# seg7_scan_driver

--- src/rtl/seg7_pkg.sv ---
// seg7_pkg: shared constants for the 7-segment scan driver.
//   SEG_0..SEG_F : active-high A..G patterns (bit 6 = A, bit 0 = G)
//   SEG_OFF      : all segments unlit
//   idx_width()  : width of a digit index for n digits (never below 1)
package seg7_pkg;

  localparam logic [6:0] SEG_0   = 7'h7E;
  localparam logic [6:0] SEG_1   = 7'h30;
  localparam logic [6:0] SEG_2   = 7'h6D;
  localparam logic [6:0] SEG_3   = 7'h79;
  localparam logic [6:0] SEG_4   = 7'h33;
  localparam logic [6:0] SEG_5   = 7'h5B;
  localparam logic [6:0] SEG_6   = 7'h5F;
  localparam logic [6:0] SEG_7   = 7'h70;
  localparam logic [6:0] SEG_8   = 7'h7F;
  localparam logic [6:0] SEG_9   = 7'h7B;
  localparam logic [6:0] SEG_A   = 7'h77;
  localparam logic [6:0] SEG_B   = 7'h1F;
  localparam logic [6:0] SEG_C   = 7'h4E;
  localparam logic [6:0] SEG_D   = 7'h3D;
  localparam logic [6:0] SEG_E   = 7'h4F;
  localparam logic [6:0] SEG_F   = 7'h47;
  localparam logic [6:0] SEG_OFF = 7'h00;

  function automatic int unsigned idx_width(input int unsigned n);
    return (n > 1) ? $clog2(n) : 1;
  endfunction

endpackage

--- src/rtl/seg7_hex_decode.sv ---
// seg7_hex_decode: nibble to active-high 7-segment pattern.
//   nibble  in  4  digit value
//   hex_en  in  1  1: 10..15 shown as A b C d E F; 0: shown blank
//   pattern out 7  A..G, bit 6 = A
module seg7_hex_decode
  import seg7_pkg::*;
(
  input  logic [3:0] nibble,
  input  logic       hex_en,
  output logic [6:0] pattern
);

  always_comb begin
    pattern = SEG_OFF;
    case (nibble)
      4'h0: pattern = SEG_0;
      4'h1: pattern = SEG_1;
      4'h2: pattern = SEG_2;
      4'h3: pattern = SEG_3;
      4'h4: pattern = SEG_4;
      4'h5: pattern = SEG_5;
      4'h6: pattern = SEG_6;
      4'h7: pattern = SEG_7;
      4'h8: pattern = SEG_8;
      4'h9: pattern = SEG_9;
      4'hA: pattern = hex_en ? SEG_A : SEG_OFF;
      4'hB: pattern = hex_en ? SEG_B : SEG_OFF;
      4'hC: pattern = hex_en ? SEG_C : SEG_OFF;
      4'hD: pattern = hex_en ? SEG_D : SEG_OFF;
      4'hE: pattern = hex_en ? SEG_E : SEG_OFF;
      4'hF: pattern = hex_en ? SEG_F : SEG_OFF;
      default: pattern = SEG_OFF;
    endcase
  end

endmodule

--- src/rtl/seg7_scan_driver.sv ---
// seg7_scan_driver: time-multiplexed N-digit 7-segment display driver.
// A loaded value waits in a shadow register and is applied only at the end
// of a frame so a frame never shows a mix of old and new digits.
//   clk, rst_n  clock / async active-low reset
//   load        1-cycle strobe capturing value/dp into the shadow register
//   value       packed nibbles, digit 0 = value[3:0]
//   dp          decimal point request per digit
//   hex_en      show 10..15 as hex letters (else blank), live
//   blank_lz    leading-zero blanking enable, live
//   seg/seg_dp  segment outputs (polarity set by SEG_ACTIVE_LOW)
//   dig_sel     one-hot digit enable (polarity set by DIG_ACTIVE_LOW)
//   frame_tick  1-cycle pulse after the last digit slot of a frame
//   pending     shadow holds a value not yet displayed
module seg7_scan_driver #(
  parameter int unsigned N_DIGITS       = 4,
  parameter int unsigned SCAN_DIV       = 50000,
  parameter int unsigned BLANK_CYC      = 2,
  parameter bit          SEG_ACTIVE_LOW = 1'b1,
  parameter bit          DIG_ACTIVE_LOW = 1'b1
) (
  input  logic                  clk,
  input  logic                  rst_n,
  input  logic                  load,
  input  logic [4*N_DIGITS-1:0] value,
  input  logic [N_DIGITS-1:0]   dp,
  input  logic                  hex_en,
  input  logic                  blank_lz,
  output logic [6:0]            seg,
  output logic                  seg_dp,
  output logic [N_DIGITS-1:0]   dig_sel,
  output logic                  frame_tick,
  output logic                  pending
);
  import seg7_pkg::*;

  localparam int unsigned        IDX_W     = idx_width(N_DIGITS);
  localparam int unsigned        CNT_W     = $clog2(SCAN_DIV);
  localparam logic [IDX_W-1:0]   IDX_LAST  = IDX_W'(N_DIGITS - 1);
  localparam logic [CNT_W-1:0]   CNT_LAST  = CNT_W'(SCAN_DIV - 1);
  localparam logic [CNT_W-1:0]   BLANK_LIM = CNT_W'(BLANK_CYC);

  logic [CNT_W-1:0]      cnt;
  logic [IDX_W-1:0]      idx;
  logic [4*N_DIGITS-1:0] shadow_val, disp_val;
  logic [N_DIGITS-1:0]   shadow_dp, disp_dp;
  logic                  frame_end;

  logic [N_DIGITS-1:0]   lz_mask;
  logic                  lz_seen;
  logic [3:0]            cur_nib;
  logic                  cur_dp, cur_blank;
  logic [6:0]            cur_pat;
  logic [6:0]            seg_lit;
  logic                  dp_lit;
  logic [N_DIGITS-1:0]   sel_next;

  assign frame_end = (idx == IDX_LAST) && (cnt == CNT_LAST);

  // Scan counters and the shadow/display hand-off.
  always_ff @(posedge clk or negedge rst_n) begin
    if (!rst_n) begin
      cnt        <= '0;
      idx        <= '0;
      shadow_val <= '0;
      shadow_dp  <= '0;
      disp_val   <= '0;
      disp_dp    <= '0;
      pending    <= 1'b0;
      frame_tick <= 1'b0;
    end else begin
      frame_tick <= frame_end;
      if (cnt == CNT_LAST) begin
        cnt <= '0;
        idx <= (idx == IDX_LAST) ? '0 : idx + 1'b1;
      end else begin
        cnt <= cnt + 1'b1;
      end
      // A load landing exactly on the frame boundary bypasses the shadow;
      // it is newer than anything already pending, so it wins.
      if (load) begin
        if (frame_end) begin
          disp_val <= value;
          disp_dp  <= dp;
          pending  <= 1'b0;
        end else begin
          shadow_val <= value;
          shadow_dp  <= dp;
          pending    <= 1'b1;
        end
      end else if (frame_end && pending) begin
        disp_val <= shadow_val;
        disp_dp  <= shadow_dp;
        pending  <= 1'b0;
      end
    end
  end

  // Leading-zero mask: walk from the most significant digit down; blanking
  // stops at the first digit with a nonzero nibble or a lit decimal point.
  // Digit 0 is never masked.
  always_comb begin
    lz_mask = '0;
    lz_seen = 1'b0;
    for (int unsigned i = N_DIGITS - 1; i >= 1; i--) begin
      if ((disp_val[i*4 +: 4] != 4'h0) || disp_dp[i]) lz_seen = 1'b1;
      lz_mask[i] = blank_lz & ~lz_seen;
    end
  end

  always_comb begin
    cur_nib   = '0;
    cur_dp    = 1'b0;
    cur_blank = 1'b0;
    sel_next  = '0;
    for (int unsigned i = 0; i < N_DIGITS; i++) begin
      if (idx == IDX_W'(i)) begin
        cur_nib     = disp_val[i*4 +: 4];
        cur_dp      = disp_dp[i];
        cur_blank   = lz_mask[i];
        sel_next[i] = 1'b1;
      end
    end
  end

  seg7_hex_decode u_decode (
    .nibble  (cur_nib),
    .hex_en  (hex_en),
    .pattern (cur_pat)
  );

  // Anti-ghost: segments stay dark for the first BLANK_CYC cycles of a slot.
  always_comb begin
    seg_lit = cur_pat;
    dp_lit  = cur_dp;
    if ((cnt < BLANK_LIM) || cur_blank) begin
      seg_lit = SEG_OFF;
      dp_lit  = 1'b0;
    end
  end

  // Output flops: polarity applied only here.
  always_ff @(posedge clk or negedge rst_n) begin
    if (!rst_n) begin
      seg     <= {7{SEG_ACTIVE_LOW}};
      seg_dp  <= SEG_ACTIVE_LOW;
      dig_sel <= {N_DIGITS{DIG_ACTIVE_LOW}};
    end else begin
      seg     <= SEG_ACTIVE_LOW ? ~seg_lit  : seg_lit;
      seg_dp  <= SEG_ACTIVE_LOW ? ~dp_lit   : dp_lit;
      dig_sel <= DIG_ACTIVE_LOW ? ~sel_next : sel_next;
    end
  end

endmodule

--- config.mk ---
export PLATFORM = sky130hd
export DESIGN_NAME = seg7_scan_driver
export DESIGN_NICKNAME = d
export VERILOG_FILES = /design/src/rtl/seg7_pkg.sv /design/src/rtl/seg7_hex_decode.sv /design/src/rtl/seg7_scan_driver.sv
export SDC_FILE = /design/constraint.sdc
export NUM_CORES = 1
export LEC_CHECK = 0
export CAP_MARGIN = 25
export CORE_UTILIZATION = 47
export CTS_BUF_LIST = sky130_fd_sc_hd__clkbuf_2
export DETAILED_ROUTE_END_ITERATION = 7
export HOLD_SLACK_MARGIN = 0.12
export PLACE_DENSITY = 0.68
export SLEW_MARGIN = 0
export SYNTH_ARGS = -nofsm -noshare
export SYNTH_HDL_FRONTEND = slang
export SYNTH_HIERARCHICAL = 1
export SYNTH_SLANG_ARGS = --single-unit
--- constraint.sdc ---
create_clock -name clk -period 3.2 [get_ports clk]
set_input_delay 0.32 -clock clk [delete_from_list [all_inputs] [get_ports clk]]
set_output_delay 0.32 -clock clk [all_outputs]
set_load 0.02 [all_outputs]
# uart_rx_flat

File: config.mk
export PLATFORM = sky130hd
export DESIGN_NAME = uart_rx_flat
export DESIGN_NICKNAME = d
export VERILOG_FILES = /design/src/rtl/uart_rx_if.sv /design/src/rtl/uart_rx.sv /design/src/flat_wrapper.sv
export SDC_FILE = /design/constraint.sdc
export NUM_CORES = 1
export LEC_CHECK = 0
export CELL_PAD_IN_SITES_DETAIL_PLACEMENT = 1
export CELL_PAD_IN_SITES_GLOBAL_PLACEMENT = 2
export CORE_MARGIN = 1
export CORE_UTILIZATION = 45
export DETAILED_ROUTE_END_ITERATION = 12
export MAX_ROUTING_LAYER = met4
export PLACE_DENSITY_LB_ADDON = 0.1
export SLEW_MARGIN = 20
export SYNTH_ARGS = -nofsm -noshare
export SYNTH_HDL_FRONTEND = slang
export SYNTH_SLANG_ARGS = --single-unit
File: constraint.sdc
create_clock -name clk -period 5.8 [get_ports clk]
set_clock_uncertainty 0.05 [all_clocks]
set_input_delay 1.45 -clock clk [delete_from_list [all_inputs] [get_ports clk]]
set_output_delay 1.45 -clock clk [all_outputs]
set_load 0.03 [all_outputs]
File: src/rtl/uart_rx_if.sv
// CPU-side register view of the UART receiver: read/clear strobes in,
// FIFO head and status flags out.
interface uart_rx_if #(
  parameter int AW = 2
);
  logic          re;
  logic          clr;
  logic [7:0]    rdata;
  logic          valid;
  logic [AW:0]   count;
  logic          overrun;
  logic          frame_err;

  // CPU / bus side
  modport master (
    output re, clr,
    input  rdata, valid, count, overrun, frame_err
  );

  // receiver side
  modport slave (
    input  re, clr,
    output rdata, valid, count, overrun, frame_err
  );
endinterface

File: src/rtl/uart_rx.sv
// 8N1 UART receiver. The serial line is synchronised, frames are recovered
// by mid-bit sampling against a bit timer, and good bytes are queued in a
// 2**AW entry FIFO that the CPU drains with a read strobe.
module uart_rx #(
  parameter int CLKDIV = 434,
  parameter int AW     = 2
) (
  input  logic     clk,
  input  logic     reset_n,
  input  logic     rx,
  uart_rx_if.slave bus
);

  localparam int          DEPTH    = 1 << AW;
  localparam logic [15:0] HALF_LD  = 16'(CLKDIV / 2 - 1);
  localparam logic [15:0] FULL_LD  = 16'(CLKDIV - 1);
  localparam logic [AW:0] FULL_CNT = (AW + 1)'(DEPTH);

  typedef enum logic [1:0] {
    S_IDLE  = 2'd0,
    S_START = 2'd1,
    S_DATA  = 2'd2,
    S_STOP  = 2'd3
  } state_t;

  state_t        state, state_n;
  logic          rx_meta, rxs;
  logic [15:0]   tmr;
  logic [2:0]    bitcnt;
  logic [7:0]    shreg;

  logic          tmr_zero;
  logic          ld_half, ld_full, shift_en, bit_clr;
  logic          push, ferr_set;

  logic [7:0]    mem [DEPTH];
  logic [AW-1:0] wptr, rptr;
  logic [AW:0]   count, count_n;
  logic          valid_q, overrun_q, frame_err_q;
  logic          pop_ok, wr_en, drop;

  assign tmr_zero = (tmr == 16'd0);

  // Two-flop synchroniser; idles high so reset does not look like a start bit.
  always_ff @(posedge clk or negedge reset_n) begin
    if (!reset_n) begin
      rx_meta <= 1'b1;
      rxs     <= 1'b1;
    end else begin
      rx_meta <= rx;
      rxs     <= rx_meta;
    end
  end

  // Frame state register.
  always_ff @(posedge clk or negedge reset_n) begin
    if (!reset_n) state <= S_IDLE;
    else          state <= state_n;
  end

  // Frame sequencing: each non-idle state waits for the timer to expire,
  // then samples rxs and decides where to go.
  always_comb begin
    state_n  = state;
    ld_half  = 1'b0;
    ld_full  = 1'b0;
    shift_en = 1'b0;
    bit_clr  = 1'b0;
    push     = 1'b0;
    ferr_set = 1'b0;
    case (state)
      S_IDLE: begin
        if (!rxs) begin
          ld_half = 1'b1;
          state_n = S_START;
        end
      end
      S_START: begin
        if (tmr_zero) begin
          if (rxs) begin
            // glitch shorter than half a bit: nothing recorded
            state_n = S_IDLE;
          end else begin
            ld_full = 1'b1;
            bit_clr = 1'b1;
            state_n = S_DATA;
          end
        end
      end
      S_DATA: begin
        if (tmr_zero) begin
          shift_en = 1'b1;
          ld_full  = 1'b1;
          if (bitcnt == 3'd7) state_n = S_STOP;
        end
      end
      S_STOP: begin
        if (tmr_zero) begin
          if (rxs) push     = 1'b1;
          else     ferr_set = 1'b1;
          state_n = S_IDLE;
        end
      end
      default: state_n = S_IDLE;
    endcase
  end

  // Bit timer: half-bit load centres the sampling, full-bit reloads step it.
  always_ff @(posedge clk or negedge reset_n) begin
    if (!reset_n)                              tmr <= 16'd0;
    else if (ld_half)                          tmr <= HALF_LD;
    else if (ld_full)                          tmr <= FULL_LD;
    else if (state != S_IDLE && !tmr_zero)     tmr <= tmr - 16'd1;
  end

  // Bit counter and LSB-first shift register.
  always_ff @(posedge clk or negedge reset_n) begin
    if (!reset_n) begin
      bitcnt <= 3'd0;
      shreg  <= 8'h00;
    end else begin
      if (bit_clr)       bitcnt <= 3'd0;
      else if (shift_en) bitcnt <= bitcnt + 3'd1;
      if (shift_en)      shreg  <= {rxs, shreg[7:1]};
    end
  end

  // A pop from empty is ignored, so a simultaneous push into an empty FIFO
  // just writes. When full, a concurrent pop frees the slot for the push.
  assign pop_ok = bus.re && (count != '0);
  assign wr_en  = push && (pop_ok || count != FULL_CNT);
  assign drop   = push && !wr_en;

  // Next occupancy.
  always_comb begin
    count_n = count;
    if (wr_en && !pop_ok)      count_n = count + 1'b1;
    else if (pop_ok && !wr_en) count_n = count - 1'b1;
  end

  // FIFO storage; contents need no reset since rdata is gated by count.
  always_ff @(posedge clk) begin
    if (wr_en) mem[wptr] <= shreg;
  end

  // Pointers, occupancy and sticky flags; a new error beats a same-cycle clr.
  always_ff @(posedge clk or negedge reset_n) begin
    if (!reset_n) begin
      wptr        <= '0;
      rptr        <= '0;
      count       <= '0;
      valid_q     <= 1'b0;
      overrun_q   <= 1'b0;
      frame_err_q <= 1'b0;
    end else begin
      if (wr_en)  wptr <= wptr + 1'b1;
      if (pop_ok) rptr <= rptr + 1'b1;
      count       <= count_n;
      valid_q     <= (count_n != '0);
      overrun_q   <= drop     | (overrun_q   & ~bus.clr);
      frame_err_q <= ferr_set | (frame_err_q & ~bus.clr);
    end
  end

  assign bus.rdata     = (count != '0) ? mem[rptr] : 8'h00;
  assign bus.valid     = valid_q;
  assign bus.count     = count;
  assign bus.overrun   = overrun_q;
  assign bus.frame_err = frame_err_q;

endmodule

File: src/flat_wrapper.sv
// flat-port wrapper written by rule: the top's interface ports become plain ports
module uart_rx_flat 
#(
  parameter int CLKDIV = 434,
  parameter int AW     = 2
)
  (clk, reset_n, rx, bus_re, bus_clr, bus_rdata, bus_valid, bus_count, bus_overrun, bus_frame_err);
  uart_rx_if #(.AW(AW)) bus_i ();
  input  logic clk;
  input  logic reset_n;
  input  logic rx;
  input wire logic [$bits(bus_i.re)-1:0] bus_re;
  input wire logic [$bits(bus_i.clr)-1:0] bus_clr;
  output wire logic [$bits(bus_i.rdata)-1:0] bus_rdata;
  output wire logic [$bits(bus_i.valid)-1:0] bus_valid;
  output wire logic [$bits(bus_i.count)-1:0] bus_count;
  output wire logic [$bits(bus_i.overrun)-1:0] bus_overrun;
  output wire logic [$bits(bus_i.frame_err)-1:0] bus_frame_err;
  assign bus_i.re = bus_re;
  assign bus_i.clr = bus_clr;
  assign bus_rdata = bus_i.rdata;
  assign bus_valid = bus_i.valid;
  assign bus_count = bus_i.count;
  assign bus_overrun = bus_i.overrun;
  assign bus_frame_err = bus_i.frame_err;
  uart_rx #(.CLKDIV(CLKDIV), .AW(AW)) u_core (.clk(clk), .reset_n(reset_n), .rx(rx), .bus(bus_i));
endmodule
Fig. 1: seg7_scan_driver, I/O nets highlighted
The bar under the picture is 20 um long.
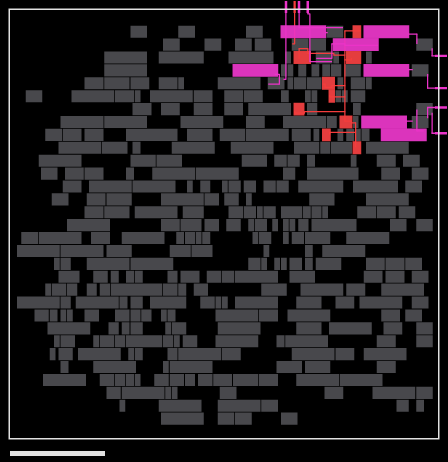
Key: red = `hex_en` [bits 1, direction input, edge north, end cells 9, buffers 1, wire 78.5 um]; magenta = `seg` [bits 7, direction output, edge 4 east, 3 north, end cells 7, buffers 7, wire 92.9 um]
IO Count: 39
count of buffers inserted at the top-level ports: 38

==> notes.md, seg7_scan_driver <==
Notes on the flow outputs.

- The filler-free cell count of the finished design is 445.
- The fraction of met1 tracks used by global routing reads 25.2%.
- The run finished with clean final reports.
- By instance count after routing, the leading logic cell types are dfrtp_1, mux2_2, clkdlybuf4s50_1.
- The worst-case hold slack reads 436 ps.
- Per the timing report, the most critical flop-to-flop path originates at idx[1].
- The total of clock buffers placed in the layout is 9.
- The flip-flop and latch count after synthesis reads 72.
- The capturing instance or port of the critical path is seg[5].
- The group drawing the most power is registers.
- The portion of netlist area occupied by mux cells reads 21.1%.
- The largest fanout on the critical path reads 14.
- The initial antenna violation count is 0.
- The part of the power in combinational logic reads 7.3%.
- The site row count is 31.
- The sequential fraction of the synthesis area is 49.6%.
- The capture point of the worst reg-to-reg path reads seg[5].
- Summing every instance area after synthesis gives 3660 um2.
- The post-detailed-route via-to-cell ratio is 5.33.
- The type of origin of the critical path is a flop.
- The global routing usage on met2 reads 29.8%.
- The total length of routed wires reads 7.01 mm.
- Yosys reported that registers with async set or reset make up 100%.
- Of the cells placed in the final design, the portion with a size suffix greater than 1 is 30.6%.
- The post-cts repair resize count reads 0.
- TritonRoute output was used to compute an average wire per cell of 15.7 um.
- The design received a total of 99 well taps at floorplan.
- The setup violation total in the final timing report reads 0.
seg7_scan_driver: critical path, cell delays in order (launching register included):
cell and delay (ps):
dfrtp_1 430, inv_1 80, ha_1 260, nor2b_1 310, a221oi_1 150, o31ai_1 310, buf_4 270, nor2b_1 80
o21a_1 180, a221o_1 260, nand2_1 60
seg7_scan_driver: cell usage after synthesis, types with 2 or more instances:
cell and number:
a211oi_2 2, a21oi_1 4, a221oi_1 5, and3_1 4, and4_1 3, buf_6 7
clkbuf_1 3, dfrtp_1 60, dfstp_2 12, ha_1 5, inv_1 11, mux2_2 40
mux2_4 20, nand2_1 20, nand2b_1 2, nand3_1 7, nand4_1 5, nor2_1 21
nor2b_1 2, nor3_1 3, nor4_1 5, nor4_4 2, o21ai_0 6, o21ai_2 2
o31ai_1 6, or4_1 4, xnor2_1 7, xor2_1 6
seg7_scan_driver: sequential cells by signal, indices dropped and copies added (netlist names), 2 cells and up:
register	count
disp_val	16
seg	7
disp_dp	4
shadow_dp	4
cnt	16
dig_sel	4
shadow_val	16
idx	2
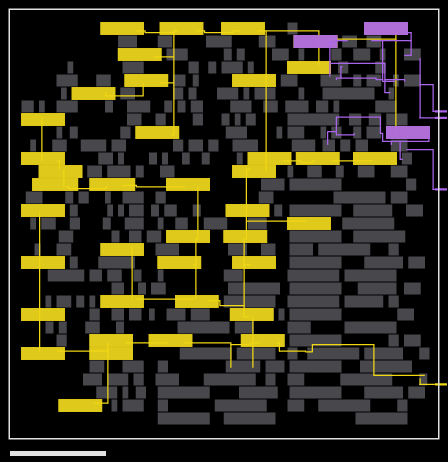
Fig. 2. I/O nets highlighted (uart_rx_flat).
The bar under the picture is 20 um long.
Key: purple = `bus_count` [bits 3, direction output, edge east, end cells 3, buffers 3, wire 154 um]; yellow = `reset_n` [bits 1, direction input, edge east, end cells 41, buffers 2, wire 443 um]

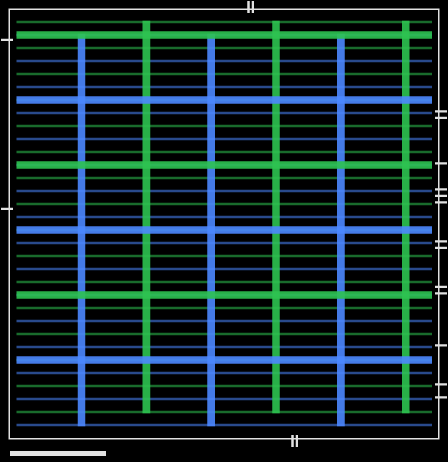
Fig. 3. Supply network (uart_rx_flat).
The bar under the picture is 20 um long. Pins as bars on the die edge.
Key: green = VDD; blue = VSS
6 straps on met5. 19 signal pins sit on the boundary. 32 met1 rails follow the rows. The core has 31 rows. 6 straps on met4.
largest voltage drop on the vdd net: 0.139 mV
die width: 89.6 um
Chip Height: 89.6 um
floorplan core area: 7330 um2

==> notes.md, uart_rx_flat <==
Notes on the flow outputs.

- The category of cells accounting for the largest share of critical-path delay is buffers and inverters.
- Buffers inserted during clock tree synthesis total 9.
- After Yosys synthesis, and, or, nand and nor cells account for 14.8% of the synthesized area.
- The post-route worst setup slack is 1900 ps.
- The number of cells in the design after placement reads 367.
- The critical path's slowest cell reads clkdlybuf4s50_1.
- The type of destination of the critical path reads a primary output.
- STA puts the critical path data arrival time at 2400 ps.
- The I/O pin total reads 19.
- The clock sink count is 73.
- In this run the worst setup path terminates at bus_rdata[3].
- The source of the critical timing path is u_core.bus.count[0].
- Before CTS, the worst setup slack after placement is 2250 ps.
- The total of warnings raised by yosys is 0.
- The chip occupies 8020 um2.
- The worst-case clock buffer depth reads 2.
- For reference, the final report shows the hold violation count at 0.
- The report shows a maximum critical-path fanout of 11.
- The weighted congestion at the end of routability-driven global placement is 0.747.
- The maximum single-stage delay on the critical path reads 670 ps.
- The run finished with clean final reports.
- The clock network is responsible for 33.2% of the overall power.
- The power consumed by sequential cells is 608 uW.
- Leaving out fill and tap cells, the most frequent cell in the layout is dfrtp_1.
- The fraction of layout cells with a size suffix above 1 is 14.4%.
- Counting every net in the synthesized netlist gives 277.
- The growth of design area from synthesis to finish reads 14.1%.
- On the reported timing paths, the clock transition at the registers reads 80 ps.
- The number of global-route vias before repair reads 2075.
- The synthesized netlist handed to floorplanning was reported with a cell count of 256.
- Across all checked pins, the minimum headroom to the slew limit is 41.7%.
- The total overflow left after global routing is 0.
- The final max-slew violation count recorded for this run is 0.
[uart_rx_flat: Yosys cell counts (5+ instances only)]
cell type,number
a21oi_1,7
nor3_1,8
mux2_1,7
xor2_1,9
nand2_1,10
nand3_1,7
ha_1,16
dfrtp_1,39
and2_1,12
nand2b_1,5
nor2_1,11
inv_1,11
edfxtp_1,32
xnor2_1,6
mux4_2,8
o21ai_0,5
[uart_rx_flat: routing by layer]
metal	part of all wire (%)	global-route usage, %	up-vias
met4	1.3	6.93	0
li1	-	-	984
met3	2.6	4.43	8
met5	0	-	-
met2	48	30.1	34
met1	48	24.3	1056
[uart_rx_flat: through the flow]
step | utilization [%] | hold slack (ps) | power [mW]
after global routing | 53.7 | 311 | 1.26
after detailed placement | 50.7 | 298 | 0.813
after CTS | 53.4 | 309 | 1.21
final | 53.7 | 309 | 1.20
after global placement | 50.7 | 301 | 0.811
after floorplan | - | 295 | 0.747
[uart_rx_flat: layout make-up]
type / instances / share of cell area (%)
Inverter: 11 / 1.05
Tap cell: 99 / 3.15
Clock buffer: 11 / 3.34
Timing Repair Buffer: 20 / 5.15
Multi-Input combinational cell: 165 / 35.1
Clock inverter: 5 / 1.65
Sequential cell: 73 / 50.6

# qos_wrr_scheduler_flat

Fig. 4: qos_wrr_scheduler_flat, local utilization
The bar under the picture is 20 um long. 9 x 9 tiles, from black (low) to pale yellow (high), 0 to 100% covered.
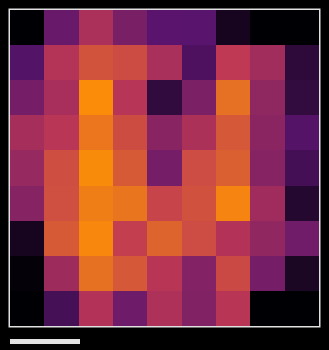

## src/rtl/qos_wrr_scheduler_pkg.sv

```systemverilog
// Shared definitions for the qos weighted round-robin scheduler.
// Holds the default sizing constants used across the qos block and the
// scheduler FSM state encoding.
package qos_wrr_scheduler_pkg;

  localparam int DEF_QUEUE_QUANTITY = 4;   // number of FIFO queues scheduled
  localparam int DEF_WEIGHT_BITS    = 7;   // weight/credit field width (holds 0..64)
  localparam int DEF_MAX_WEIGHT     = 64;  // weights above this saturate
  localparam int DEF_SEL_BITS       = 2;   // log2(DEF_QUEUE_QUANTITY)

  typedef enum logic {
    IDLE  = 1'b0,
    SERVE = 1'b1
  } state_e;

endpackage

```

## src/rtl/qos_wrr_scheduler_if.sv

```systemverilog
// Scheduler <-> FIFO-bank / output-mux interface.
//   empty    : per-queue FIFO empty flags (bit i = queue i)
//   weights  : packed per-queue weights, queue i at [i*WEIGHT_BITS +: WEIGHT_BITS]
//   out_full : downstream FIFO almost-full
//   pop      : one-hot FIFO read enables (combinational)
//   sel      : index of the queue being served (registered)
//   busy     : high while a turn is active
//   credit   : pops remaining in the current turn
// master = scheduler side, slave = FIFO bank / mux side.
interface qos_wrr_scheduler_if
  import qos_wrr_scheduler_pkg::*;
#(
  parameter int QUEUE_QUANTITY = DEF_QUEUE_QUANTITY,
  parameter int WEIGHT_BITS    = DEF_WEIGHT_BITS,
  parameter int SEL_BITS       = DEF_SEL_BITS
);

  logic [QUEUE_QUANTITY-1:0]             empty;
  logic [QUEUE_QUANTITY*WEIGHT_BITS-1:0] weights;
  logic                                  out_full;
  logic [QUEUE_QUANTITY-1:0]             pop;
  logic [SEL_BITS-1:0]                   sel;
  logic                                  busy;
  logic [WEIGHT_BITS-1:0]                credit;

  modport master (
    input  empty, weights, out_full,
    output pop, sel, busy, credit
  );

  modport slave (
    output empty, weights, out_full,
    input  pop, sel, busy, credit
  );

endinterface

```

## src/rtl/qos_wrr_scheduler_rr_search.sv

```systemverilog
// qos_rr_search: combinational rotate-and-priority-encode.
// Finds the first set bit of 'eligible' in the order last+1, last+2, ...
// wrapping, with 'last' itself examined last.
//   eligible : per-queue eligibility vector
//   last     : index the search rotates from
//   found    : some queue is eligible
//   next_idx : first eligible index in search order (holds 'last' when none)
module qos_rr_search
  import qos_wrr_scheduler_pkg::*;
#(
  parameter int QUEUE_QUANTITY = DEF_QUEUE_QUANTITY,
  parameter int SEL_BITS       = DEF_SEL_BITS
) (
  input  logic [QUEUE_QUANTITY-1:0] eligible,
  input  logic [SEL_BITS-1:0]       last,
  output logic                      found,
  output logic [SEL_BITS-1:0]       next_idx
);

  logic [SEL_BITS-1:0] cand;

  always_comb begin
    // NOTE: every output of a combinational block gets a default first, so no
    // path through the loop can leave it unassigned and infer a latch.
    found    = 1'b0;
    next_idx = last;
    cand     = '0;
    for (int k = 1; k <= QUEUE_QUANTITY; k++) begin
      cand = SEL_BITS'((int'(last) + k) % QUEUE_QUANTITY);
      if (!found && eligible[cand]) begin
        found    = 1'b1;
        next_idx = cand;
      end
    end
  end

endmodule

```

## src/rtl/qos_wrr_scheduler.sv

```systemverilog
// qos_wrr_scheduler: weighted round-robin pop scheduler for the qos FIFO bank.
// Each eligible queue (non-empty, non-zero weight) gets a turn of up to
// min(weight, MAX_WEIGHT) consecutive pops; turns rotate round-robin.
//   clk  : clock
//   rst  : asynchronous active-low reset
//   enb  : global enable; low freezes all state and forces pop=0
//   bus  : scheduler side of qos_wrr_scheduler_if (empty/weights/out_full in,
//          pop/sel/busy/credit out)
module qos_wrr_scheduler
  import qos_wrr_scheduler_pkg::*;
#(
  parameter int QUEUE_QUANTITY = DEF_QUEUE_QUANTITY,
  parameter int WEIGHT_BITS    = DEF_WEIGHT_BITS,
  parameter int MAX_WEIGHT     = DEF_MAX_WEIGHT,
  parameter int SEL_BITS       = DEF_SEL_BITS
) (
  input logic                 clk,
  input logic                 rst,
  input logic                 enb,
  qos_wrr_scheduler_if.master bus
);

  state_e                    state_q, state_d;
  logic [SEL_BITS-1:0]       sel_q, sel_d;
  logic [SEL_BITS-1:0]       last_q, last_d;
  logic [WEIGHT_BITS-1:0]    credit_q, credit_d;
  logic [QUEUE_QUANTITY-1:0] pop_d;

  logic [WEIGHT_BITS-1:0]    weight [QUEUE_QUANTITY];
  logic [QUEUE_QUANTITY-1:0] eligible;
  logic [SEL_BITS-1:0]       search_last;
  logic [SEL_BITS-1:0]       found_idx;
  logic                      found;
  logic [WEIGHT_BITS-1:0]    load_credit;
  logic                      turn_end;

  always_comb begin
    for (int i = 0; i < QUEUE_QUANTITY; i++) begin
      weight[i]   = bus.weights[i*WEIGHT_BITS +: WEIGHT_BITS];
      eligible[i] = !bus.empty[i] && (weight[i] != '0);
    end
  end

  // While serving, a turn that ends this cycle rotates from the queue being
  // served; the just-popped queue's empty flag is not yet updated, so it may
  // be picked again and will then drain on the following cycle.
  assign search_last = (state_q == SERVE) ? sel_q : last_q;

  qos_rr_search #(
    .QUEUE_QUANTITY(QUEUE_QUANTITY),
    .SEL_BITS      (SEL_BITS)
  ) u_search (
    .eligible(eligible),
    .last    (search_last),
    .found   (found),
    .next_idx(found_idx)
  );

  assign load_credit = (weight[found_idx] > WEIGHT_BITS'(MAX_WEIGHT))
                     ? WEIGHT_BITS'(MAX_WEIGHT) : weight[found_idx];

  always_comb begin
    state_d  = state_q;
    sel_d    = sel_q;
    credit_d = credit_q;
    last_d   = last_q;
    pop_d    = '0;
    turn_end = 1'b0;

    if (enb) begin
      case (state_q)
        IDLE: begin
          if (found) begin
            state_d  = SERVE;
            sel_d    = found_idx;
            credit_d = load_credit;
          end
        end
        SERVE: begin
          if (bus.empty[sel_q]) begin
            // Drained early: remaining credit is forfeited.
            turn_end = 1'b1;
          end else if (!bus.out_full) begin
            pop_d[sel_q] = 1'b1;
            if (credit_q > WEIGHT_BITS'(1)) credit_d = credit_q - WEIGHT_BITS'(1);
            else                            turn_end = 1'b1;
          end
          // out_full with data pending: stall, everything held.

          if (turn_end) begin
            last_d = sel_q;
            if (found) begin
              sel_d    = found_idx;
              credit_d = load_credit;
            end else begin
              state_d  = IDLE;
              credit_d = '0;
            end
          end
        end
        default: state_d = IDLE;
      endcase
    end
  end

  always_ff @(posedge clk or negedge rst) begin
    // NOTE: all state uses non-blocking assignment so every register samples
    // the pre-edge values regardless of statement order.
    if (!rst) begin
      state_q  <= IDLE;
      sel_q    <= '0;
      credit_q <= '0;
      last_q   <= SEL_BITS'(QUEUE_QUANTITY - 1);
    end else begin
      state_q  <= state_d;
      sel_q    <= sel_d;
      credit_q <= credit_d;
      last_q   <= last_d;
    end
  end

  // pop is derived from registered state plus live inputs; asynchronous reset
  // clears state_q immediately, so pop drops with rst.
  assign bus.pop    = pop_d;
  assign bus.sel    = sel_q;
  assign bus.busy   = (state_q == SERVE);
  assign bus.credit = credit_q;

endmodule

```

## src/flat_wrapper.sv

```systemverilog
// flat-port wrapper written by rule: the top's interface ports become plain ports
module qos_wrr_scheduler_flat import qos_wrr_scheduler_pkg::*;
#(
  parameter int QUEUE_QUANTITY = DEF_QUEUE_QUANTITY,
  parameter int WEIGHT_BITS    = DEF_WEIGHT_BITS,
  parameter int MAX_WEIGHT     = DEF_MAX_WEIGHT,
  parameter int SEL_BITS       = DEF_SEL_BITS
)
  (clk, rst, enb, bus_empty, bus_weights, bus_out_full, bus_pop, bus_sel, bus_busy, bus_credit);
  qos_wrr_scheduler_if #(.QUEUE_QUANTITY(QUEUE_QUANTITY), .WEIGHT_BITS(WEIGHT_BITS), .SEL_BITS(SEL_BITS)) bus_i ();
  input logic clk;
  input logic rst;
  input logic enb;
  input wire logic [$bits(bus_i.empty)-1:0] bus_empty;
  input wire logic [$bits(bus_i.weights)-1:0] bus_weights;
  input wire logic [$bits(bus_i.out_full)-1:0] bus_out_full;
  output wire logic [$bits(bus_i.pop)-1:0] bus_pop;
  output wire logic [$bits(bus_i.sel)-1:0] bus_sel;
  output wire logic [$bits(bus_i.busy)-1:0] bus_busy;
  output wire logic [$bits(bus_i.credit)-1:0] bus_credit;
  assign bus_i.empty = bus_empty;
  assign bus_i.weights = bus_weights;
  assign bus_i.out_full = bus_out_full;
  assign bus_pop = bus_i.pop;
  assign bus_sel = bus_i.sel;
  assign bus_busy = bus_i.busy;
  assign bus_credit = bus_i.credit;
  qos_wrr_scheduler #(.QUEUE_QUANTITY(QUEUE_QUANTITY), .WEIGHT_BITS(WEIGHT_BITS), .MAX_WEIGHT(MAX_WEIGHT), .SEL_BITS(SEL_BITS)) u_core (.clk(clk), .rst(rst), .enb(enb), .bus(bus_i));
endmodule
```

## config.mk

```make
export PLATFORM = sky130hd
export DESIGN_NAME = qos_wrr_scheduler_flat
export DESIGN_NICKNAME = d
export VERILOG_FILES = /design/src/rtl/qos_wrr_scheduler_pkg.sv /design/src/rtl/qos_wrr_scheduler_if.sv /design/src/rtl/qos_wrr_scheduler_rr_search.sv /design/src/rtl/qos_wrr_scheduler.sv /design/src/flat_wrapper.sv
export SDC_FILE = /design/constraint.sdc
export NUM_CORES = 1
export LEC_CHECK = 0
export ABC_AREA = 1
export CAP_MARGIN = 5
export CELL_PAD_IN_SITES_DETAIL_PLACEMENT = 1
export CELL_PAD_IN_SITES_GLOBAL_PLACEMENT = 2
export CORE_AREA = 2 2 86 88
export CTS_CLUSTER_SIZE = 30
export DETAILED_ROUTE_END_ITERATION = 8
export DIE_AREA = 0 0 88 90
export PLACE_DENSITY_LB_ADDON = 0.1
export SETUP_SLACK_MARGIN = 0.4
export SYNTH_ARGS = -nofsm -noshare
export SYNTH_HDL_FRONTEND = slang
export SYNTH_SLANG_ARGS = --single-unit
export TNS_END_PERCENT = 30
```

## constraint.sdc

```tcl
create_clock -name clk -period 2.8 [get_ports clk]
set_input_delay 0.56 -clock clk [delete_from_list [all_inputs] [get_ports clk]]
set_output_delay 0.56 -clock clk [all_outputs]
set_load 0.05 [all_outputs]
```

# sent_tx_pulse_gen

### config.mk
export PLATFORM = sky130hd
export DESIGN_NAME = sent_tx_pulse_gen
export DESIGN_NICKNAME = d
export VERILOG_FILES = /design/src/rtl/sent_pkg.sv /design/src/rtl/sent_crc4_step.sv /design/src/rtl/sent_tx_pulse_gen.sv
export SDC_FILE = /design/constraint.sdc
export NUM_CORES = 1
export LEC_CHECK = 0
export ABC_AREA = 1
export CAP_MARGIN = 40
export CORE_MARGIN = 2
export CORE_UTILIZATION = 40
export DETAILED_ROUTE_END_ITERATION = 10
export GPL_TIMING_DRIVEN = 0
export PLACE_DENSITY_LB_ADDON = 0.05
export SLEW_MARGIN = 20
export SYNTH_ARGS = -nofsm -noshare
export SYNTH_HDL_FRONTEND = slang
export SYNTH_SLANG_ARGS = --single-unit
### constraint.sdc
create_clock -name clk_tx -period 10.4 [get_ports clk_tx]
set_input_delay 1.56 -clock clk_tx [delete_from_list [all_inputs] [get_ports clk_tx]]
set_output_delay 1.56 -clock clk_tx [all_outputs]
set_load 0.01 [all_outputs]
### src/rtl/sent_pkg.sv
// Shared SENT definitions: FSM states, period constants and the CRC-4 lookup.
// Also used by the receiver-side CRC check.
package sent_pkg;

    typedef enum logic [2:0] {
        ST_IDLE,
        ST_SYNC,
        ST_STATUS,
        ST_DATA,
        ST_CRC,
        ST_PAUSE,
        ST_END
    } sent_state_t;

    localparam int SYNC_TICKS        = 56;
    localparam int NIBBLE_BASE_TICKS = 12;
    localparam int PAUSE_MIN_TICKS   = 12;

    localparam logic [3:0] CRC_SEED = 4'h5;

    // T[x] = x * 2^4 mod (x^4+x^3+x^2+1); entry 0 sits in the low nibble.
    localparam logic [15:0][3:0] CRC4_TABLE = 64'h582F_B6C1_493E_A7D0;

    function automatic logic [2:0] clamp_count(input logic [2:0] n);
        logic [2:0] r;
        r = n;
        if (n == 3'd0) r = 3'd1;
        if (n == 3'd7) r = 3'd6;
        return r;
    endfunction

    function automatic logic [9:0] clamp_pause(input logic [9:0] p);
        logic [9:0] r;
        r = p;
        if (p != 10'd0 && p < 10'(PAUSE_MIN_TICKS)) r = 10'(PAUSE_MIN_TICKS);
        return r;
    endfunction

endpackage

### src/rtl/sent_crc4_step.sv
// One SENT CRC-4 step: crc_out = T[crc_in] ^ nibble (purely combinational).
module sent_crc4_step
    import sent_pkg::*;
(
    input  logic [3:0] i_crc,
    input  logic [3:0] i_nibble,
    output logic [3:0] o_crc
);

    assign o_crc = CRC4_TABLE[i_crc] ^ i_nibble;

endmodule

### src/rtl/sent_tx_pulse_gen.sv
// SENT transmitter: latches a frame descriptor and drives sync/status/data/CRC/pause
// periods on a single open line, chaining frames back-to-back when one is waiting.
module sent_tx_pulse_gen
    import sent_pkg::*;
#(
    parameter int TICK_CLKS = 6,
    parameter int LOW_TICKS = 5
) (
    input  logic        clk_tx,
    input  logic        reset_n_tx,
    input  logic        frame_valid_i,
    output logic        frame_ready_o,
    input  logic [3:0]  status_i,
    input  logic [23:0] data_i,
    input  logic [2:0]  nibble_count_i,
    input  logic [9:0]  pause_ticks_i,
    output logic        sent_tx_o,
    output logic        busy_o,
    output logic        frame_done_o,
    output logic [3:0]  crc_o
);

    localparam int TW = $clog2(TICK_CLKS);

    sent_state_t  r_state;
    logic [TW-1:0] r_tick_cnt;
    logic [9:0]   r_pcnt;
    logic [3:0]   r_status;
    logic [23:0]  r_data;
    logic [2:0]   r_left;
    logic [9:0]   r_pause;
    logic [3:0]   r_crc;
    logic         r_tx, r_busy, r_done, r_rdy_en;

    logic         w_tick, w_last, w_final, w_accept;
    logic [9:0]   w_len;
    logic [3:0]   w_step_nib, w_crc_next;
    logic [2:0]   w_cnt;
    logic [23:0]  w_data_aligned;

    assign w_tick = (r_tick_cnt == TW'(TICK_CLKS - 1));

    always_comb begin
        w_len = 10'(LOW_TICKS);
        case (r_state)
            ST_SYNC:   w_len = 10'(SYNC_TICKS);
            ST_STATUS: w_len = 10'(NIBBLE_BASE_TICKS) + 10'(r_status);
            ST_DATA:   w_len = 10'(NIBBLE_BASE_TICKS) + 10'(r_data[23:20]);
            ST_CRC:    w_len = 10'(NIBBLE_BASE_TICKS) + 10'(r_crc);
            ST_PAUSE:  w_len = r_pause;
            default:   w_len = 10'(LOW_TICKS);
        endcase
    end

    assign w_last  = w_tick && (r_pcnt == w_len - 10'd1);
    assign w_final = w_last && (r_state == ST_PAUSE || (r_state == ST_CRC && r_pause == 10'd0));

    // Ready only in IDLE or on the very last tick of a frame, so a waiting frame chains without a gap.
    assign frame_ready_o = r_rdy_en && (r_state == ST_IDLE || w_final);
    assign w_accept      = frame_valid_i && frame_ready_o;

    // Nibble folded into the CRC at the edge that starts the next data period; 0 gives the augment step.
    always_comb begin
        w_step_nib = 4'h0;
        if (r_state == ST_STATUS)
            w_step_nib = r_data[23:20];
        else if (r_state == ST_DATA && r_left != 3'd0)
            w_step_nib = r_data[19:16];
    end

    sent_crc4_step u_crc_step (
        .i_crc    (r_crc),
        .i_nibble (w_step_nib),
        .o_crc    (w_crc_next)
    );

    assign w_cnt          = clamp_count(nibble_count_i);
    assign w_data_aligned = data_i << {3'd6 - w_cnt, 2'b00};

    always_ff @(posedge clk_tx or negedge reset_n_tx) begin
        if (!reset_n_tx) begin
            r_state    <= ST_IDLE;
            r_tick_cnt <= '0;
            r_pcnt     <= '0;
            r_status   <= '0;
            r_data     <= '0;
            r_left     <= '0;
            r_pause    <= '0;
            r_crc      <= '0;
            r_tx       <= 1'b1;
            r_busy     <= 1'b0;
            r_done     <= 1'b0;
            r_rdy_en   <= 1'b0;
        end else begin
            r_rdy_en   <= 1'b1;
            r_done     <= w_final;
            r_tick_cnt <= (w_accept || w_tick) ? '0 : r_tick_cnt + 1'b1;
            r_tx       <= !(r_state != ST_IDLE && r_pcnt < 10'(LOW_TICKS));
            if (w_accept) begin
                r_state  <= ST_SYNC;
                r_pcnt   <= '0;
                r_status <= status_i;
                r_data   <= w_data_aligned;
                r_left   <= w_cnt - 3'd1;
                r_pause  <= clamp_pause(pause_ticks_i);
                r_busy   <= 1'b1;
            end else if (r_state != ST_IDLE && w_tick) begin
                if (w_last) begin
                    r_pcnt <= '0;
                    case (r_state)
                        ST_SYNC: begin
                            r_state <= ST_STATUS;
                            r_crc   <= CRC_SEED;
                        end
                        ST_STATUS: begin
                            r_state <= ST_DATA;
                            r_crc   <= w_crc_next;
                        end
                        ST_DATA: begin
                            r_crc <= w_crc_next;
                            if (r_left != 3'd0) begin
                                r_left <= r_left - 3'd1;
                                r_data <= r_data << 4;
                            end else begin
                                r_state <= ST_CRC;
                            end
                        end
                        ST_CRC:   r_state <= (r_pause != 10'd0) ? ST_PAUSE : ST_END;
                        ST_PAUSE: r_state <= ST_END;
                        default: begin
                            r_state <= ST_IDLE;
                            r_busy  <= 1'b0;
                        end
                    endcase
                end else begin
                    r_pcnt <= r_pcnt + 10'd1;
                end
            end
        end
    end

    assign sent_tx_o    = r_tx;
    assign busy_o       = r_busy;
    assign frame_done_o = r_done;
    assign crc_o        = r_crc;

endmodule

# regfile_scoreboard

File: config.mk
export PLATFORM = sky130hd
export DESIGN_NAME = regfile_scoreboard
export DESIGN_NICKNAME = d
export VERILOG_FILES = /design/src/rtl/regfile_scoreboard.sv
export SDC_FILE = /design/constraint.sdc
export NUM_CORES = 2
export LEC_CHECK = 0
export CORE_ASPECT_RATIO = 0.7
export CORE_MARGIN = 4
export CORE_UTILIZATION = 57
export CTS_BUF_LIST = sky130_fd_sc_hd__clkbuf_16
export CTS_CLUSTER_DIAMETER = 100
export CTS_CLUSTER_SIZE = 14
export DETAILED_ROUTE_END_ITERATION = 7
export PLACE_DENSITY = 0.81
export SYNTH_ARGS = -nofsm -noshare
export SYNTH_HDL_FRONTEND = slang
export SYNTH_SLANG_ARGS = --single-unit
File: constraint.sdc
create_clock -name clk -period 3.35 [get_ports clk]
set_input_delay 0.67 -clock clk [delete_from_list [all_inputs] [get_ports clk]]
set_output_delay 0.67 -clock clk [all_outputs]
set_load 0.01 [all_outputs]
File: src/rtl/regfile_scoreboard.sv
// Integer register file with a per-register pending-write scoreboard for ID.
// Optional write-through bypass of the writeback port: RF_WB_BYPASS_EN.
module regfile_scoreboard #(
  parameter int XLEN   = 32,
  parameter int NREGS  = 32,
  parameter int NRD    = 2,
  parameter int PEND_W = 2
) (
  input  logic                clk,
  input  logic                rst_n,
  input  logic                stall,
  input  logic [NRD*5-1:0]    rd_addr_i,
  output logic [NRD*XLEN-1:0] rd_data_o,
  output logic [NRD-1:0]      rd_busy_o,
  output logic                hazard_o,
  input  logic                iss_valid_i,
  input  logic [4:0]          iss_rd_i,
  output logic                iss_ready_o,
  input  logic                wb_valid_i,
  input  logic [4:0]          wb_rd_i,
  input  logic [XLEN-1:0]     wb_data_i,
  output logic                illegal_o
);

  localparam int AW = $clog2(NREGS);
  localparam logic [PEND_W-1:0] CMAX = '1;
  localparam logic [PEND_W-1:0] CONE = PEND_W'(1);

  logic [XLEN-1:0]   regs_q [NREGS];
  logic [PEND_W-1:0] cnt_q  [NREGS];
  logic [PEND_W-1:0] cnt_d  [NREGS];

  logic          wb_hit;
  logic          iss_legal;
  logic          iss_full;
  logic          claim;
  logic          any_bad;
  logic [AW-1:0] wb_idx;
  logic [AW-1:0] iss_idx;

  function automatic logic legal(input logic [4:0] a);
    return int'(a) < NREGS;
  endfunction

  assign wb_idx  = wb_rd_i[AW-1:0];
  assign iss_idx = iss_rd_i[AW-1:0];

  // x0 and out-of-range targets never touch storage or counters
  always_comb begin
    wb_hit      = wb_valid_i && legal(wb_rd_i) && (wb_rd_i != 5'd0);
    iss_legal   = legal(iss_rd_i) && (iss_rd_i != 5'd0);
    iss_full    = iss_legal && (cnt_q[iss_idx] == CMAX);
    iss_ready_o = !stall && !iss_full;
    claim       = iss_valid_i && iss_ready_o && iss_legal;
  end

  // read ports: stored value plus busy, optionally patched by writeback
  always_comb begin
    logic [4:0]        a;
    logic [PEND_W-1:0] c;
    a = '0;
    c = '0;
    rd_data_o = '0;
    rd_busy_o = '0;
    for (int k = 0; k < NRD; k++) begin
      a = rd_addr_i[5*k +: 5];
      if (legal(a) && (a != 5'd0)) begin
        c = cnt_q[a[AW-1:0]];
        rd_data_o[k*XLEN +: XLEN] = regs_q[a[AW-1:0]];
        rd_busy_o[k] = (c != '0);
`ifdef RF_WB_BYPASS_EN
        if (wb_hit && (wb_rd_i == a)) begin
          rd_data_o[k*XLEN +: XLEN] = wb_data_i;
          if (c == CONE) rd_busy_o[k] = 1'b0;
        end
`endif
      end
    end
  end

  assign hazard_o = |rd_busy_o;

  // flag any out-of-range address seen on any port this cycle
  always_comb begin
    any_bad = (iss_valid_i && !legal(iss_rd_i))
           || (wb_valid_i && !legal(wb_rd_i));
    for (int k = 0; k < NRD; k++) begin
      if (!legal(rd_addr_i[5*k +: 5])) any_bad = 1'b1;
    end
  end

  // counter next state: claim +1, retire -1, both cancel, never underflow
  always_comb begin
    logic inc;
    logic dec;
    inc = 1'b0;
    dec = 1'b0;
    for (int r = 0; r < NREGS; r++) begin
      cnt_d[r] = cnt_q[r];
      inc = claim && (iss_idx == AW'(r));
      dec = wb_hit && (wb_idx == AW'(r));
      if (inc && !dec) begin
        cnt_d[r] = cnt_q[r] + CONE;
      end else if (dec && !inc && (cnt_q[r] != '0)) begin
        cnt_d[r] = cnt_q[r] - CONE;
      end
    end
  end

  // register storage, written by the writeback port
  always_ff @(posedge clk or negedge rst_n) begin
    if (!rst_n) begin
      for (int i = 0; i < NREGS; i++) regs_q[i] <= '0;
    end else if (wb_hit) begin
      regs_q[wb_idx] <= wb_data_i;
    end
  end

  // pending counters; reset drops every outstanding claim
  always_ff @(posedge clk or negedge rst_n) begin
    if (!rst_n) begin
      for (int i = 0; i < NREGS; i++) cnt_q[i] <= '0;
    end else begin
      for (int i = 0; i < NREGS; i++) cnt_q[i] <= cnt_d[i];
    end
  end

  // one-cycle illegal-address report
  always_ff @(posedge clk or negedge rst_n) begin
    if (!rst_n) illegal_o <= 1'b0;
    else        illegal_o <= any_bad;
  end

endmodule

# ama_riscv_spec_tracker

==> config.mk <==
export PLATFORM = sky130hd
export DESIGN_NAME = ama_riscv_spec_tracker
export DESIGN_NICKNAME = d
export VERILOG_FILES = /design/src/rtl/ama_riscv_spec_tracker_pkg.sv /design/src/rtl/ama_riscv_spec_fifo.sv /design/src/rtl/ama_riscv_spec_tracker.sv
export SDC_FILE = /design/constraint.sdc
export NUM_CORES = 1
export LEC_CHECK = 0
export CORE_MARGIN = 3
export CORE_UTILIZATION = 40
export CTS_CLUSTER_DIAMETER = 40
export CTS_CLUSTER_SIZE = 40
export DETAILED_ROUTE_END_ITERATION = 7
export HOLD_SLACK_MARGIN = 0.15
export PLACE_DENSITY = 0.77
export SYNTH_ARGS = -nofsm -noshare
export SYNTH_HDL_FRONTEND = slang
export SYNTH_SLANG_ARGS = --single-unit
==> constraint.sdc <==
create_clock -name clk -period 5.13 [get_ports clk]
set_input_delay 1.2825 -clock clk [delete_from_list [all_inputs] [get_ports clk]]
set_output_delay 1.2825 -clock clk [all_outputs]
set_load 0.01 [all_outputs]
==> src/rtl/ama_riscv_spec_tracker_pkg.sv <==
// Speculation tracker shared types.
// Queue entry layout and reset constant.
package ama_riscv_spec_tracker_pkg;

  localparam int ARCH_W = 32;

  typedef logic [ARCH_W-1:0] arch_width_t;

  typedef enum logic {
    B_NT = 1'b0,
    B_T  = 1'b1
  } branch_t;

  typedef struct packed {
    arch_width_t pc;
    branch_t     pred;
  } spec_q_entry_t;

  localparam spec_q_entry_t SPEC_Q_ENTRY_RST = '{
    pc:   'h0,
    pred: B_NT
  };

  localparam int SPEC_Q_ENTRY_W = $bits(spec_q_entry_t);

endpackage

==> src/rtl/ama_riscv_spec_fifo.sv <==
// Generic circular buffer with push/pop/flush.
// Flush empties the queue and discards a same-cycle push.
module ama_riscv_spec_fifo #(
  parameter int         DEPTH   = 4,
  parameter int         W       = 33,
  parameter logic [W-1:0] RST_VAL = '0
) (
  input  logic                     clk,
  input  logic                     rst_n,
  input  logic                     push,
  input  logic                     pop,
  input  logic                     flush,
  input  logic [W-1:0]             din,
  output logic [W-1:0]             head,
  output logic [$clog2(DEPTH):0]   count,
  output logic                     full
);

  localparam int PW = $clog2(DEPTH);
  localparam int CW = PW + 1;

  logic [W-1:0]  mem [DEPTH];
  logic [PW-1:0] rd_ptr;
  logic [PW-1:0] wr_ptr;

  assign head = mem[rd_ptr];
  assign full = (count == CW'(DEPTH));

  // Entry storage, pointers and occupancy
  always_ff @(posedge clk or negedge rst_n) begin
    if (!rst_n) begin
      for (int i = 0; i < DEPTH; i++) begin
        mem[i] <= RST_VAL;
      end
      rd_ptr <= '0;
      wr_ptr <= '0;
      count  <= '0;
    end else if (flush) begin
      rd_ptr <= wr_ptr;
      count  <= '0;
    end else begin
      if (push) begin
        mem[wr_ptr] <= din;
        wr_ptr      <= wr_ptr + PW'(1);
      end
      if (pop) begin
        rd_ptr <= rd_ptr + PW'(1);
      end
      unique case ({push, pop})
        2'b10:   count <= count + CW'(1);
        2'b01:   count <= count - CW'(1);
        default: count <= count;
      endcase
    end
  end

endmodule

==> src/rtl/ama_riscv_spec_tracker.sv <==
// In-order tracker of unresolved predicted branches.
// Optional stats counters: AMA_RISCV_SPEC_STATS_EN.
module ama_riscv_spec_tracker
  import ama_riscv_spec_tracker_pkg::*;
#(
  parameter int DEPTH = 4,
  parameter int PC_W  = 32
) (
  input  logic                   clk,
  input  logic                   rst_n,
  input  logic                   enq_valid,
  input  logic [PC_W-1:0]        enq_pc,
  input  logic                   enq_pred,
  output logic                   enq_ready,
  input  logic                   res_valid,
  input  logic [PC_W-1:0]        res_pc,
  input  logic                   res_taken,
  output logic                   hit,
  output logic                   wrong,
  output logic [PC_W-1:0]        cp_pc,
  output logic                   cp_taken,
  output logic                   spec_active,
  output logic [$clog2(DEPTH):0] count,
  output logic                   err,
  output logic [31:0]            hit_cnt,
  output logic [31:0]            miss_cnt
);

  localparam int EW = PC_W + 1;
  localparam logic [EW-1:0] ENT_RST =
    EW'(SPEC_Q_ENTRY_RST);

  logic [EW-1:0]   head;
  logic [PC_W-1:0] head_pc;
  logic            head_pred;
  logic            full;
  logic            match;
  logic            push;

  assign head_pc   = head[EW-1:1];
  assign head_pred = head[0];

  assign match = res_valid
              && (count != '0)
              && (res_pc == head_pc);
  assign hit   = match && (head_pred == res_taken);
  assign wrong = match && (head_pred != res_taken);

  assign enq_ready   = !full || hit;
  assign push        = enq_valid && enq_ready && !wrong;
  assign cp_pc       = head_pc;
  assign cp_taken    = res_taken;
  assign spec_active = (count != '0);

  ama_riscv_spec_fifo #(
    .DEPTH   (DEPTH),
    .W       (EW),
    .RST_VAL (ENT_RST)
  ) u_fifo (
    .clk   (clk),
    .rst_n (rst_n),
    .push  (push),
    .pop   (hit),
    .flush (wrong),
    .din   ({enq_pc, enq_pred}),
    .head  (head),
    .count (count),
    .full  (full)
  );

  // Sticky flag for a push offered while full
  always_ff @(posedge clk or negedge rst_n) begin
    if (!rst_n) begin
      err <= 1'b0;
    end else if (enq_valid && !enq_ready) begin
      err <= 1'b1;
    end
  end

`ifdef AMA_RISCV_SPEC_STATS_EN
  // Saturating hit/mispredict statistics
  always_ff @(posedge clk or negedge rst_n) begin
    if (!rst_n) begin
      hit_cnt  <= '0;
      miss_cnt <= '0;
    end else begin
      if (hit && (hit_cnt != '1)) begin
        hit_cnt <= hit_cnt + 32'd1;
      end
      if (wrong && (miss_cnt != '1)) begin
        miss_cnt <= miss_cnt + 32'd1;
      end
    end
  end
`else
  assign hit_cnt  = '0;
  assign miss_cnt = '0;
`endif

endmodule
Fig. 5: regfile_scoreboard, supply network
The bar under the picture is 100 um long. Pins as bars on the die edge.
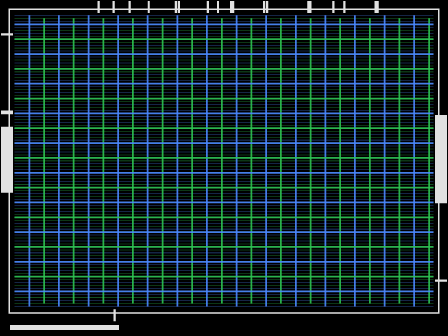
Key: green = VDD; blue = VSS
The core has 98 rows. 99 met1 rails follow the rows. 126 signal pins sit on the boundary.
floorplan core area: 102000 um2
Chip Height: 277 um
die width: 392 um

==> notes.md, regfile_scoreboard <==
Notes on the flow outputs.

- Per the finish-stage timing summary, setup violations number 23.
- The pre-CTS setup slack is -968 ps.
- The number of global-route vias before repair is 44300.
- The flip-flop count of the largest register, all copies and words added reads 1024.
- The highest-count logic cell in the final layout reads dfrtp_1.
- The clock sink count reads 1088.
- The floorplan report gives the top-level pin count as 126.
- The count of unresolved DRC violations after routing is 4.
- The data required time at the worst endpoint is 2680 ps.
- The final standard cell utilization of the core is 68.6%.
- Per the detail_route log, met3 wirelength is 31.8 mm.
- The TritonCTS buffer count is 87.
- The post-route worst setup slack reads -135 ps.
- The flow ran to the end, but the final reports show violations.
- The largest fanout on the critical path is 2.
- The final reports fail on DRC, setup timing.
- The final period utilization reads 104%.
- The clock edge transition at the registers on the reported setup and hold paths is 80 ps.
- The worst-margin pin slew reads 1230 ps.
- The post-cts repair resize count is 432.
- The clock reaches the later pin of the worst-skew pair after 690 ps.
- The flip-flop and latch count after synthesis is 1088.
- The maximum number of pins on one net before global-route repair reads 84.
==> regfile_scoreboard: area by class of cell <==
type	count	area [um2]	area share (%)
antenna	10	25.0	0.0356
clock buffer	87	2180	3.10
clock inverter	5	80.1	0.114
inverter	17	68.8	0.0980
multi-input combinational	2651	30700	43.7
sequential	1088	27200	38.8
tap	1350	1690	2.40
timing repair buffer	679	8300	11.8
==> regfile_scoreboard: worst paths after layout <==
| kind | from | to | slack [ps] | depth (start not counted) |
|---|---|---|---|---|
| max | cnt_q[16] | hazard_o | -130 | 7 |
| max in group asynchronous | rst_n | regs_q[431] | 1710 | 4 |
| min reg2reg | cnt_q[63] | cnt_q[63] | 390 | 0 |
| min | cnt_q[63] | cnt_q[63] | 390 | 0 |
| min in group asynchronous | rst_n | regs_q[256] | 570 | 2 |
| max reg2reg | cnt_q[26] | cnt_q[18] | 700 | 8 |
==> regfile_scoreboard: cells by family after synthesis <==
| kind of cell | count (synthesis) | share of synthesized area (%) |
|---|---|---|
| buf+inv | 457 | 3.05 |
| flops | 1088 | 46.2 |
| other cells | 1 | 0.00636 |
| mux | 1529 | 42.0 |
| compound gates | 173 | 2.01 |
| simple gates | 933 | 6.52 |
| xor+xnor | 15 | 0.223 |
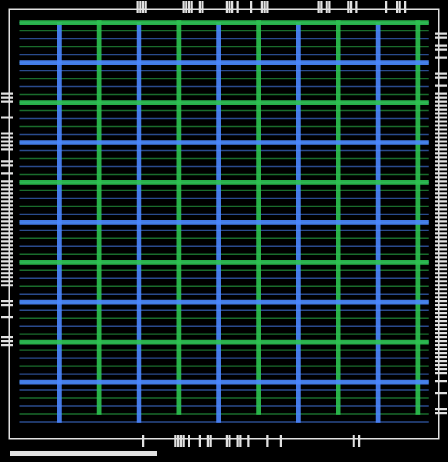
Fig. 6. Supply network (ama_riscv_spec_tracker).
The bar under the picture is 50 um long. Pins as bars on the die edge.
Key: green = VDD; blue = VSS
175 signal pins sit on the boundary. 51 met1 rails follow the rows. 10 straps on met5. The core has 50 rows.

==> notes.md, ama_riscv_spec_tracker <==
Notes on the flow outputs.

- The flow ran to the end, and the final reports show no timing, DRC or antenna violations.
- The area fraction of the largest cell type after synthesis is 44.8%.
- The highest-count logic cell in the final layout reads dfrtp_1.
- The main area contributors are dfrtp_1, mux2_4, mux4_2.
- In the final report, the number of pins over their slew limit comes to 0.
- The filler cell count is 1597.
- Setup repair after global routing left no endpoint under its margin.
- The post-route minimum period is 5000 ps.
- Yosys reported that registers with async set or reset make up 100%.
- Clock tree synthesis found a total of 140 sinks.
- The maximum number of pins on one net before global-route repair reads 105.
- The area of the multi-input gates reads 3690 um2.
- The floorplan utilization is 41.2%.
- The capture point of the worst reg-to-reg path is u_fifo.count[1].
- The sequential fraction of the synthesis area reads 44.8%.
- 346 cells are multi-input combinational gates.
- The average footprint of a synthesized cell is 14.9 um2.
- In this run the count of I/O pins placed on the die edge is 175.
- The flip-flop and latch count after synthesis reads 140.
- The share of synthesized cell area in full adder, half adder and majority cells is 0.897%.
- The number of global-route vias before repair is 4945.
- The source of the critical timing path reads res_pc[6].
- The data arrival time of the critical path is 3720 ps.
ama_riscv_spec_tracker: critical path, cell delays in order:
cell	delay [ps]
clkdlybuf4s50_1	420
xnor2_1	240
nand4_1	230
nor4_4	390
buf_4	170
nand3_1	100
buf_4	240
nor2_1	100
clkdlybuf4s50_1	540
ama_riscv_spec_tracker: per-layer routing:
layer	part of all wire, %	vias up	track usage [%]	wire (um)
met5	0.15	-	0	27
met4	1.2	4	5.03	207
met3	7.5	22	5.85	1340
met2	49	178	28.4	8740
met1	43	2339	21.3	7660
li1	-	1997	-	-
ama_riscv_spec_tracker: kinds of logic after synthesis:
group | Yosys count
mux | 176
flops | 140
buf+inv | 103
simple gates | 43
xor+xnor | 30
compound gates | 28
fa+ha+maj | 5
other cells | 1
ama_riscv_spec_tracker: sequential cells by signal, summed over array words and instances, names as in the netlist:
name	cells
u_fifo.mem	132
u_fifo.count	3
err	1
u_fifo.wr_ptr	2
u_fifo.rd_ptr	2
ama_riscv_spec_tracker: metrics by stage:
stage / worst slack (ps) / hold slack [ps]
floorplan: 1180 / 471
global route: 10.5 / 497
global placement: 97.5 / 465
detailed placement: -1.45 / 469
finish: 126 / 493
CTS: 21.5 / 486
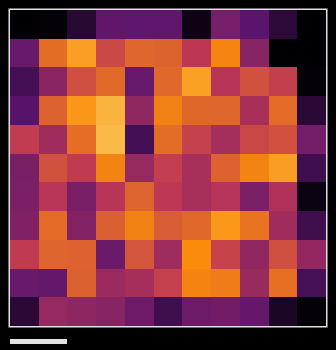
Fig. 7. Local utilization (sent_tx_pulse_gen).
The bar under the picture is 20 um long. 11 x 11 tiles, from black (low) to pale yellow (high), 0 to 100% covered.
5.8% of the tiles are nearly empty. The fullest tile reaches 85%. 5.8% of the tiles are over 75% full. The mean over all tiles is 44%. The emptiest ninth of the die: north-east.
initial core utilization: 41.4%
floorplan core area: 10900 um2
fin util: 51.0%

==> notes.md, sent_tx_pulse_gen <==
Notes on the flow outputs.

- The top metal layer carrying routed signals is met4.
- The largest registers in the layout are r_data (24), r_pause (10), r_pcnt (10).
- The die is 110 um wide.
- The number of cells on the worst hold path reads 1.
- The highest-count logic cell in the final layout is nand2_1.
- The proportion of register bits with asynchronous set or reset after synthesis is 100%.
- The critical path's slowest cell reads clkdlybuf4s50_1.
- The tally of unique sky130hd cells used after synthesis is 46.
- On met3, the global router reports a usage of 3.76%.
- The buffer count from post-CTS setup fixing is 0.
- Yosys reported a register bit count of 65.
- The max capacitance violation total is 0.
- The post-layout net count reads 753.
- The commonest register cell after synthesis is dfrtp_1.
- Summed over all layers, the routed wires come to 12.2 mm.
- The detailed-router iteration count before antenna repair reads 5.
- The register with the most flip-flops in the layout has 24 of them.
- Warnings raised by the tools during the run amount to 29.
- The data required time at the worst endpoint reads 8840 ps.
- The total nets after synthesis is 690.
- The post-route met1 wirelength is 5.70 mm.
- The flow ran to the end, and the final reports show no timing, DRC or antenna violations.
[sent_tx_pulse_gen: cell type report]
cell class	instances	area, um2
Sequential cell	65	1630
Multi-Input combinational cell	465	2440
Clock inverter	5	103
Clock buffer	11	243
Inverter	81	304
Tap cell	140	175
Buffer	25	156
Timing Repair Buffer	52	528
Fill cell	1135	5360
[sent_tx_pulse_gen: final timing paths]
path	from	to	slack (ps)
worst max-delay path	r_state[1]	frame_ready_o	5050
worst min-delay path	r_tick_cnt[0]	r_tick_cnt[0]	460
worst max register to register	r_state[1]	r_left[2]	6400
worst min register to register	r_tick_cnt[0]	r_tick_cnt[0]	460
max in group asynchronous	reset_n_tx	sent_tx_o	8680
min in group asynchronous	reset_n_tx	crc_o[2]	1140
[sent_tx_pulse_gen: logic make-up after synthesis]
group	count (synthesis)	synth area share, %
AND-OR/OR-AND	123	16.2
XOR/XNOR	16	3.09
adder cells (fa/ha/maj)	10	2.76
buffers and inverters	106	10.2
flip-flops	65	35.9
other	1	0.0828
AND/OR/NAND/NOR	315	31.8
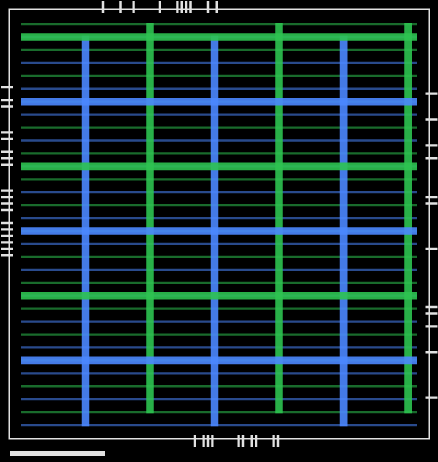
Fig. 8. Supply network (qos_wrr_scheduler_flat).
The bar under the picture is 20 um long. Pins as bars on the die edge.
Key: green = VDD; blue = VSS
6 straps on met5. The core has 31 rows. 6 straps on met4.
Chip Height: 90 um
die width: 88 um
floorplan core area: 7020 um2

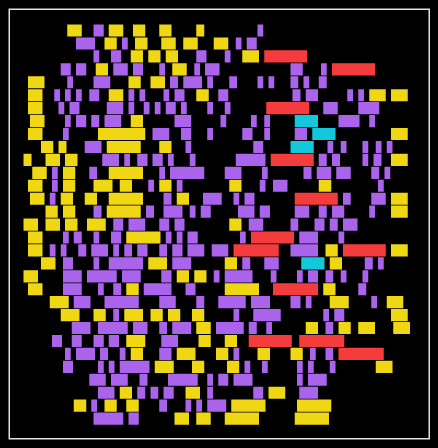
Fig. 9. Cells colored by class (qos_wrr_scheduler_flat).
Key: red = registers [cells 12, share of their area 9.7%]; yellow = remaining buffers and delay cells [cells 118, share of their area 36%]; purple = remaining logic cells [cells 251, share of their area 52%]; cyan = clock drivers and dummy loads [cells 4, share of their area 1.8%]

## Picture notes: Fig. 4
The fullest tile reaches 75%. The emptiest ninth of the die: north-east. 1.2% of the tiles are over 75% full.
initial core utilization: 23.0%
fin util: 46.5%

==> notes.md, qos_wrr_scheduler_flat <==
Notes on the flow outputs.

- The clock sink count is 12.
- The initial antenna violation count came to 0.
- The total nets after synthesis is 304.
- The run finished with clean final reports.
- The detailed-router iteration count before antenna repair reads 4.
- The simple-gate share of the synthesized area is 49.2%.
- The average routed wire per standard cell reads 14.4 um.
- The worst register-to-register path depth is 16.
- The buffer count from post-CTS setup fixing reads 44.
- The worst-case clock buffer depth is 2.
- The number of global-route vias before repair is 2267.
- For the worst-skew pair, the clock arrives at the later sink with an insertion delay of 250 ps.
- The number of cells in the design after placement reads 419.
- The wire length on met3 reads 170 um.
- The number of vias after detailed routing reads 2226.
- After synthesis the cells add up to 1620 um2.
[qos_wrr_scheduler_flat: cells in the mapped netlist, drive strengths merged]
| master | n |
|---|---|
| nand3 | 43 |
| clkinv | 1 |
| a31oi | 1 |
| dfstp | 2 |
| xor2 | 2 |
| a22oi | 1 |
| o211ai | 4 |
| o21ai | 13 |
| a21oi | 16 |
| nor2 | 28 |
| ha | 2 |
| buf | 4 |
| o22ai | 2 |
| inv | 35 |
| xnor2 | 3 |
| nand2 | 95 |
| dfrtp | 10 |
| and2 | 1 |
| nor3 | 2 |
| nand4 | 1 |
[qos_wrr_scheduler_flat: metal layers]
metal  up-vias  global-route usage [%]
li1       1100                       -
met3        10                   0.826
met1      1068                    23.2
met5         -                       0
met2        48                    26.6
met4         0                    6.92
[qos_wrr_scheduler_flat: final cells by class]
cell class	instances	area (um2)	share of cell area, %
Multi-Input combinational cell	215	1510	46.1
Clock buffer	4	55.1	1.69
Tap cell	99	124	3.79
Timing Repair Buffer	118	1130	34.7
Sequential cell	12	305	9.35
Inverter	36	143	4.37
[qos_wrr_scheduler_flat: registers in the layout, indices dropped and copies added, names as in the netlist]
name	count
u_core.bus.credit	7
u_core.bus.sel	2
u_core.last_q	2
u_core.bus.busy	1

==> gallery <==
I/O nets highlighted.
(a)
The bar under the picture is 100 um long.
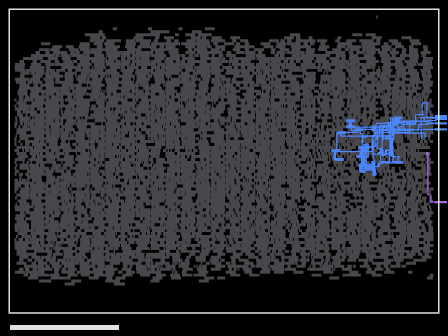
(b)
The bar under the picture is 20 um long.
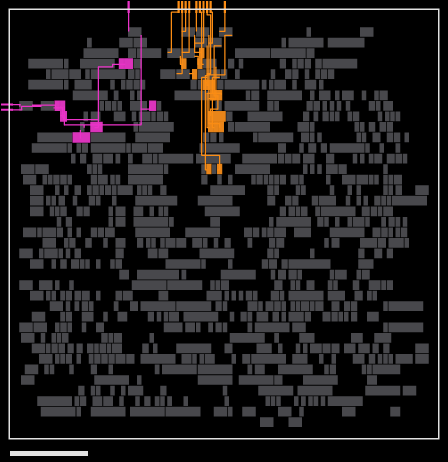
(c)
The bar under the picture is 20 um long.
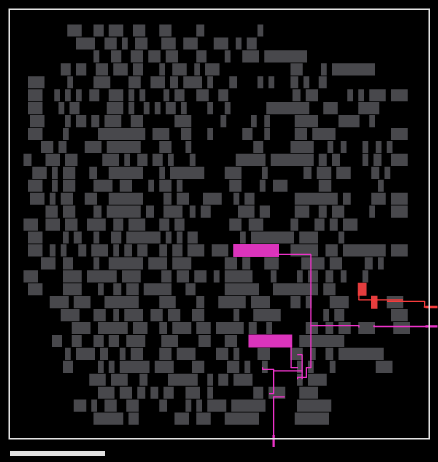
(d)
The bar under the picture is 50 um long.
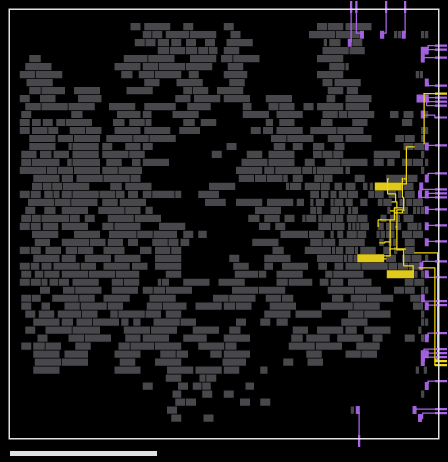
| from | picture |
|---|---|
| ama_riscv_spec_tracker | (d) |
| sent_tx_pulse_gen | (b) |
| regfile_scoreboard | (a) |
| qos_wrr_scheduler_flat | (c) |
The one with the smallest die is (c).
The one with the most cells is (a).


# pulse_to_level

Fig. 10: pulse_to_level, routing congestion map
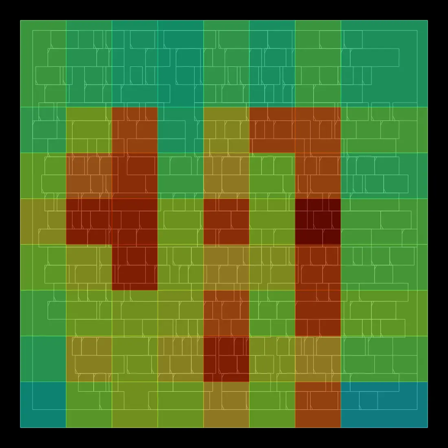

File: src/rtl/pulse_to_level_pkg.sv
// Shared irrigation package for the pulse-to-level actuator driver.
// Holds the FSM state enumeration and the default hold and cooldown
// durations used by pulse_to_level.
package pulse_to_level_pkg;

  // Default level high time per accepted pulse, in clk cycles (>= 1).
  localparam int unsigned DEF_HOLD_CYCLES     = 8;
  // Default forced low time after each hold, in clk cycles (>= 0).
  localparam int unsigned DEF_COOLDOWN_CYCLES = 4;

  typedef enum logic [1:0] {
    IDLE     = 2'd0,
    HOLD     = 2'd1,
    COOLDOWN = 2'd2
  } state_t;

endpackage

File: src/rtl/pulse_to_level_down_counter.sv
// Loadable down-counter used to time the HOLD and COOLDOWN phases.
// Ports:
//   clk        - clock, rising edge
//   rst        - synchronous active-high reset, clears count
//   load       - load load_value (takes priority over enable)
//   load_value - value to load
//   enable     - decrement count by one
//   count      - current counter value
//   zero       - high when count is zero
module down_counter #(
  parameter int unsigned CNT_W = 16
) (
  input  logic             clk,
  input  logic             rst,
  input  logic             load,
  input  logic [CNT_W-1:0] load_value,
  input  logic             enable,
  output logic [CNT_W-1:0] count,
  output logic             zero
);

  always_ff @(posedge clk) begin
    if (rst) begin
      count <= '0;
    end else if (load) begin
      count <= load_value;
    end else if (enable) begin
      count <= count - CNT_W'(1);
    end
  end

  assign zero = (count == '0);

endmodule

File: src/rtl/pulse_to_level.sv
// Converts single-cycle event pulses into a held actuator drive level.
// Each accepted pulse holds level high for HOLD_CYCLES cycles, followed by
// a forced-low cooldown of COOLDOWN_CYCLES cycles. Pulses that cannot be
// accepted are reported on dropped and counted (saturating) in dropped_cnt.
// Ports:
//   clk         - clock, rising edge
//   rst         - synchronous active-high reset
//   pulse       - single-cycle trigger event
//   stop        - abort the current hold
//   retrig_en   - allow a pulse during hold to restart the hold
//   level       - registered actuator drive, high exactly in HOLD
//   cooldown    - high exactly in COOLDOWN
//   remaining   - cycles left in current HOLD/COOLDOWN minus one, 0 in IDLE
//   dropped     - one-cycle strobe after a rejected pulse
//   dropped_cnt - saturating count of rejected pulses
module pulse_to_level
  import pulse_to_level_pkg::*;
#(
  parameter int unsigned HOLD_CYCLES     = DEF_HOLD_CYCLES,
  parameter int unsigned COOLDOWN_CYCLES = DEF_COOLDOWN_CYCLES,
  parameter int unsigned CNT_W           = 16
) (
  input  logic             clk,
  input  logic             rst,
  input  logic             pulse,
  input  logic             stop,
  input  logic             retrig_en,
  output logic             level,
  output logic             cooldown,
  output logic [CNT_W-1:0] remaining,
  output logic             dropped,
  output logic [7:0]       dropped_cnt
);

  localparam logic [CNT_W-1:0] HOLD_LOAD = CNT_W'(HOLD_CYCLES - 1);
  // With no cooldown phase the counter is loaded with zero so that IDLE
  // always reads remaining = 0 without a separate clear path.
  localparam logic [CNT_W-1:0] COOL_LOAD =
    (COOLDOWN_CYCLES == 0) ? '0 : CNT_W'(COOLDOWN_CYCLES - 1);
  localparam state_t AFTER_HOLD = (COOLDOWN_CYCLES == 0) ? IDLE : COOLDOWN;

  state_t           state, state_n;
  logic             cnt_load;
  logic [CNT_W-1:0] cnt_load_value;
  logic             cnt_dec;
  logic             cnt_zero;
  logic             drop;

  down_counter #(
    .CNT_W (CNT_W)
  ) u_cnt (
    .clk        (clk),
    .rst        (rst),
    .load       (cnt_load),
    .load_value (cnt_load_value),
    .enable     (cnt_dec),
    .count      (remaining),
    .zero       (cnt_zero)
  );

  always_comb begin
    state_n        = state;
    cnt_load       = 1'b0;
    cnt_load_value = HOLD_LOAD;
    cnt_dec        = 1'b0;
    drop           = 1'b0;
    case (state)
      IDLE: begin
        if (pulse) begin
          state_n  = HOLD;
          cnt_load = 1'b1;
        end
      end
      HOLD: begin
        if (stop) begin
          drop           = pulse;
          state_n        = AFTER_HOLD;
          cnt_load       = 1'b1;
          cnt_load_value = COOL_LOAD;
        end else if (pulse && retrig_en) begin
          // Reload in place; state stays HOLD so level never glitches.
          cnt_load = 1'b1;
        end else begin
          drop = pulse;
          if (cnt_zero) begin
            state_n        = AFTER_HOLD;
            cnt_load       = 1'b1;
            cnt_load_value = COOL_LOAD;
          end else begin
            cnt_dec = 1'b1;
          end
        end
      end
      COOLDOWN: begin
        drop = pulse;
        if (cnt_zero) begin
          state_n = IDLE;
        end else begin
          cnt_dec = 1'b1;
        end
      end
      default: begin
        state_n = IDLE;
      end
    endcase
  end

  always_ff @(posedge clk) begin
    if (rst) begin
      state       <= IDLE;
      level       <= 1'b0;
      cooldown    <= 1'b0;
      dropped     <= 1'b0;
      dropped_cnt <= '0;
    end else begin
      state    <= state_n;
      level    <= (state_n == HOLD);
      cooldown <= (state_n == COOLDOWN);
      dropped  <= drop;
      if (drop && (dropped_cnt != '1)) begin
        dropped_cnt <= dropped_cnt + 8'd1;
      end
    end
  end

endmodule
File: config.mk
export PLATFORM = sky130hd
export DESIGN_NAME = pulse_to_level
export DESIGN_NICKNAME = d
export VERILOG_FILES = /design/src/rtl/pulse_to_level_pkg.sv /design/src/rtl/pulse_to_level_down_counter.sv /design/src/rtl/pulse_to_level.sv
export SDC_FILE = /design/constraint.sdc
export NUM_CORES = 1
export LEC_CHECK = 0
export CORE_MARGIN = 1.5
export CORE_UTILIZATION = 45
export CTS_CLUSTER_SIZE = 20
export DETAILED_ROUTE_END_ITERATION = 12
export PLACE_DENSITY_LB_ADDON = 0.15
export SLEW_MARGIN = 20
export SYNTH_ARGS = -nofsm -noshare
export SYNTH_HDL_FRONTEND = slang
export SYNTH_SLANG_ARGS = --single-unit
File: constraint.sdc
create_clock -name clk -period 1.85 [get_ports clk]
set_input_delay 0.185 -clock clk [delete_from_list [all_inputs] [get_ports clk]]
set_output_delay 0.185 -clock clk [all_outputs]
set_load 0.01 [all_outputs]
# fetch_unit

--- src/rtl/fetch_pkg.sv ---
// rtl/fetch_pkg.sv - shared types and constants for the instruction fetch stage
//
// Contents:
//   fetch_state_e : request FSM states (IDLE, REQ, DISCARD)
//   NOP_INST      : instruction word presented to ID on a bubble
//   INST_BYTES    : PC increment per fetched instruction
//   fifo_entry_t  : buffered fetch result {inst, new_pc}
//   pc_incr       : 32-bit modulo PC+4
//   align_pc      : clears the byte-offset bits of a PC
package fetch_pkg;

  typedef enum logic [1:0] {
    IDLE    = 2'd0,
    REQ     = 2'd1,
    DISCARD = 2'd2
  } fetch_state_e;

  localparam logic [31:0] NOP_INST   = 32'h0000_0000;
  localparam logic [31:0] INST_BYTES = 32'd4;

  typedef struct packed {
    logic [31:0] inst;
    logic [31:0] new_pc;
  } fifo_entry_t;

  // Wraps at 2^32, so 32'hFFFF_FFFC advances to 0.
  function automatic logic [31:0] pc_incr(input logic [31:0] pc);
    return pc + INST_BYTES;
  endfunction

  function automatic logic [31:0] align_pc(input logic [31:0] pc);
    return {pc[31:2], 2'b00};
  endfunction

endpackage

--- src/rtl/fetch_fifo.sv ---
// rtl/fetch_fifo.sv - synchronous FIFO buffering fetched words ahead of ID
//
// Ports:
//   clk_i, rst_ni : clock, asynchronous active-low reset
//   push_i        : write push_data_i (ignored when full unless a pop frees a slot)
//   push_data_i   : entry to store
//   pop_i         : remove the head entry (ignored when empty)
//   clear_i       : empty the FIFO; overrides push and pop in the same cycle
//   count_o       : number of stored entries
//   empty_o       : count_o == 0
//   head_o        : oldest entry; only meaningful when empty_o is 0
module fetch_fifo
  import fetch_pkg::*;
#(
  parameter int DEPTH = 2
) (
  input  logic                         clk_i,
  input  logic                         rst_ni,
  input  logic                         push_i,
  input  fifo_entry_t                  push_data_i,
  input  logic                         pop_i,
  input  logic                         clear_i,
  output logic [$clog2(DEPTH+1)-1:0]   count_o,
  output logic                         empty_o,
  output fifo_entry_t                  head_o
);

  localparam int PW = (DEPTH > 1) ? $clog2(DEPTH) : 1;
  localparam int CW = $clog2(DEPTH + 1);
  localparam logic [CW-1:0] DEPTH_C = CW'(DEPTH);

  fifo_entry_t   mem_q [DEPTH];
  logic [PW-1:0] rd_ptr_q, rd_ptr_d;
  logic [PW-1:0] wr_ptr_q, wr_ptr_d;
  logic [CW-1:0] count_q, count_d;
  logic          pop_ok;
  logic          push_ok;
  logic          full;

  function automatic logic [PW-1:0] next_ptr(input logic [PW-1:0] p);
    return (p == PW'(DEPTH - 1)) ? '0 : p + 1'b1;
  endfunction

  assign full    = (count_q == DEPTH_C);
  assign pop_ok  = pop_i && (count_q != '0);
  // A pop in the same cycle frees the slot a push into a full FIFO needs.
  assign push_ok = push_i && (!full || pop_ok);

  always_comb begin
    rd_ptr_d = rd_ptr_q;
    wr_ptr_d = wr_ptr_q;
    count_d  = count_q;
    if (clear_i) begin
      rd_ptr_d = '0;
      wr_ptr_d = '0;
      count_d  = '0;
    end else begin
      if (pop_ok)  rd_ptr_d = next_ptr(rd_ptr_q);
      if (push_ok) wr_ptr_d = next_ptr(wr_ptr_q);
      count_d = count_q + CW'(push_ok) - CW'(pop_ok);
    end
  end

  always_ff @(posedge clk_i or negedge rst_ni) begin
    if (!rst_ni) begin
      rd_ptr_q <= '0;
      wr_ptr_q <= '0;
      count_q  <= '0;
    end else begin
      rd_ptr_q <= rd_ptr_d;
      wr_ptr_q <= wr_ptr_d;
      count_q  <= count_d;
    end
  end

  // Storage carries no reset; validity is tracked by count_q alone.
  always_ff @(posedge clk_i) begin
    if (push_ok && !clear_i) begin
      mem_q[wr_ptr_q] <= push_data_i;
    end
  end

  assign count_o = count_q;
  assign empty_o = (count_q == '0);
  assign head_o  = mem_q[rd_ptr_q];

endmodule

--- src/rtl/fetch_unit.sv ---
// rtl/fetch_unit.sv - IF stage: PC, single-outstanding imem handshake, fetch FIFO, IF/ID register
//
// Optional feature macro: FETCH_PERFCNT_EN adds perf_fetched / perf_bubbles.
//
// Ports:
//   clock, reset     : clock, asynchronous active-low reset
//   imem_req/addr    : fetch request, held with a stable address until imem_ack
//   imem_ack/rdata   : acknowledge with same-cycle instruction word
//   stall            : hold ToID_* and the FIFO head
//   redirect/_pc     : flush the stage and restart fetch at redirect_pc
//   ToID_Inst        : instruction to ID (NOP on a bubble)
//   ToID_NewPC       : fetch PC of ToID_Inst plus 4
//   ToID_Valid       : ToID_Inst is a real instruction
//   perf_fetched     : (FETCH_PERFCNT_EN) instructions popped to ID
//   perf_bubbles     : (FETCH_PERFCNT_EN) unstalled cycles that load a bubble
module fetch_unit
  import fetch_pkg::*;
#(
  parameter logic [31:0] RESET_PC  = 32'h0000_0000,
  parameter int          BUF_DEPTH = 2
) (
  input  logic        clock,
  input  logic        reset,
  output logic        imem_req,
  output logic [31:0] imem_addr,
  input  logic        imem_ack,
  input  logic [31:0] imem_rdata,
  input  logic        stall,
  input  logic        redirect,
  input  logic [31:0] redirect_pc,
  output logic [31:0] ToID_Inst,
  output logic [31:0] ToID_NewPC,
  output logic        ToID_Valid
`ifdef FETCH_PERFCNT_EN
  ,
  output logic [31:0] perf_fetched,
  output logic [31:0] perf_bubbles
`endif
);

  localparam int            CW         = $clog2(BUF_DEPTH + 1);
  localparam logic [CW-1:0] DEPTH_C    = CW'(BUF_DEPTH);
  localparam logic [31:0]   RESET_PC_A = {RESET_PC[31:2], 2'b00};

  fetch_state_e state_q, state_d;
  logic [31:0]  pc_q, pc_d;
  logic         req_q, req_d;
  logic [31:0]  addr_q, addr_d;
  logic [31:0]  inst_q, inst_d;
  logic [31:0]  newpc_q, newpc_d;
  logic         valid_q, valid_d;

  logic [31:0]  redir_pc;
  logic [31:0]  pc_plus4;
  logic         fifo_push;
  logic         fifo_pop;
  logic         fifo_empty;
  logic [CW-1:0] fifo_count;
  logic [CW-1:0] count_next;
  logic         has_space;
  fifo_entry_t  push_entry;
  fifo_entry_t  head;

  assign redir_pc = align_pc(redirect_pc);
  assign pc_plus4 = pc_incr(pc_q);

  // In REQ, pc_q is the address of the outstanding request.
  assign fifo_push  = (state_q == REQ) && imem_ack && !redirect;
  assign push_entry = '{inst: imem_rdata, new_pc: pc_plus4};
  assign fifo_pop   = !redirect && !stall && !fifo_empty;

  // Credit is judged on occupancy after this cycle's push/pop/clear, so a
  // new request is only issued when its word is guaranteed a slot.
  assign count_next = redirect ? '0 : (fifo_count + CW'(fifo_push) - CW'(fifo_pop));
  assign has_space  = (count_next < DEPTH_C);

  fetch_fifo #(
    .DEPTH (BUF_DEPTH)
  ) u_fifo (
    .clk_i       (clock),
    .rst_ni      (reset),
    .push_i      (fifo_push),
    .push_data_i (push_entry),
    .pop_i       (fifo_pop),
    .clear_i     (redirect),
    .count_o     (fifo_count),
    .empty_o     (fifo_empty),
    .head_o      (head)
  );

  always_comb begin
    state_d = state_q;
    pc_d    = pc_q;
    req_d   = req_q;
    addr_d  = addr_q;
    unique case (state_q)
      IDLE: begin
        if (redirect) begin
          pc_d = redir_pc;
        end else if (has_space) begin
          state_d = REQ;
          req_d   = 1'b1;
          addr_d  = pc_q;
        end
      end
      REQ: begin
        if (imem_ack) begin
          if (redirect) begin
            pc_d   = redir_pc;
            addr_d = redir_pc;
          end else begin
            pc_d = pc_plus4;
            if (has_space) begin
              addr_d = pc_plus4;
            end else begin
              state_d = IDLE;
              req_d   = 1'b0;
            end
          end
        end else if (redirect) begin
          // Request stays on the bus at the old address until memory answers.
          pc_d    = redir_pc;
          state_d = DISCARD;
        end
      end
      DISCARD: begin
        if (redirect) pc_d = redir_pc;
        if (imem_ack) begin
          state_d = REQ;
          addr_d  = pc_d;
        end
      end
      default: begin
        state_d = IDLE;
        req_d   = 1'b0;
      end
    endcase
  end

  always_ff @(posedge clock or negedge reset) begin
    if (!reset) begin
      state_q <= IDLE;
      pc_q    <= RESET_PC_A;
      req_q   <= 1'b0;
      addr_q  <= RESET_PC_A;
    end else begin
      state_q <= state_d;
      pc_q    <= pc_d;
      req_q   <= req_d;
      addr_q  <= addr_d;
    end
  end

  // IF/ID register: redirect beats stall beats pop.
  always_comb begin
    inst_d  = inst_q;
    newpc_d = newpc_q;
    valid_d = valid_q;
    if (redirect) begin
      inst_d  = NOP_INST;
      valid_d = 1'b0;
    end else if (stall) begin
      inst_d  = inst_q;
    end else if (!fifo_empty) begin
      inst_d  = head.inst;
      newpc_d = head.new_pc;
      valid_d = 1'b1;
    end else begin
      inst_d  = NOP_INST;
      valid_d = 1'b0;
    end
  end

  always_ff @(posedge clock or negedge reset) begin
    if (!reset) begin
      inst_q  <= NOP_INST;
      newpc_q <= 32'h0000_0000;
      valid_q <= 1'b0;
    end else begin
      inst_q  <= inst_d;
      newpc_q <= newpc_d;
      valid_q <= valid_d;
    end
  end

  assign imem_req   = req_q;
  assign imem_addr  = addr_q;
  assign ToID_Inst  = inst_q;
  assign ToID_NewPC = newpc_q;
  assign ToID_Valid = valid_q;

`ifdef FETCH_PERFCNT_EN
  logic [31:0] fetched_q;
  logic [31:0] bubbles_q;
  logic        bubble;

  // With stall low the output register always updates, so valid_d=0 is a bubble load.
  assign bubble = !stall && !valid_d;

  always_ff @(posedge clock or negedge reset) begin
    if (!reset) begin
      fetched_q <= 32'h0;
      bubbles_q <= 32'h0;
    end else begin
      if (fifo_pop) fetched_q <= fetched_q + 32'd1;
      if (bubble)   bubbles_q <= bubbles_q + 32'd1;
    end
  end

  assign perf_fetched = fetched_q;
  assign perf_bubbles = bubbles_q;
`endif

endmodule

--- config.mk ---
export PLATFORM = sky130hd
export DESIGN_NAME = fetch_unit
export DESIGN_NICKNAME = d
export VERILOG_FILES = /design/src/rtl/fetch_pkg.sv /design/src/rtl/fetch_fifo.sv /design/src/rtl/fetch_unit.sv
export SDC_FILE = /design/constraint.sdc
export NUM_CORES = 1
export LEC_CHECK = 0
export CORE_MARGIN = 2
export CORE_UTILIZATION = 50
export CTS_BUF_LIST = sky130_fd_sc_hd__clkbuf_16
export CTS_CLUSTER_DIAMETER = 40
export CTS_CLUSTER_SIZE = 24
export DETAILED_ROUTE_END_ITERATION = 10
export GPL_ROUTABILITY_DRIVEN = 0
export PLACE_DENSITY = 0.74
export SYNTH_ARGS = -nofsm -noshare
export SYNTH_HDL_FRONTEND = slang
export SYNTH_SLANG_ARGS = --single-unit
--- constraint.sdc ---
create_clock -name clock -period 13.8 [get_ports clock]
set_input_delay 2.76 -clock clock [delete_from_list [all_inputs] [get_ports clock]]
set_output_delay 2.76 -clock clock [all_outputs]
set_load 0.03 [all_outputs]

==> notes/layouts.md <==
Pictures saved along the way, in no particular order.

Supply network.
image #1
The bar under the picture is 50 um long. Pins as bars on the die edge.
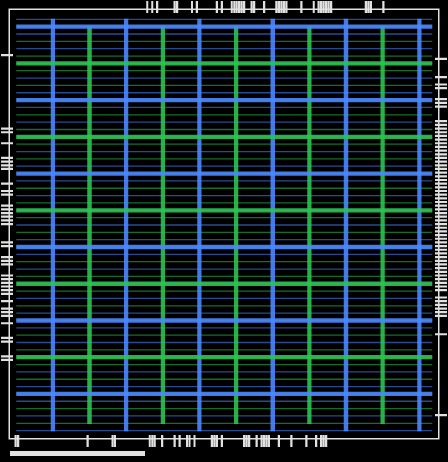
image #2
The bar under the picture is 20 um long. Pins as bars on the die edge.
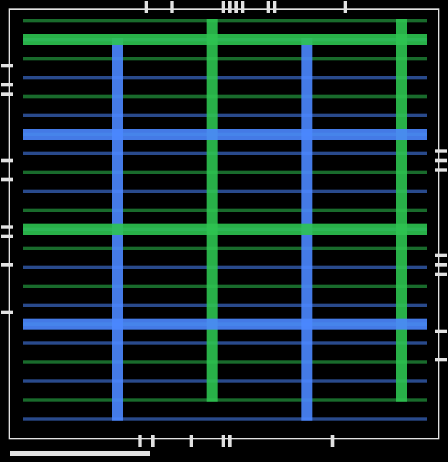
The one with the most pins is image #1.
The one with the largest die is image #1.
pulse_to_level is image #2.
fetch_unit is image #1.

Key to image #2:
Key: blue = VSS; green = VDD
4 straps on met5. 22 met1 rails follow the rows. 32 signal pins sit on the boundary.

Fig. 11: fetch_unit, routing congestion map
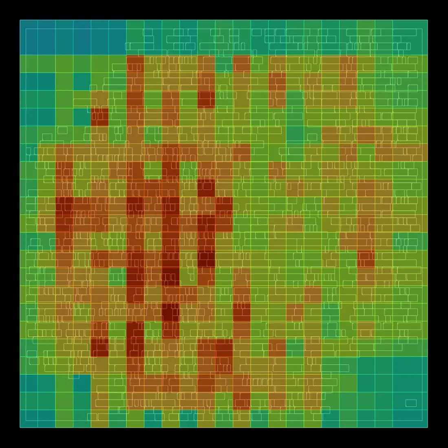
fin util: 63.4%
met1 global-route usage: 33.8%
Routed wire per std cell: 20.0 um
met3 track demand over resource: 4.71%
routing layer with the top usage in global route: met2

==> notes.md, fetch_unit <==
Notes on the flow outputs.

- The flow ran to the end, and the final reports show no timing, DRC or antenna violations.
- Looking at the clock tree report, the maximum root-to-sink buffer count equals 3.
- The number of H-tree levels reads 1.
- Per the final timing report, the hold violations number 0.
- The worst-margin pin slew is 1100 ps.
- The iteration-0 DRC count of the detailed router reads 988.
- The count of inserted antenna diode cells is 0.
- The detailed-router iteration count before antenna repair reads 8.
- The total length of routed met2 wires reads 13.8 mm.
- Combinational cells account for 38.4% of the total power.
- Per the CTS log, the root buffer master is clkbuf_16.
- For reference, the final report shows the max-slew violation count at 0.
- The setup total negative slack reads 0 ps.
- The buffer and inverter count on the worst path is 5.
- The max capacitance violation total reads 0.
- For this run, the number of Yosys warnings is 0.
- Hold timing on the final database bottoms out at a slack of 475 ps.
- The placement-stage cell area is 13800 um2.
- The cell type with the highest occurrence count on the critical path is buf_4.
- The category of cells accounting for the largest share of critical-path delay is buffers and inverters.
- The overall die width reads 158 um.
- The script extracted a total leakage power of 5.58 nW.
- The library cells used most frequently in the layout, excluding fill and tap cells, are clkdlybuf4s50_1, dfrtp_1, nand2_1.
- The flow reports power dissipated in the clock network as 856 uW.
- The tally of unique sky130hd cells used after synthesis is 67.
- The commonest register cell after synthesis is dfrtp_1.
- Counting flops with a built-in enable in the synthesized netlist gives 128.
- The setup violation total in the final timing report reads 0.
- The total length of routed wires is 30.2 mm.
- The internal power of the cells totals 1.98 mW.
- The top metal layer carrying routed signals reads met4.
- The hold buffer count at cts reads 0.
==> fetch_unit: kinds of logic after synthesis <==
| family | Yosys count | synth area share (%) |
|---|---|---|
| AOI/OAI and AO/OA | 260 | 14.6 |
| buffers and inverters | 101 | 3.41 |
| DFF | 264 | 60.7 |
| xor gates and xnor gates | 33 | 2.49 |
| muxes | 73 | 6.17 |
| and+or+nand+nor | 304 | 11.8 |
| adders and majority gates | 8 | 0.839 |
==> fetch_unit: cell type report <==
class	count	area [um2]	share of cell area, %
flip-flops and latches	264	7250	48.7
inverters	12	45.0	0.303
clock buffers	31	776	5.21
repair buffers	179	1750	11.8
well taps	319	399	2.68
clock inverters	26	339	2.28
multi-input cells	678	4330	29.1
==> fetch_unit: worst max-delay path by stage <==
stage              from            endpoint  slack, ps  cells after the start
2_1_floorplan  redirect  u_fifo.mem_q[0][0]       7110                      5
3_3_place_gp   redirect       imem_addr[25]       6920                     13
4_1_cts        redirect       imem_addr[28]       7370                     14
5_1_grt        redirect       imem_addr[26]       7120                     14
6_report       redirect       imem_addr[28]       7460                     14
3_5_place_dp   redirect       imem_addr[24]       6850                     13
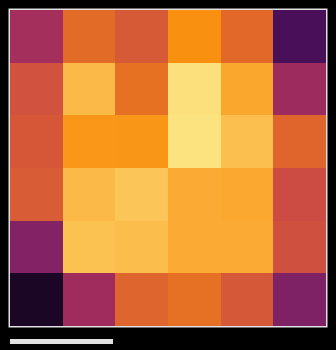
Fig. 12. Local utilization (pulse_to_level).
The bar under the picture is 20 um long. 6 x 6 tiles, from black (low) to pale yellow (high), 0 to 100% covered.
The densest ninth of the die: center. 44% of the tiles are over 75% full. The fullest tile reaches 94%.
floorplan core area: 3310 um2
initial core utilization: 46.3%
fin util: 76.5%

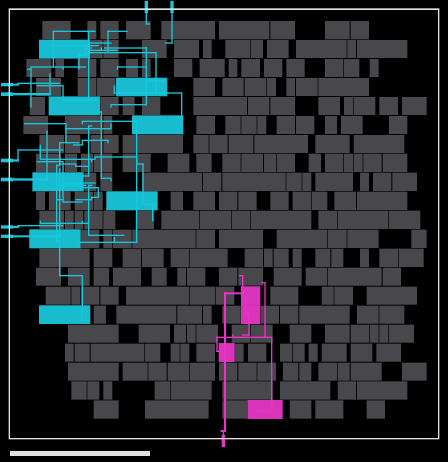
Fig. 13. I/O nets highlighted (pulse_to_level).
The bar under the picture is 20 um long.
Key: magenta = `stop` [bits 1, direction input, edge south, end cells 4, buffers 2, wire 64.3 um]; cyan = `dropped_cnt` [bits 8, direction output, edge 6 west, 2 north, end cells 8, buffers 11, wire 388 um]

Notes on Fig. 10 above:
met3 track demand over resource: 6.09%
routing layer with the top usage in global route: met2
All-Layer GR Usage: 24.3%
met2 Use GR: 43.8%

==> notes.md, pulse_to_level <==
Notes on the flow outputs.

- The final reports fail on setup timing.
- The worst-margin pin slew reads 377 ps.
- The overall die width is 61.4 um.
- Leaving out the clock tree, the finished layout contains a buffer count of 82.
- The TritonCTS buffer count is 5.
- The synthesis report gives the async set-or-reset register share as 0%.
- The inverter count reads 9.
- After synthesis the cells add up to 1530 um2.
- The startpoint of the worst register-to-register path reads u_cnt.count[1].
- Entering global routing, the biggest net connects 17 pins.
- Per STA, the worst path is made up of inv_4 > ha_4 > nor4b_4 > and4_4 > or4_4 > or3_4 > a21oi_2.
- The HPWL after detailed placement is 3.05 mm.
- The number of synthesized flops with an enable pin reads 0.
- The non-clock buffer area fraction after layout is 27.9%.
- The post-route worst setup slack reads -75.2 ps.
- The most numerous cell in the Yosys netlist is dfxtp_1.
- The dominant kind of combinational cell reads simple AND/OR/NAND/NOR gates.
- The flip-flop count of the largest register, all copies and words added reads 16.
- A synthesized cell averages 8.61 um2.
- The setup violation total in the final timing report is 4.
- The run finished, with violations left.
- The clock H-tree reported by CTS has 2 levels.
- The worst-case vdd ir drop reads 0.572 mV.
- The tally of buffers added on design ports is 31.
- The endpoint with the worst hold slack reads u_cnt.count[14].
- The critical path's slowest cell is or4_4.
==> pulse_to_level: where the power goes <==
part	internal, mW	total, mW	switching (mW)
sequential	0.687	0.734	0.0472
combinational	0.640	1.21	0.571
clock	0.144	0.374	0.230
==> pulse_to_level: routing by layer <==
layer	track usage (%)	routed length, um
met1	26.5	1750
met5	0	0
met3	6.09	172
met4	11.6	133
met2	43.8	2360
==> pulse_to_level: worst reg2reg max path: stages, from the launching register on <==
cell     delay [ps]
dfxtp_4         370
inv_4            40
ha_4            140
nor4b_4         120
and4_4          180
or4_4           540
or3_4           340
a21oi_2         130
==> pulse_to_level: stage by stage <==
| step | total power [mW] | hold WS [ps] | setup TNS [ps] | setup slack (ps) | cell area (um2) |
|---|---|---|---|---|---|
| final | 2.32 | 514 | -156 | -75.2 | 2530 |
| after CTS | 2.18 | 509 | -103 | -51.8 | 2400 |
| after global placement | 1.71 | 480 | -579 | -148 | 2280 |
| after global routing | 2.46 | 552 | -676 | -138 | 2530 |
| after detailed placement | 1.74 | 495 | -871 | -212 | 2280 |
| after floorplan | 1.28 | 345 | -60.5 | -29.9 | 1610 |

# dispatcher_iter_ctrl

Fig. 14: dispatcher_iter_ctrl, supply network
The bar under the picture is 20 um long. Pins as bars on the die edge.
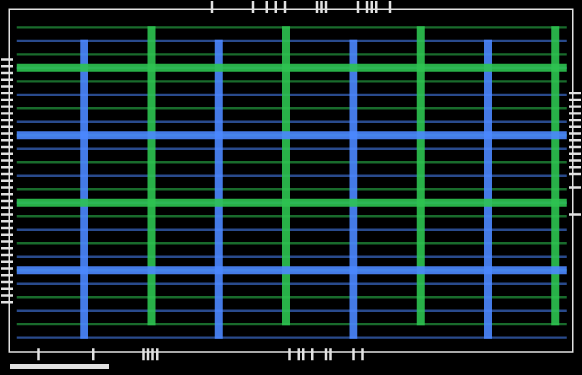

--- config.mk ---
export PLATFORM = sky130hd
export DESIGN_NAME = dispatcher_iter_ctrl
export DESIGN_NICKNAME = d
export VERILOG_FILES = /design/src/rtl/dispatcher_iter_ctrl.sv
export SDC_FILE = /design/constraint.sdc
export NUM_CORES = 1
export LEC_CHECK = 0
export CORE_ASPECT_RATIO = 0.6
export CORE_UTILIZATION = 57
export DETAILED_ROUTE_END_ITERATION = 10
export PLACE_DENSITY = 0.94
export SYNTH_ARGS = -nofsm -noshare
export SYNTH_HDL_FRONTEND = slang
export SYNTH_SLANG_ARGS = --single-unit
--- constraint.sdc ---
create_clock -name clk -period 5.75 [get_ports clk]
set_input_delay 0.575 -clock clk [delete_from_list [all_inputs] [get_ports clk]]
set_output_delay 0.575 -clock clk [all_outputs]
set_load 0.02 [all_outputs]
--- src/rtl/dispatcher_iter_ctrl.sv ---
// Job sequencer gating act/weight handshakes into the DISPACHER; zero-latency combinational gates, upstream stalls whenever a gate is closed.
// Optional perf counters behind DISPATCH_CTRL_PERF_EN.
module dispatcher_iter_ctrl #(
  parameter int LOG_MAX_ITERS          = 16,
  parameter int LOG_MAX_READS_PER_ITER = 16,
  parameter int DRAIN_CYCLES           = 8
) (
  input  logic                              clk,
  input  logic                              rst,
  input  logic                              start,
  input  logic [LOG_MAX_ITERS-1:0]          cfg_num_iters,
  input  logic [LOG_MAX_READS_PER_ITER-1:0] cfg_num_reads,
  output logic                              busy,
  output logic                              done,
  output logic                              disp_configure,
  output logic [LOG_MAX_ITERS-1:0]          disp_num_iters,
  output logic [LOG_MAX_READS_PER_ITER-1:0] disp_num_reads,
  input  logic                              src_act_valid_in,
  output logic                              src_act_avail_out,
  output logic                              disp_act_valid_out,
  input  logic                              disp_act_avail_in,
  input  logic                              src_w_valid_in,
  output logic                              src_w_avail_out,
  output logic                              disp_w_valid_out,
  input  logic                              disp_w_avail_in,
  input  logic                              disp_valid_in
`ifdef DISPATCH_CTRL_PERF_EN
  ,
  output logic [31:0]                       perf_run_cycles,
  output logic [31:0]                       perf_act_stall
`endif
);

  localparam int QW = $clog2(DRAIN_CYCLES + 1);

  typedef enum logic [2:0] {S_IDLE, S_CONFIG, S_RUN, S_DRAIN, S_DONE} state_t;

  state_t                            state, state_nxt;
  logic [LOG_MAX_ITERS-1:0]          num_iters, iter_cnt;
  logic [LOG_MAX_READS_PER_ITER-1:0] num_reads, read_cnt;
  logic                              reads_done, w_taken;
  logic [QW-1:0]                     quiet_cnt;

  logic run, act_open, w_open, act_beat, w_beat, final_act, iter_end, last_iter, quiet_hit, zero_job;

  assign run       = (state == S_RUN);
  assign act_open  = run & ~reads_done;
  assign w_open    = run & ~w_taken;
  assign act_beat  = src_act_valid_in & disp_act_avail_in & act_open;
  assign w_beat    = src_w_valid_in & disp_w_avail_in & w_open;
  assign final_act = act_beat & (read_cnt == num_reads - LOG_MAX_READS_PER_ITER'(1));
  // Weight and reads may complete in either order or together.
  assign iter_end  = (reads_done | final_act) & (w_taken | w_beat);
  assign last_iter = (iter_cnt == num_iters - LOG_MAX_ITERS'(1));
  assign quiet_hit = ~disp_valid_in & (quiet_cnt == QW'(DRAIN_CYCLES - 1));
  assign zero_job  = (num_iters == '0) | (num_reads == '0);

  assign src_act_avail_out  = disp_act_avail_in & act_open;
  assign disp_act_valid_out = src_act_valid_in & act_open;
  assign src_w_avail_out    = disp_w_avail_in & w_open;
  assign disp_w_valid_out   = src_w_valid_in & w_open;
  assign disp_num_iters     = num_iters;
  assign disp_num_reads     = num_reads;

  always_comb begin
    state_nxt      = state;
    busy           = 1'b1;
    done           = 1'b0;
    disp_configure = 1'b0;
    case (state)
      S_IDLE: begin
        busy = 1'b0;
        if (start) state_nxt = S_CONFIG;
      end
      S_CONFIG: begin
        disp_configure = 1'b1;
        state_nxt      = zero_job ? S_DONE : S_RUN;
      end
      S_RUN:   if (iter_end && last_iter) state_nxt = S_DRAIN;
      S_DRAIN: if (quiet_hit) state_nxt = S_DONE;
      S_DONE: begin
        done      = 1'b1;
        state_nxt = S_IDLE;
      end
      default: state_nxt = S_IDLE;
    endcase
  end

  always_ff @(posedge clk) begin
    if (!rst) begin
      state      <= S_IDLE;
      num_iters  <= '0;
      num_reads  <= '0;
      iter_cnt   <= '0;
      read_cnt   <= '0;
      reads_done <= 1'b0;
      w_taken    <= 1'b0;
      quiet_cnt  <= '0;
    end else begin
      state <= state_nxt;
      case (state)
        S_IDLE: if (start) begin
          num_iters <= cfg_num_iters;
          num_reads <= cfg_num_reads;
        end
        S_CONFIG: begin
          iter_cnt   <= '0;
          read_cnt   <= '0;
          reads_done <= 1'b0;
          w_taken    <= 1'b0;
          quiet_cnt  <= '0;
        end
        S_RUN: begin
          if (act_beat) begin
            if (final_act) begin
              read_cnt   <= '0;
              reads_done <= 1'b1;
            end else begin
              read_cnt <= read_cnt + LOG_MAX_READS_PER_ITER'(1);
            end
          end
          if (w_beat) w_taken <= 1'b1;
          // Iteration close overrides the per-beat flag sets above.
          if (iter_end) begin
            reads_done <= 1'b0;
            w_taken    <= 1'b0;
            iter_cnt   <= iter_cnt + LOG_MAX_ITERS'(1);
            quiet_cnt  <= '0;
          end
        end
        S_DRAIN: quiet_cnt <= disp_valid_in ? '0 : quiet_cnt + QW'(1);
        default: ;
      endcase
    end
  end

`ifdef DISPATCH_CTRL_PERF_EN
  always_ff @(posedge clk) begin
    if (!rst || (state == S_IDLE && start)) begin
      perf_run_cycles <= '0;
      perf_act_stall  <= '0;
    end else begin
      if (run && ~&perf_run_cycles) perf_run_cycles <= perf_run_cycles + 32'd1;
      if (act_open && src_act_valid_in && !disp_act_avail_in && ~&perf_act_stall)
        perf_act_stall <= perf_act_stall + 32'd1;
    end
  end
`else
  // Default build carries no performance counters.
`endif

endmodule

# alu_serial_sequencer

$ cat src/rtl/alu_serial_sequencer.sv
// -----------------------------------------------------------------------------
// alu_serial_sequencer
//
// Drives a purely combinational 1-bit ALU one bit per clock, LSB first, to
// perform a WIDTH-bit ADD / SUB / AND / NOR / XOR. The carry or borrow chain
// is held in a register between bits. Each ALU result bit is shifted into the
// result register from the MSB side. Completion is flagged with a one-cycle
// done pulse.
//
// Ports
//   clk, rst        clock; asynchronous active-high reset
//   start           request a new operation (accepted in IDLE or DONE)
//   op              3-bit opcode: 000 ADD, 001 SUB, 010 AND, 011 NOR, 111 XOR
//   a, b            WIDTH-bit operands, captured when start is accepted
//   busy            high while bits are being processed
//   done            one-cycle pulse when result/carry_flag become valid
//   result          assembled result, held until the next accepted start
//   carry_flag      final carry (ADD) or borrow (SUB), otherwise 0
//   alu_a0, alu_b0  current operand bits to the ALU
//   alu_c_in        chain input to the ALU (carry for ADD, borrow for SUB)
//   alu_b_in        borrow input to the ALU (SUB only)
//   alu_sel         opcode to the ALU
//   alu_y           ALU result bit
//   alu_c_out       ALU carry out
//   alu_b_out       ALU borrow out
// -----------------------------------------------------------------------------
module alu_serial_sequencer #(
    parameter int WIDTH = 8
) (
    input  logic             clk,
    input  logic             rst,
    input  logic             start,
    input  logic [2:0]       op,
    input  logic [WIDTH-1:0] a,
    input  logic [WIDTH-1:0] b,
    output logic             busy,
    output logic             done,
    output logic [WIDTH-1:0] result,
    output logic             carry_flag,
    output logic             alu_a0,
    output logic             alu_b0,
    output logic             alu_c_in,
    output logic             alu_b_in,
    output logic [2:0]       alu_sel,
    input  logic             alu_y,
    input  logic             alu_c_out,
    input  logic             alu_b_out
);

    localparam int               CNT_W    = $clog2(WIDTH);
    localparam logic [CNT_W-1:0] LAST_BIT = CNT_W'(WIDTH - 1);
    localparam logic [2:0]       OP_ADD   = 3'b000;
    localparam logic [2:0]       OP_SUB   = 3'b001;

    typedef enum logic [1:0] {
        S_IDLE,
        S_RUN,
        S_DONE
    } state_t;

    state_t           state;
    logic [WIDTH-1:0] a_sh;
    logic [WIDTH-1:0] b_sh;
    logic [2:0]       op_reg;
    logic             chain;
    logic [CNT_W-1:0] cnt;
    logic             chain_next;
    logic             running;

    assign running = (state == S_RUN);

    // Next chain value: carry for ADD, borrow for SUB, nothing for the
    // bitwise and undefined opcodes, so the chain stays 0 for those.
    always_comb begin
        chain_next = 1'b0;
        case (op_reg)
            OP_ADD:  chain_next = alu_c_out;
            OP_SUB:  chain_next = alu_b_out;
            default: chain_next = 1'b0;
        endcase
    end

    // ALU drive is gated by RUN so the ALU sees all zeros in IDLE, DONE and
    // during reset. For SUB the ALU forms the difference bit from c_in and the
    // borrow from b_in, so the same chain bit feeds both.
    assign alu_a0   = running & a_sh[0];
    assign alu_b0   = running & b_sh[0];
    assign alu_sel  = running ? op_reg : 3'b000;
    assign alu_c_in = running & chain & ((op_reg == OP_ADD) | (op_reg == OP_SUB));
    assign alu_b_in = running & chain & (op_reg == OP_SUB);

    always_ff @(posedge clk or posedge rst) begin
        if (rst) begin
            state      <= S_IDLE;
            busy       <= 1'b0;
            done       <= 1'b0;
            result     <= '0;
            carry_flag <= 1'b0;
            a_sh       <= '0;
            b_sh       <= '0;
            op_reg     <= 3'b000;
            chain      <= 1'b0;
            cnt        <= '0;
        end else begin
            case (state)
                // DONE behaves like IDLE except that done is high for this one
                // cycle; a start here launches the next operation immediately.
                S_IDLE, S_DONE: begin
                    done <= 1'b0;
                    if (start) begin
                        state  <= S_RUN;
                        busy   <= 1'b1;
                        a_sh   <= a;
                        b_sh   <= b;
                        op_reg <= op;
                        chain  <= 1'b0;
                        cnt    <= '0;
                        result <= '0;
                    end else begin
                        state <= S_IDLE;
                    end
                end

                // One bit per cycle; start is ignored here.
                S_RUN: begin
                    result <= {alu_y, result[WIDTH-1:1]};
                    a_sh   <= a_sh >> 1;
                    b_sh   <= b_sh >> 1;
                    chain  <= chain_next;
                    cnt    <= cnt + 1'b1;
                    if (cnt == LAST_BIT) begin
                        state      <= S_DONE;
                        busy       <= 1'b0;
                        done       <= 1'b1;
                        carry_flag <= chain_next;
                        cnt        <= '0;
                    end
                end

                default: begin
                    state <= S_IDLE;
                    busy  <= 1'b0;
                    done  <= 1'b0;
                end
            endcase
        end
    end

endmodule
$ cat config.mk
export PLATFORM = sky130hd
export DESIGN_NAME = alu_serial_sequencer
export DESIGN_NICKNAME = d
export VERILOG_FILES = /design/src/rtl/alu_serial_sequencer.sv
export SDC_FILE = /design/constraint.sdc
export NUM_CORES = 1
export LEC_CHECK = 0
export CAP_MARGIN = 40
export CORE_AREA = 2 2 44 86
export DETAILED_ROUTE_END_ITERATION = 6
export DIE_AREA = 0 0 46 88
export PLACE_DENSITY = 0.75
export SYNTH_ARGS = -nofsm -noshare
export SYNTH_HDL_FRONTEND = slang
export SYNTH_SLANG_ARGS = --single-unit
$ cat constraint.sdc
create_clock -name clk -period 1.8 [get_ports clk]
set_input_delay 0.36 -clock clk [delete_from_list [all_inputs] [get_ports clk]]
set_output_delay 0.36 -clock clk [all_outputs]
set_load 0.01 [all_outputs]
Fig. 15: alu_serial_sequencer, local utilization
The bar under the picture is 10 um long. 5 x 9 tiles, from black (low) to pale yellow (high), 0 to 100% covered.
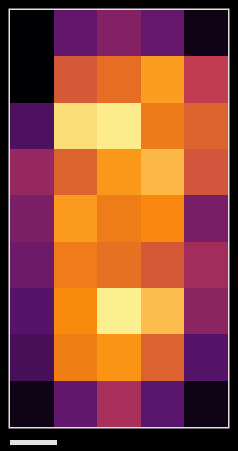
The fullest tile reaches 97%. 20% of the tiles are over 75% full. The mean over all tiles is 50%.

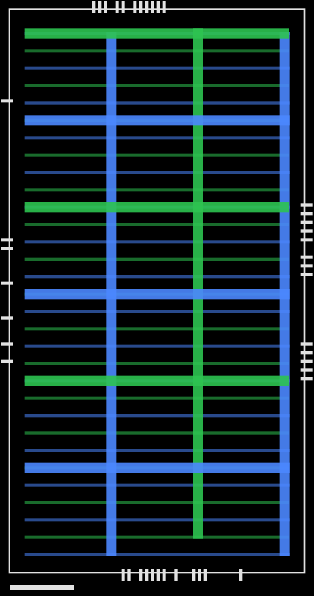
Fig. 16. Supply network (alu_serial_sequencer).
The bar under the picture is 10 um long. Pins as bars on the die edge.
Key: green = VDD; blue = VSS
31 met1 rails follow the rows. 3 straps on met4. The core has 30 rows. 6 straps on met5. 43 signal pins sit on the boundary.

==> notes.md, alu_serial_sequencer <==
Notes on the flow outputs.

- The total power consumption of the routed design reads 3.67 mW.
- The overall die width reads 46 um.
- For reference, the critical path cell chain is buf_4 > and2b_4 > and2_1 > buf_2.
- The die height reads 88 um.
- The final-layout clock-cell area share is 4.85%.
- The layout multi-input combinational cell count is 87.
- The sequential fraction of the synthesis area reads 57.4%.
- The proportion of register bits with asynchronous set or reset after synthesis is 100%.
- The global routing's busiest layer reads met2.
- The HPWL after detailed placement reads 2.45 mm.
- The data arrival time of the critical path reads 1370 ps.
- In the synthesized netlist, the number of instances is 135.
- The critical path in this run is classified as flop to primary output.
- The worst-case hold slack reads 471 ps.
- The clock latency on the worst-skew pair is 290 ps.
- The number of ordinary and repair buffers in the finished layout reads 51.
- The run finished with clean final reports.
- The global router's overall resource usage is 19.5%.
- The first-pass GRT wire length reads 5.64 mm.
- After detailed placement, the design holds a cell count of 207.
-- alu_serial_sequencer: placed cells by master (no fill, tap or decap), drive strengths merged --
cell type / count
nor2: 16
nor4b: 1
nand2: 11
buf: 12
and2b: 1
o21ai: 2
and2: 5
clkbuf: 10
nor2b: 1
o22ai: 14
mux2i: 1
dfrtp: 35
clkdlybuf4s50: 35
a32o: 1
dlygate4sd2: 2
nand2b: 2
nor3: 15
ha: 2
mux2: 1
a21oi: 1
a21o: 1
inv: 3
a22o: 12
-- alu_serial_sequencer: power by group --
group | switching [mW] | internal (mW)
Sequential | 0.246 | 1.15
Combinational | 0.809 | 0.856
Clock | 0.258 | 0.349
-- alu_serial_sequencer: path summary, 6_finish.rpt --
kind | start | cells after the start | endpoint
min in group clk | a_sh[7] | 1 | a_sh[7]
worst max register to register | done | 6 | chain
worst max-delay path | done | 4 | alu_sel[2]
worst min-delay path | rst | 3 | a_sh[6]
worst min register to register | a_sh[7] | 1 | a_sh[7]
max in group asynchronous | rst | 3 | op_reg[0]
-- alu_serial_sequencer: timing repair --
item / in CTS / in global routing
cloned: 0 / 0
setup endpoints to repair: 7 / 4
gates resized: 19 / 4
buffers inserted: 1 / 0
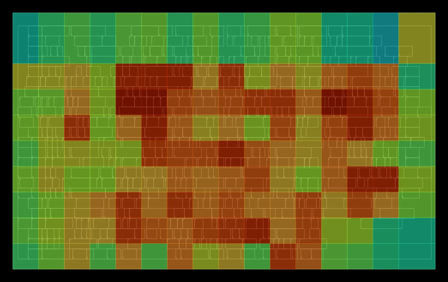
Fig. 17. Routing congestion map (dispatcher_iter_ctrl).
met1 global-route usage: 42.1%
fin util: 77.3%
All-Layer GR Usage: 32.4%

## Picture notes: Fig. 14
Key: green = VDD; blue = VSS
24 met1 rails follow the rows. 8 straps on met4. The core has 23 rows. 79 signal pins sit on the boundary.

==> notes.md, dispatcher_iter_ctrl <==
Notes on the flow outputs.

- The run finished with clean final reports.
- The post-route minimum period reads 3510 ps.
- The final power report lists total power as 1.57 mW.
- The area of the die reads 7790 um2.
- The global routing report lists met3 layer usage as 9.44%.
- With fillers left out, the area of the finished cells amounts to 5360 um2.
- The HPWL after detailed placement is 8.39 mm.
- After clock tree synthesis, the flow added hold-fix buffers numbering 0.
- Per the synthesis report, the XOR/XNOR share of the synthesized area is 11.6%.
- Per the detail_route report, vias per standard cell equal 6.29.
- The portion of synthesized area spent on multiplexers is 0.975%.
- The worst-case hold slack is 475 ps.
- The total standard cell area after synthesis reads 4240 um2.
- The top metal layer carrying routed signals reads met4.
- Per the layout report, the design carries 464 filler cells.
- The capture point of the worst reg-to-reg path is read_cnt[3].
- Setup slack on the worst reg-to-reg path comes out at 2240 ps.
- The post-layout net count reads 638.
- The filler-free cell count of the finished design reads 697.
- Counting every instance in the synthesized netlist gives 529.
- The total length of routed wires is 12.1 mm.
- The fraction of synthesized cell area taken by the top area cell type is 34.5%.
- After detailed routing, the met3 layer carries 1.38 mm of wire.
- The maximum single-stage delay on the critical path reads 940 ps.
- The clock latency on the worst-skew pair reads 340 ps.
- The share of the Yosys chip area taken by registers is 34.5%.
- Averaged over all synthesized cells, the footprint is 8.01 um2.
- The global routing usage on met2 is 51.5%.
- The simple-gate share of the synthesized area is 30.7%.
[dispatcher_iter_ctrl: report_power, final]
| part | internal (mW) | switching [mW] |
|---|---|---|
| Combinational | 0.154 | 0.195 |
| Clock | 0.435 | 0.218 |
| Sequential | 0.527 | 0.0410 |
| Total | 1.12 | 0.454 |
[dispatcher_iter_ctrl: how the worst max path moves through the flow]
stage / cells after the start / endpoint / start
CTS: 10 / read_cnt[3] / disp_num_reads[0]
finish: 10 / read_cnt[3] / disp_num_reads[0]
global placement: 8 / read_cnt[10] / disp_act_avail_in
global route: 10 / read_cnt[11] / disp_num_reads[0]
detailed placement: 10 / read_cnt[4] / disp_num_reads[0]
floorplan: 10 / iter_cnt[11] / disp_num_reads[0]
[dispatcher_iter_ctrl: final cells by class]
cell class              count  area (um2)  area share [%]
multi-input cells         418        2610            48.6
flip-flops and latches     73        1460            27.3
repair buffers             78         781            14.6
clock buffers              11         243            4.53
well taps                 100         125            2.33
clock inverters             5         103            1.91
inverters                  12        45.0           0.840


==> screenshots <==
Cells colored by class.
picture 1
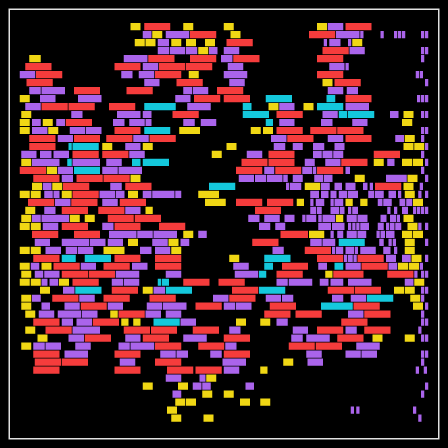
picture 2
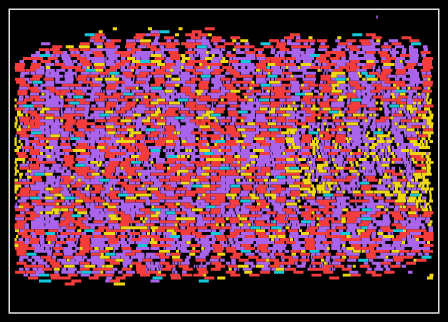
picture 3
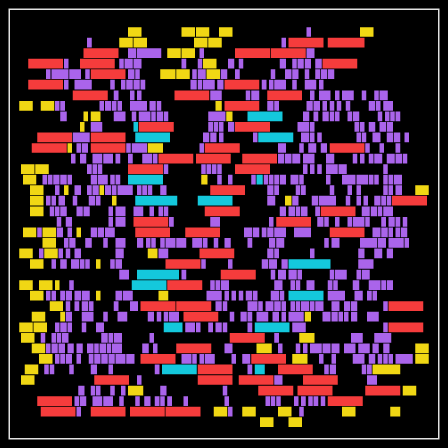
picture 4
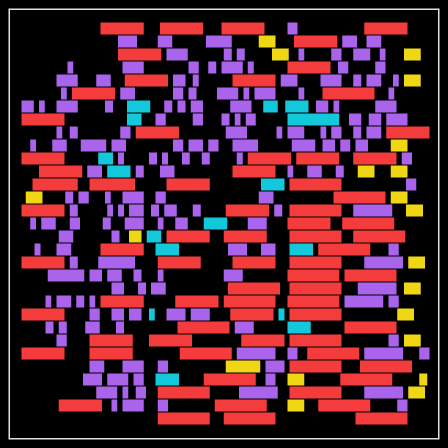
picture 5
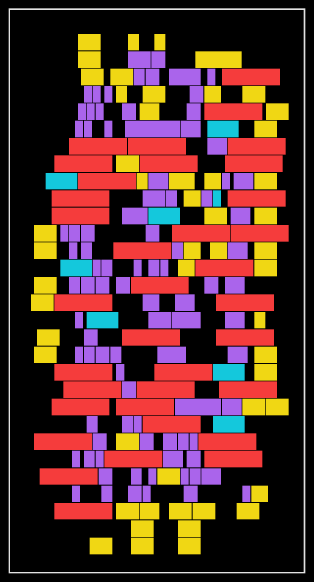
picture 6
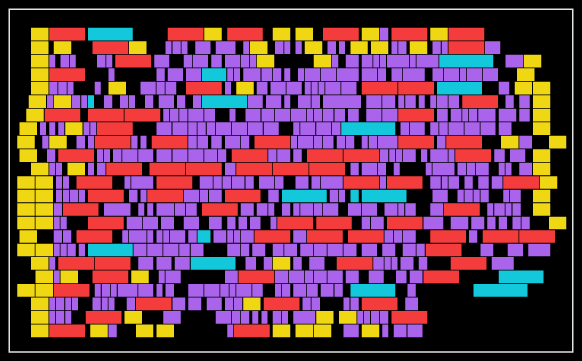
- picture 5 = alu_serial_sequencer
- picture 2 = regfile_scoreboard
- picture 1 = ama_riscv_spec_tracker
- picture 4 = uart_rx_flat
- picture 3 = sent_tx_pulse_gen
- picture 6 = dispatcher_iter_ctrl
The one with the fewest cells is picture 5.
The one with the fewest sequential cells is picture 5.


## Gallery

Cells colored by class.
panel A
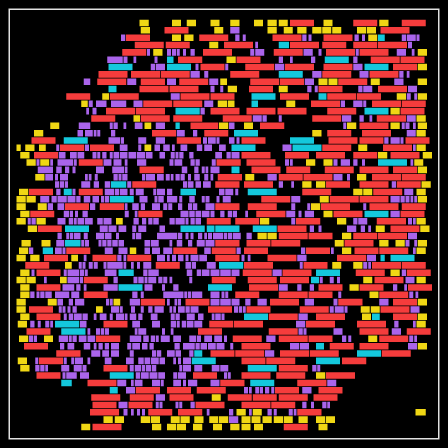
panel B
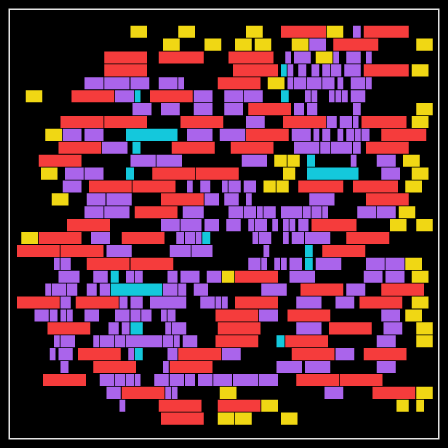
panel C
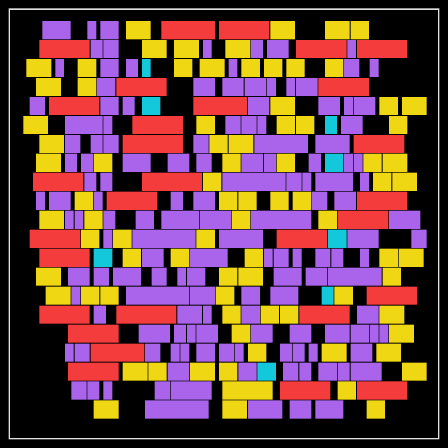
Panel A comes from fetch_unit.
Panel C comes from pulse_to_level.
Panel B comes from seg7_scan_driver.
The one with the highest utilization is panel C.
The one with the most sequential cells is panel A.

Key to panel A:
Key: red = registers [cells 264, share of their area 50%]; purple = remaining logic cells [cells 690, share of their area 30%]; cyan = clock drivers and dummy loads [cells 57, share of their area 7.7%]; yellow = remaining buffers and delay cells [cells 179, share of their area 12%]

No activity file was given, so power comes from the tool's default toggle rates.
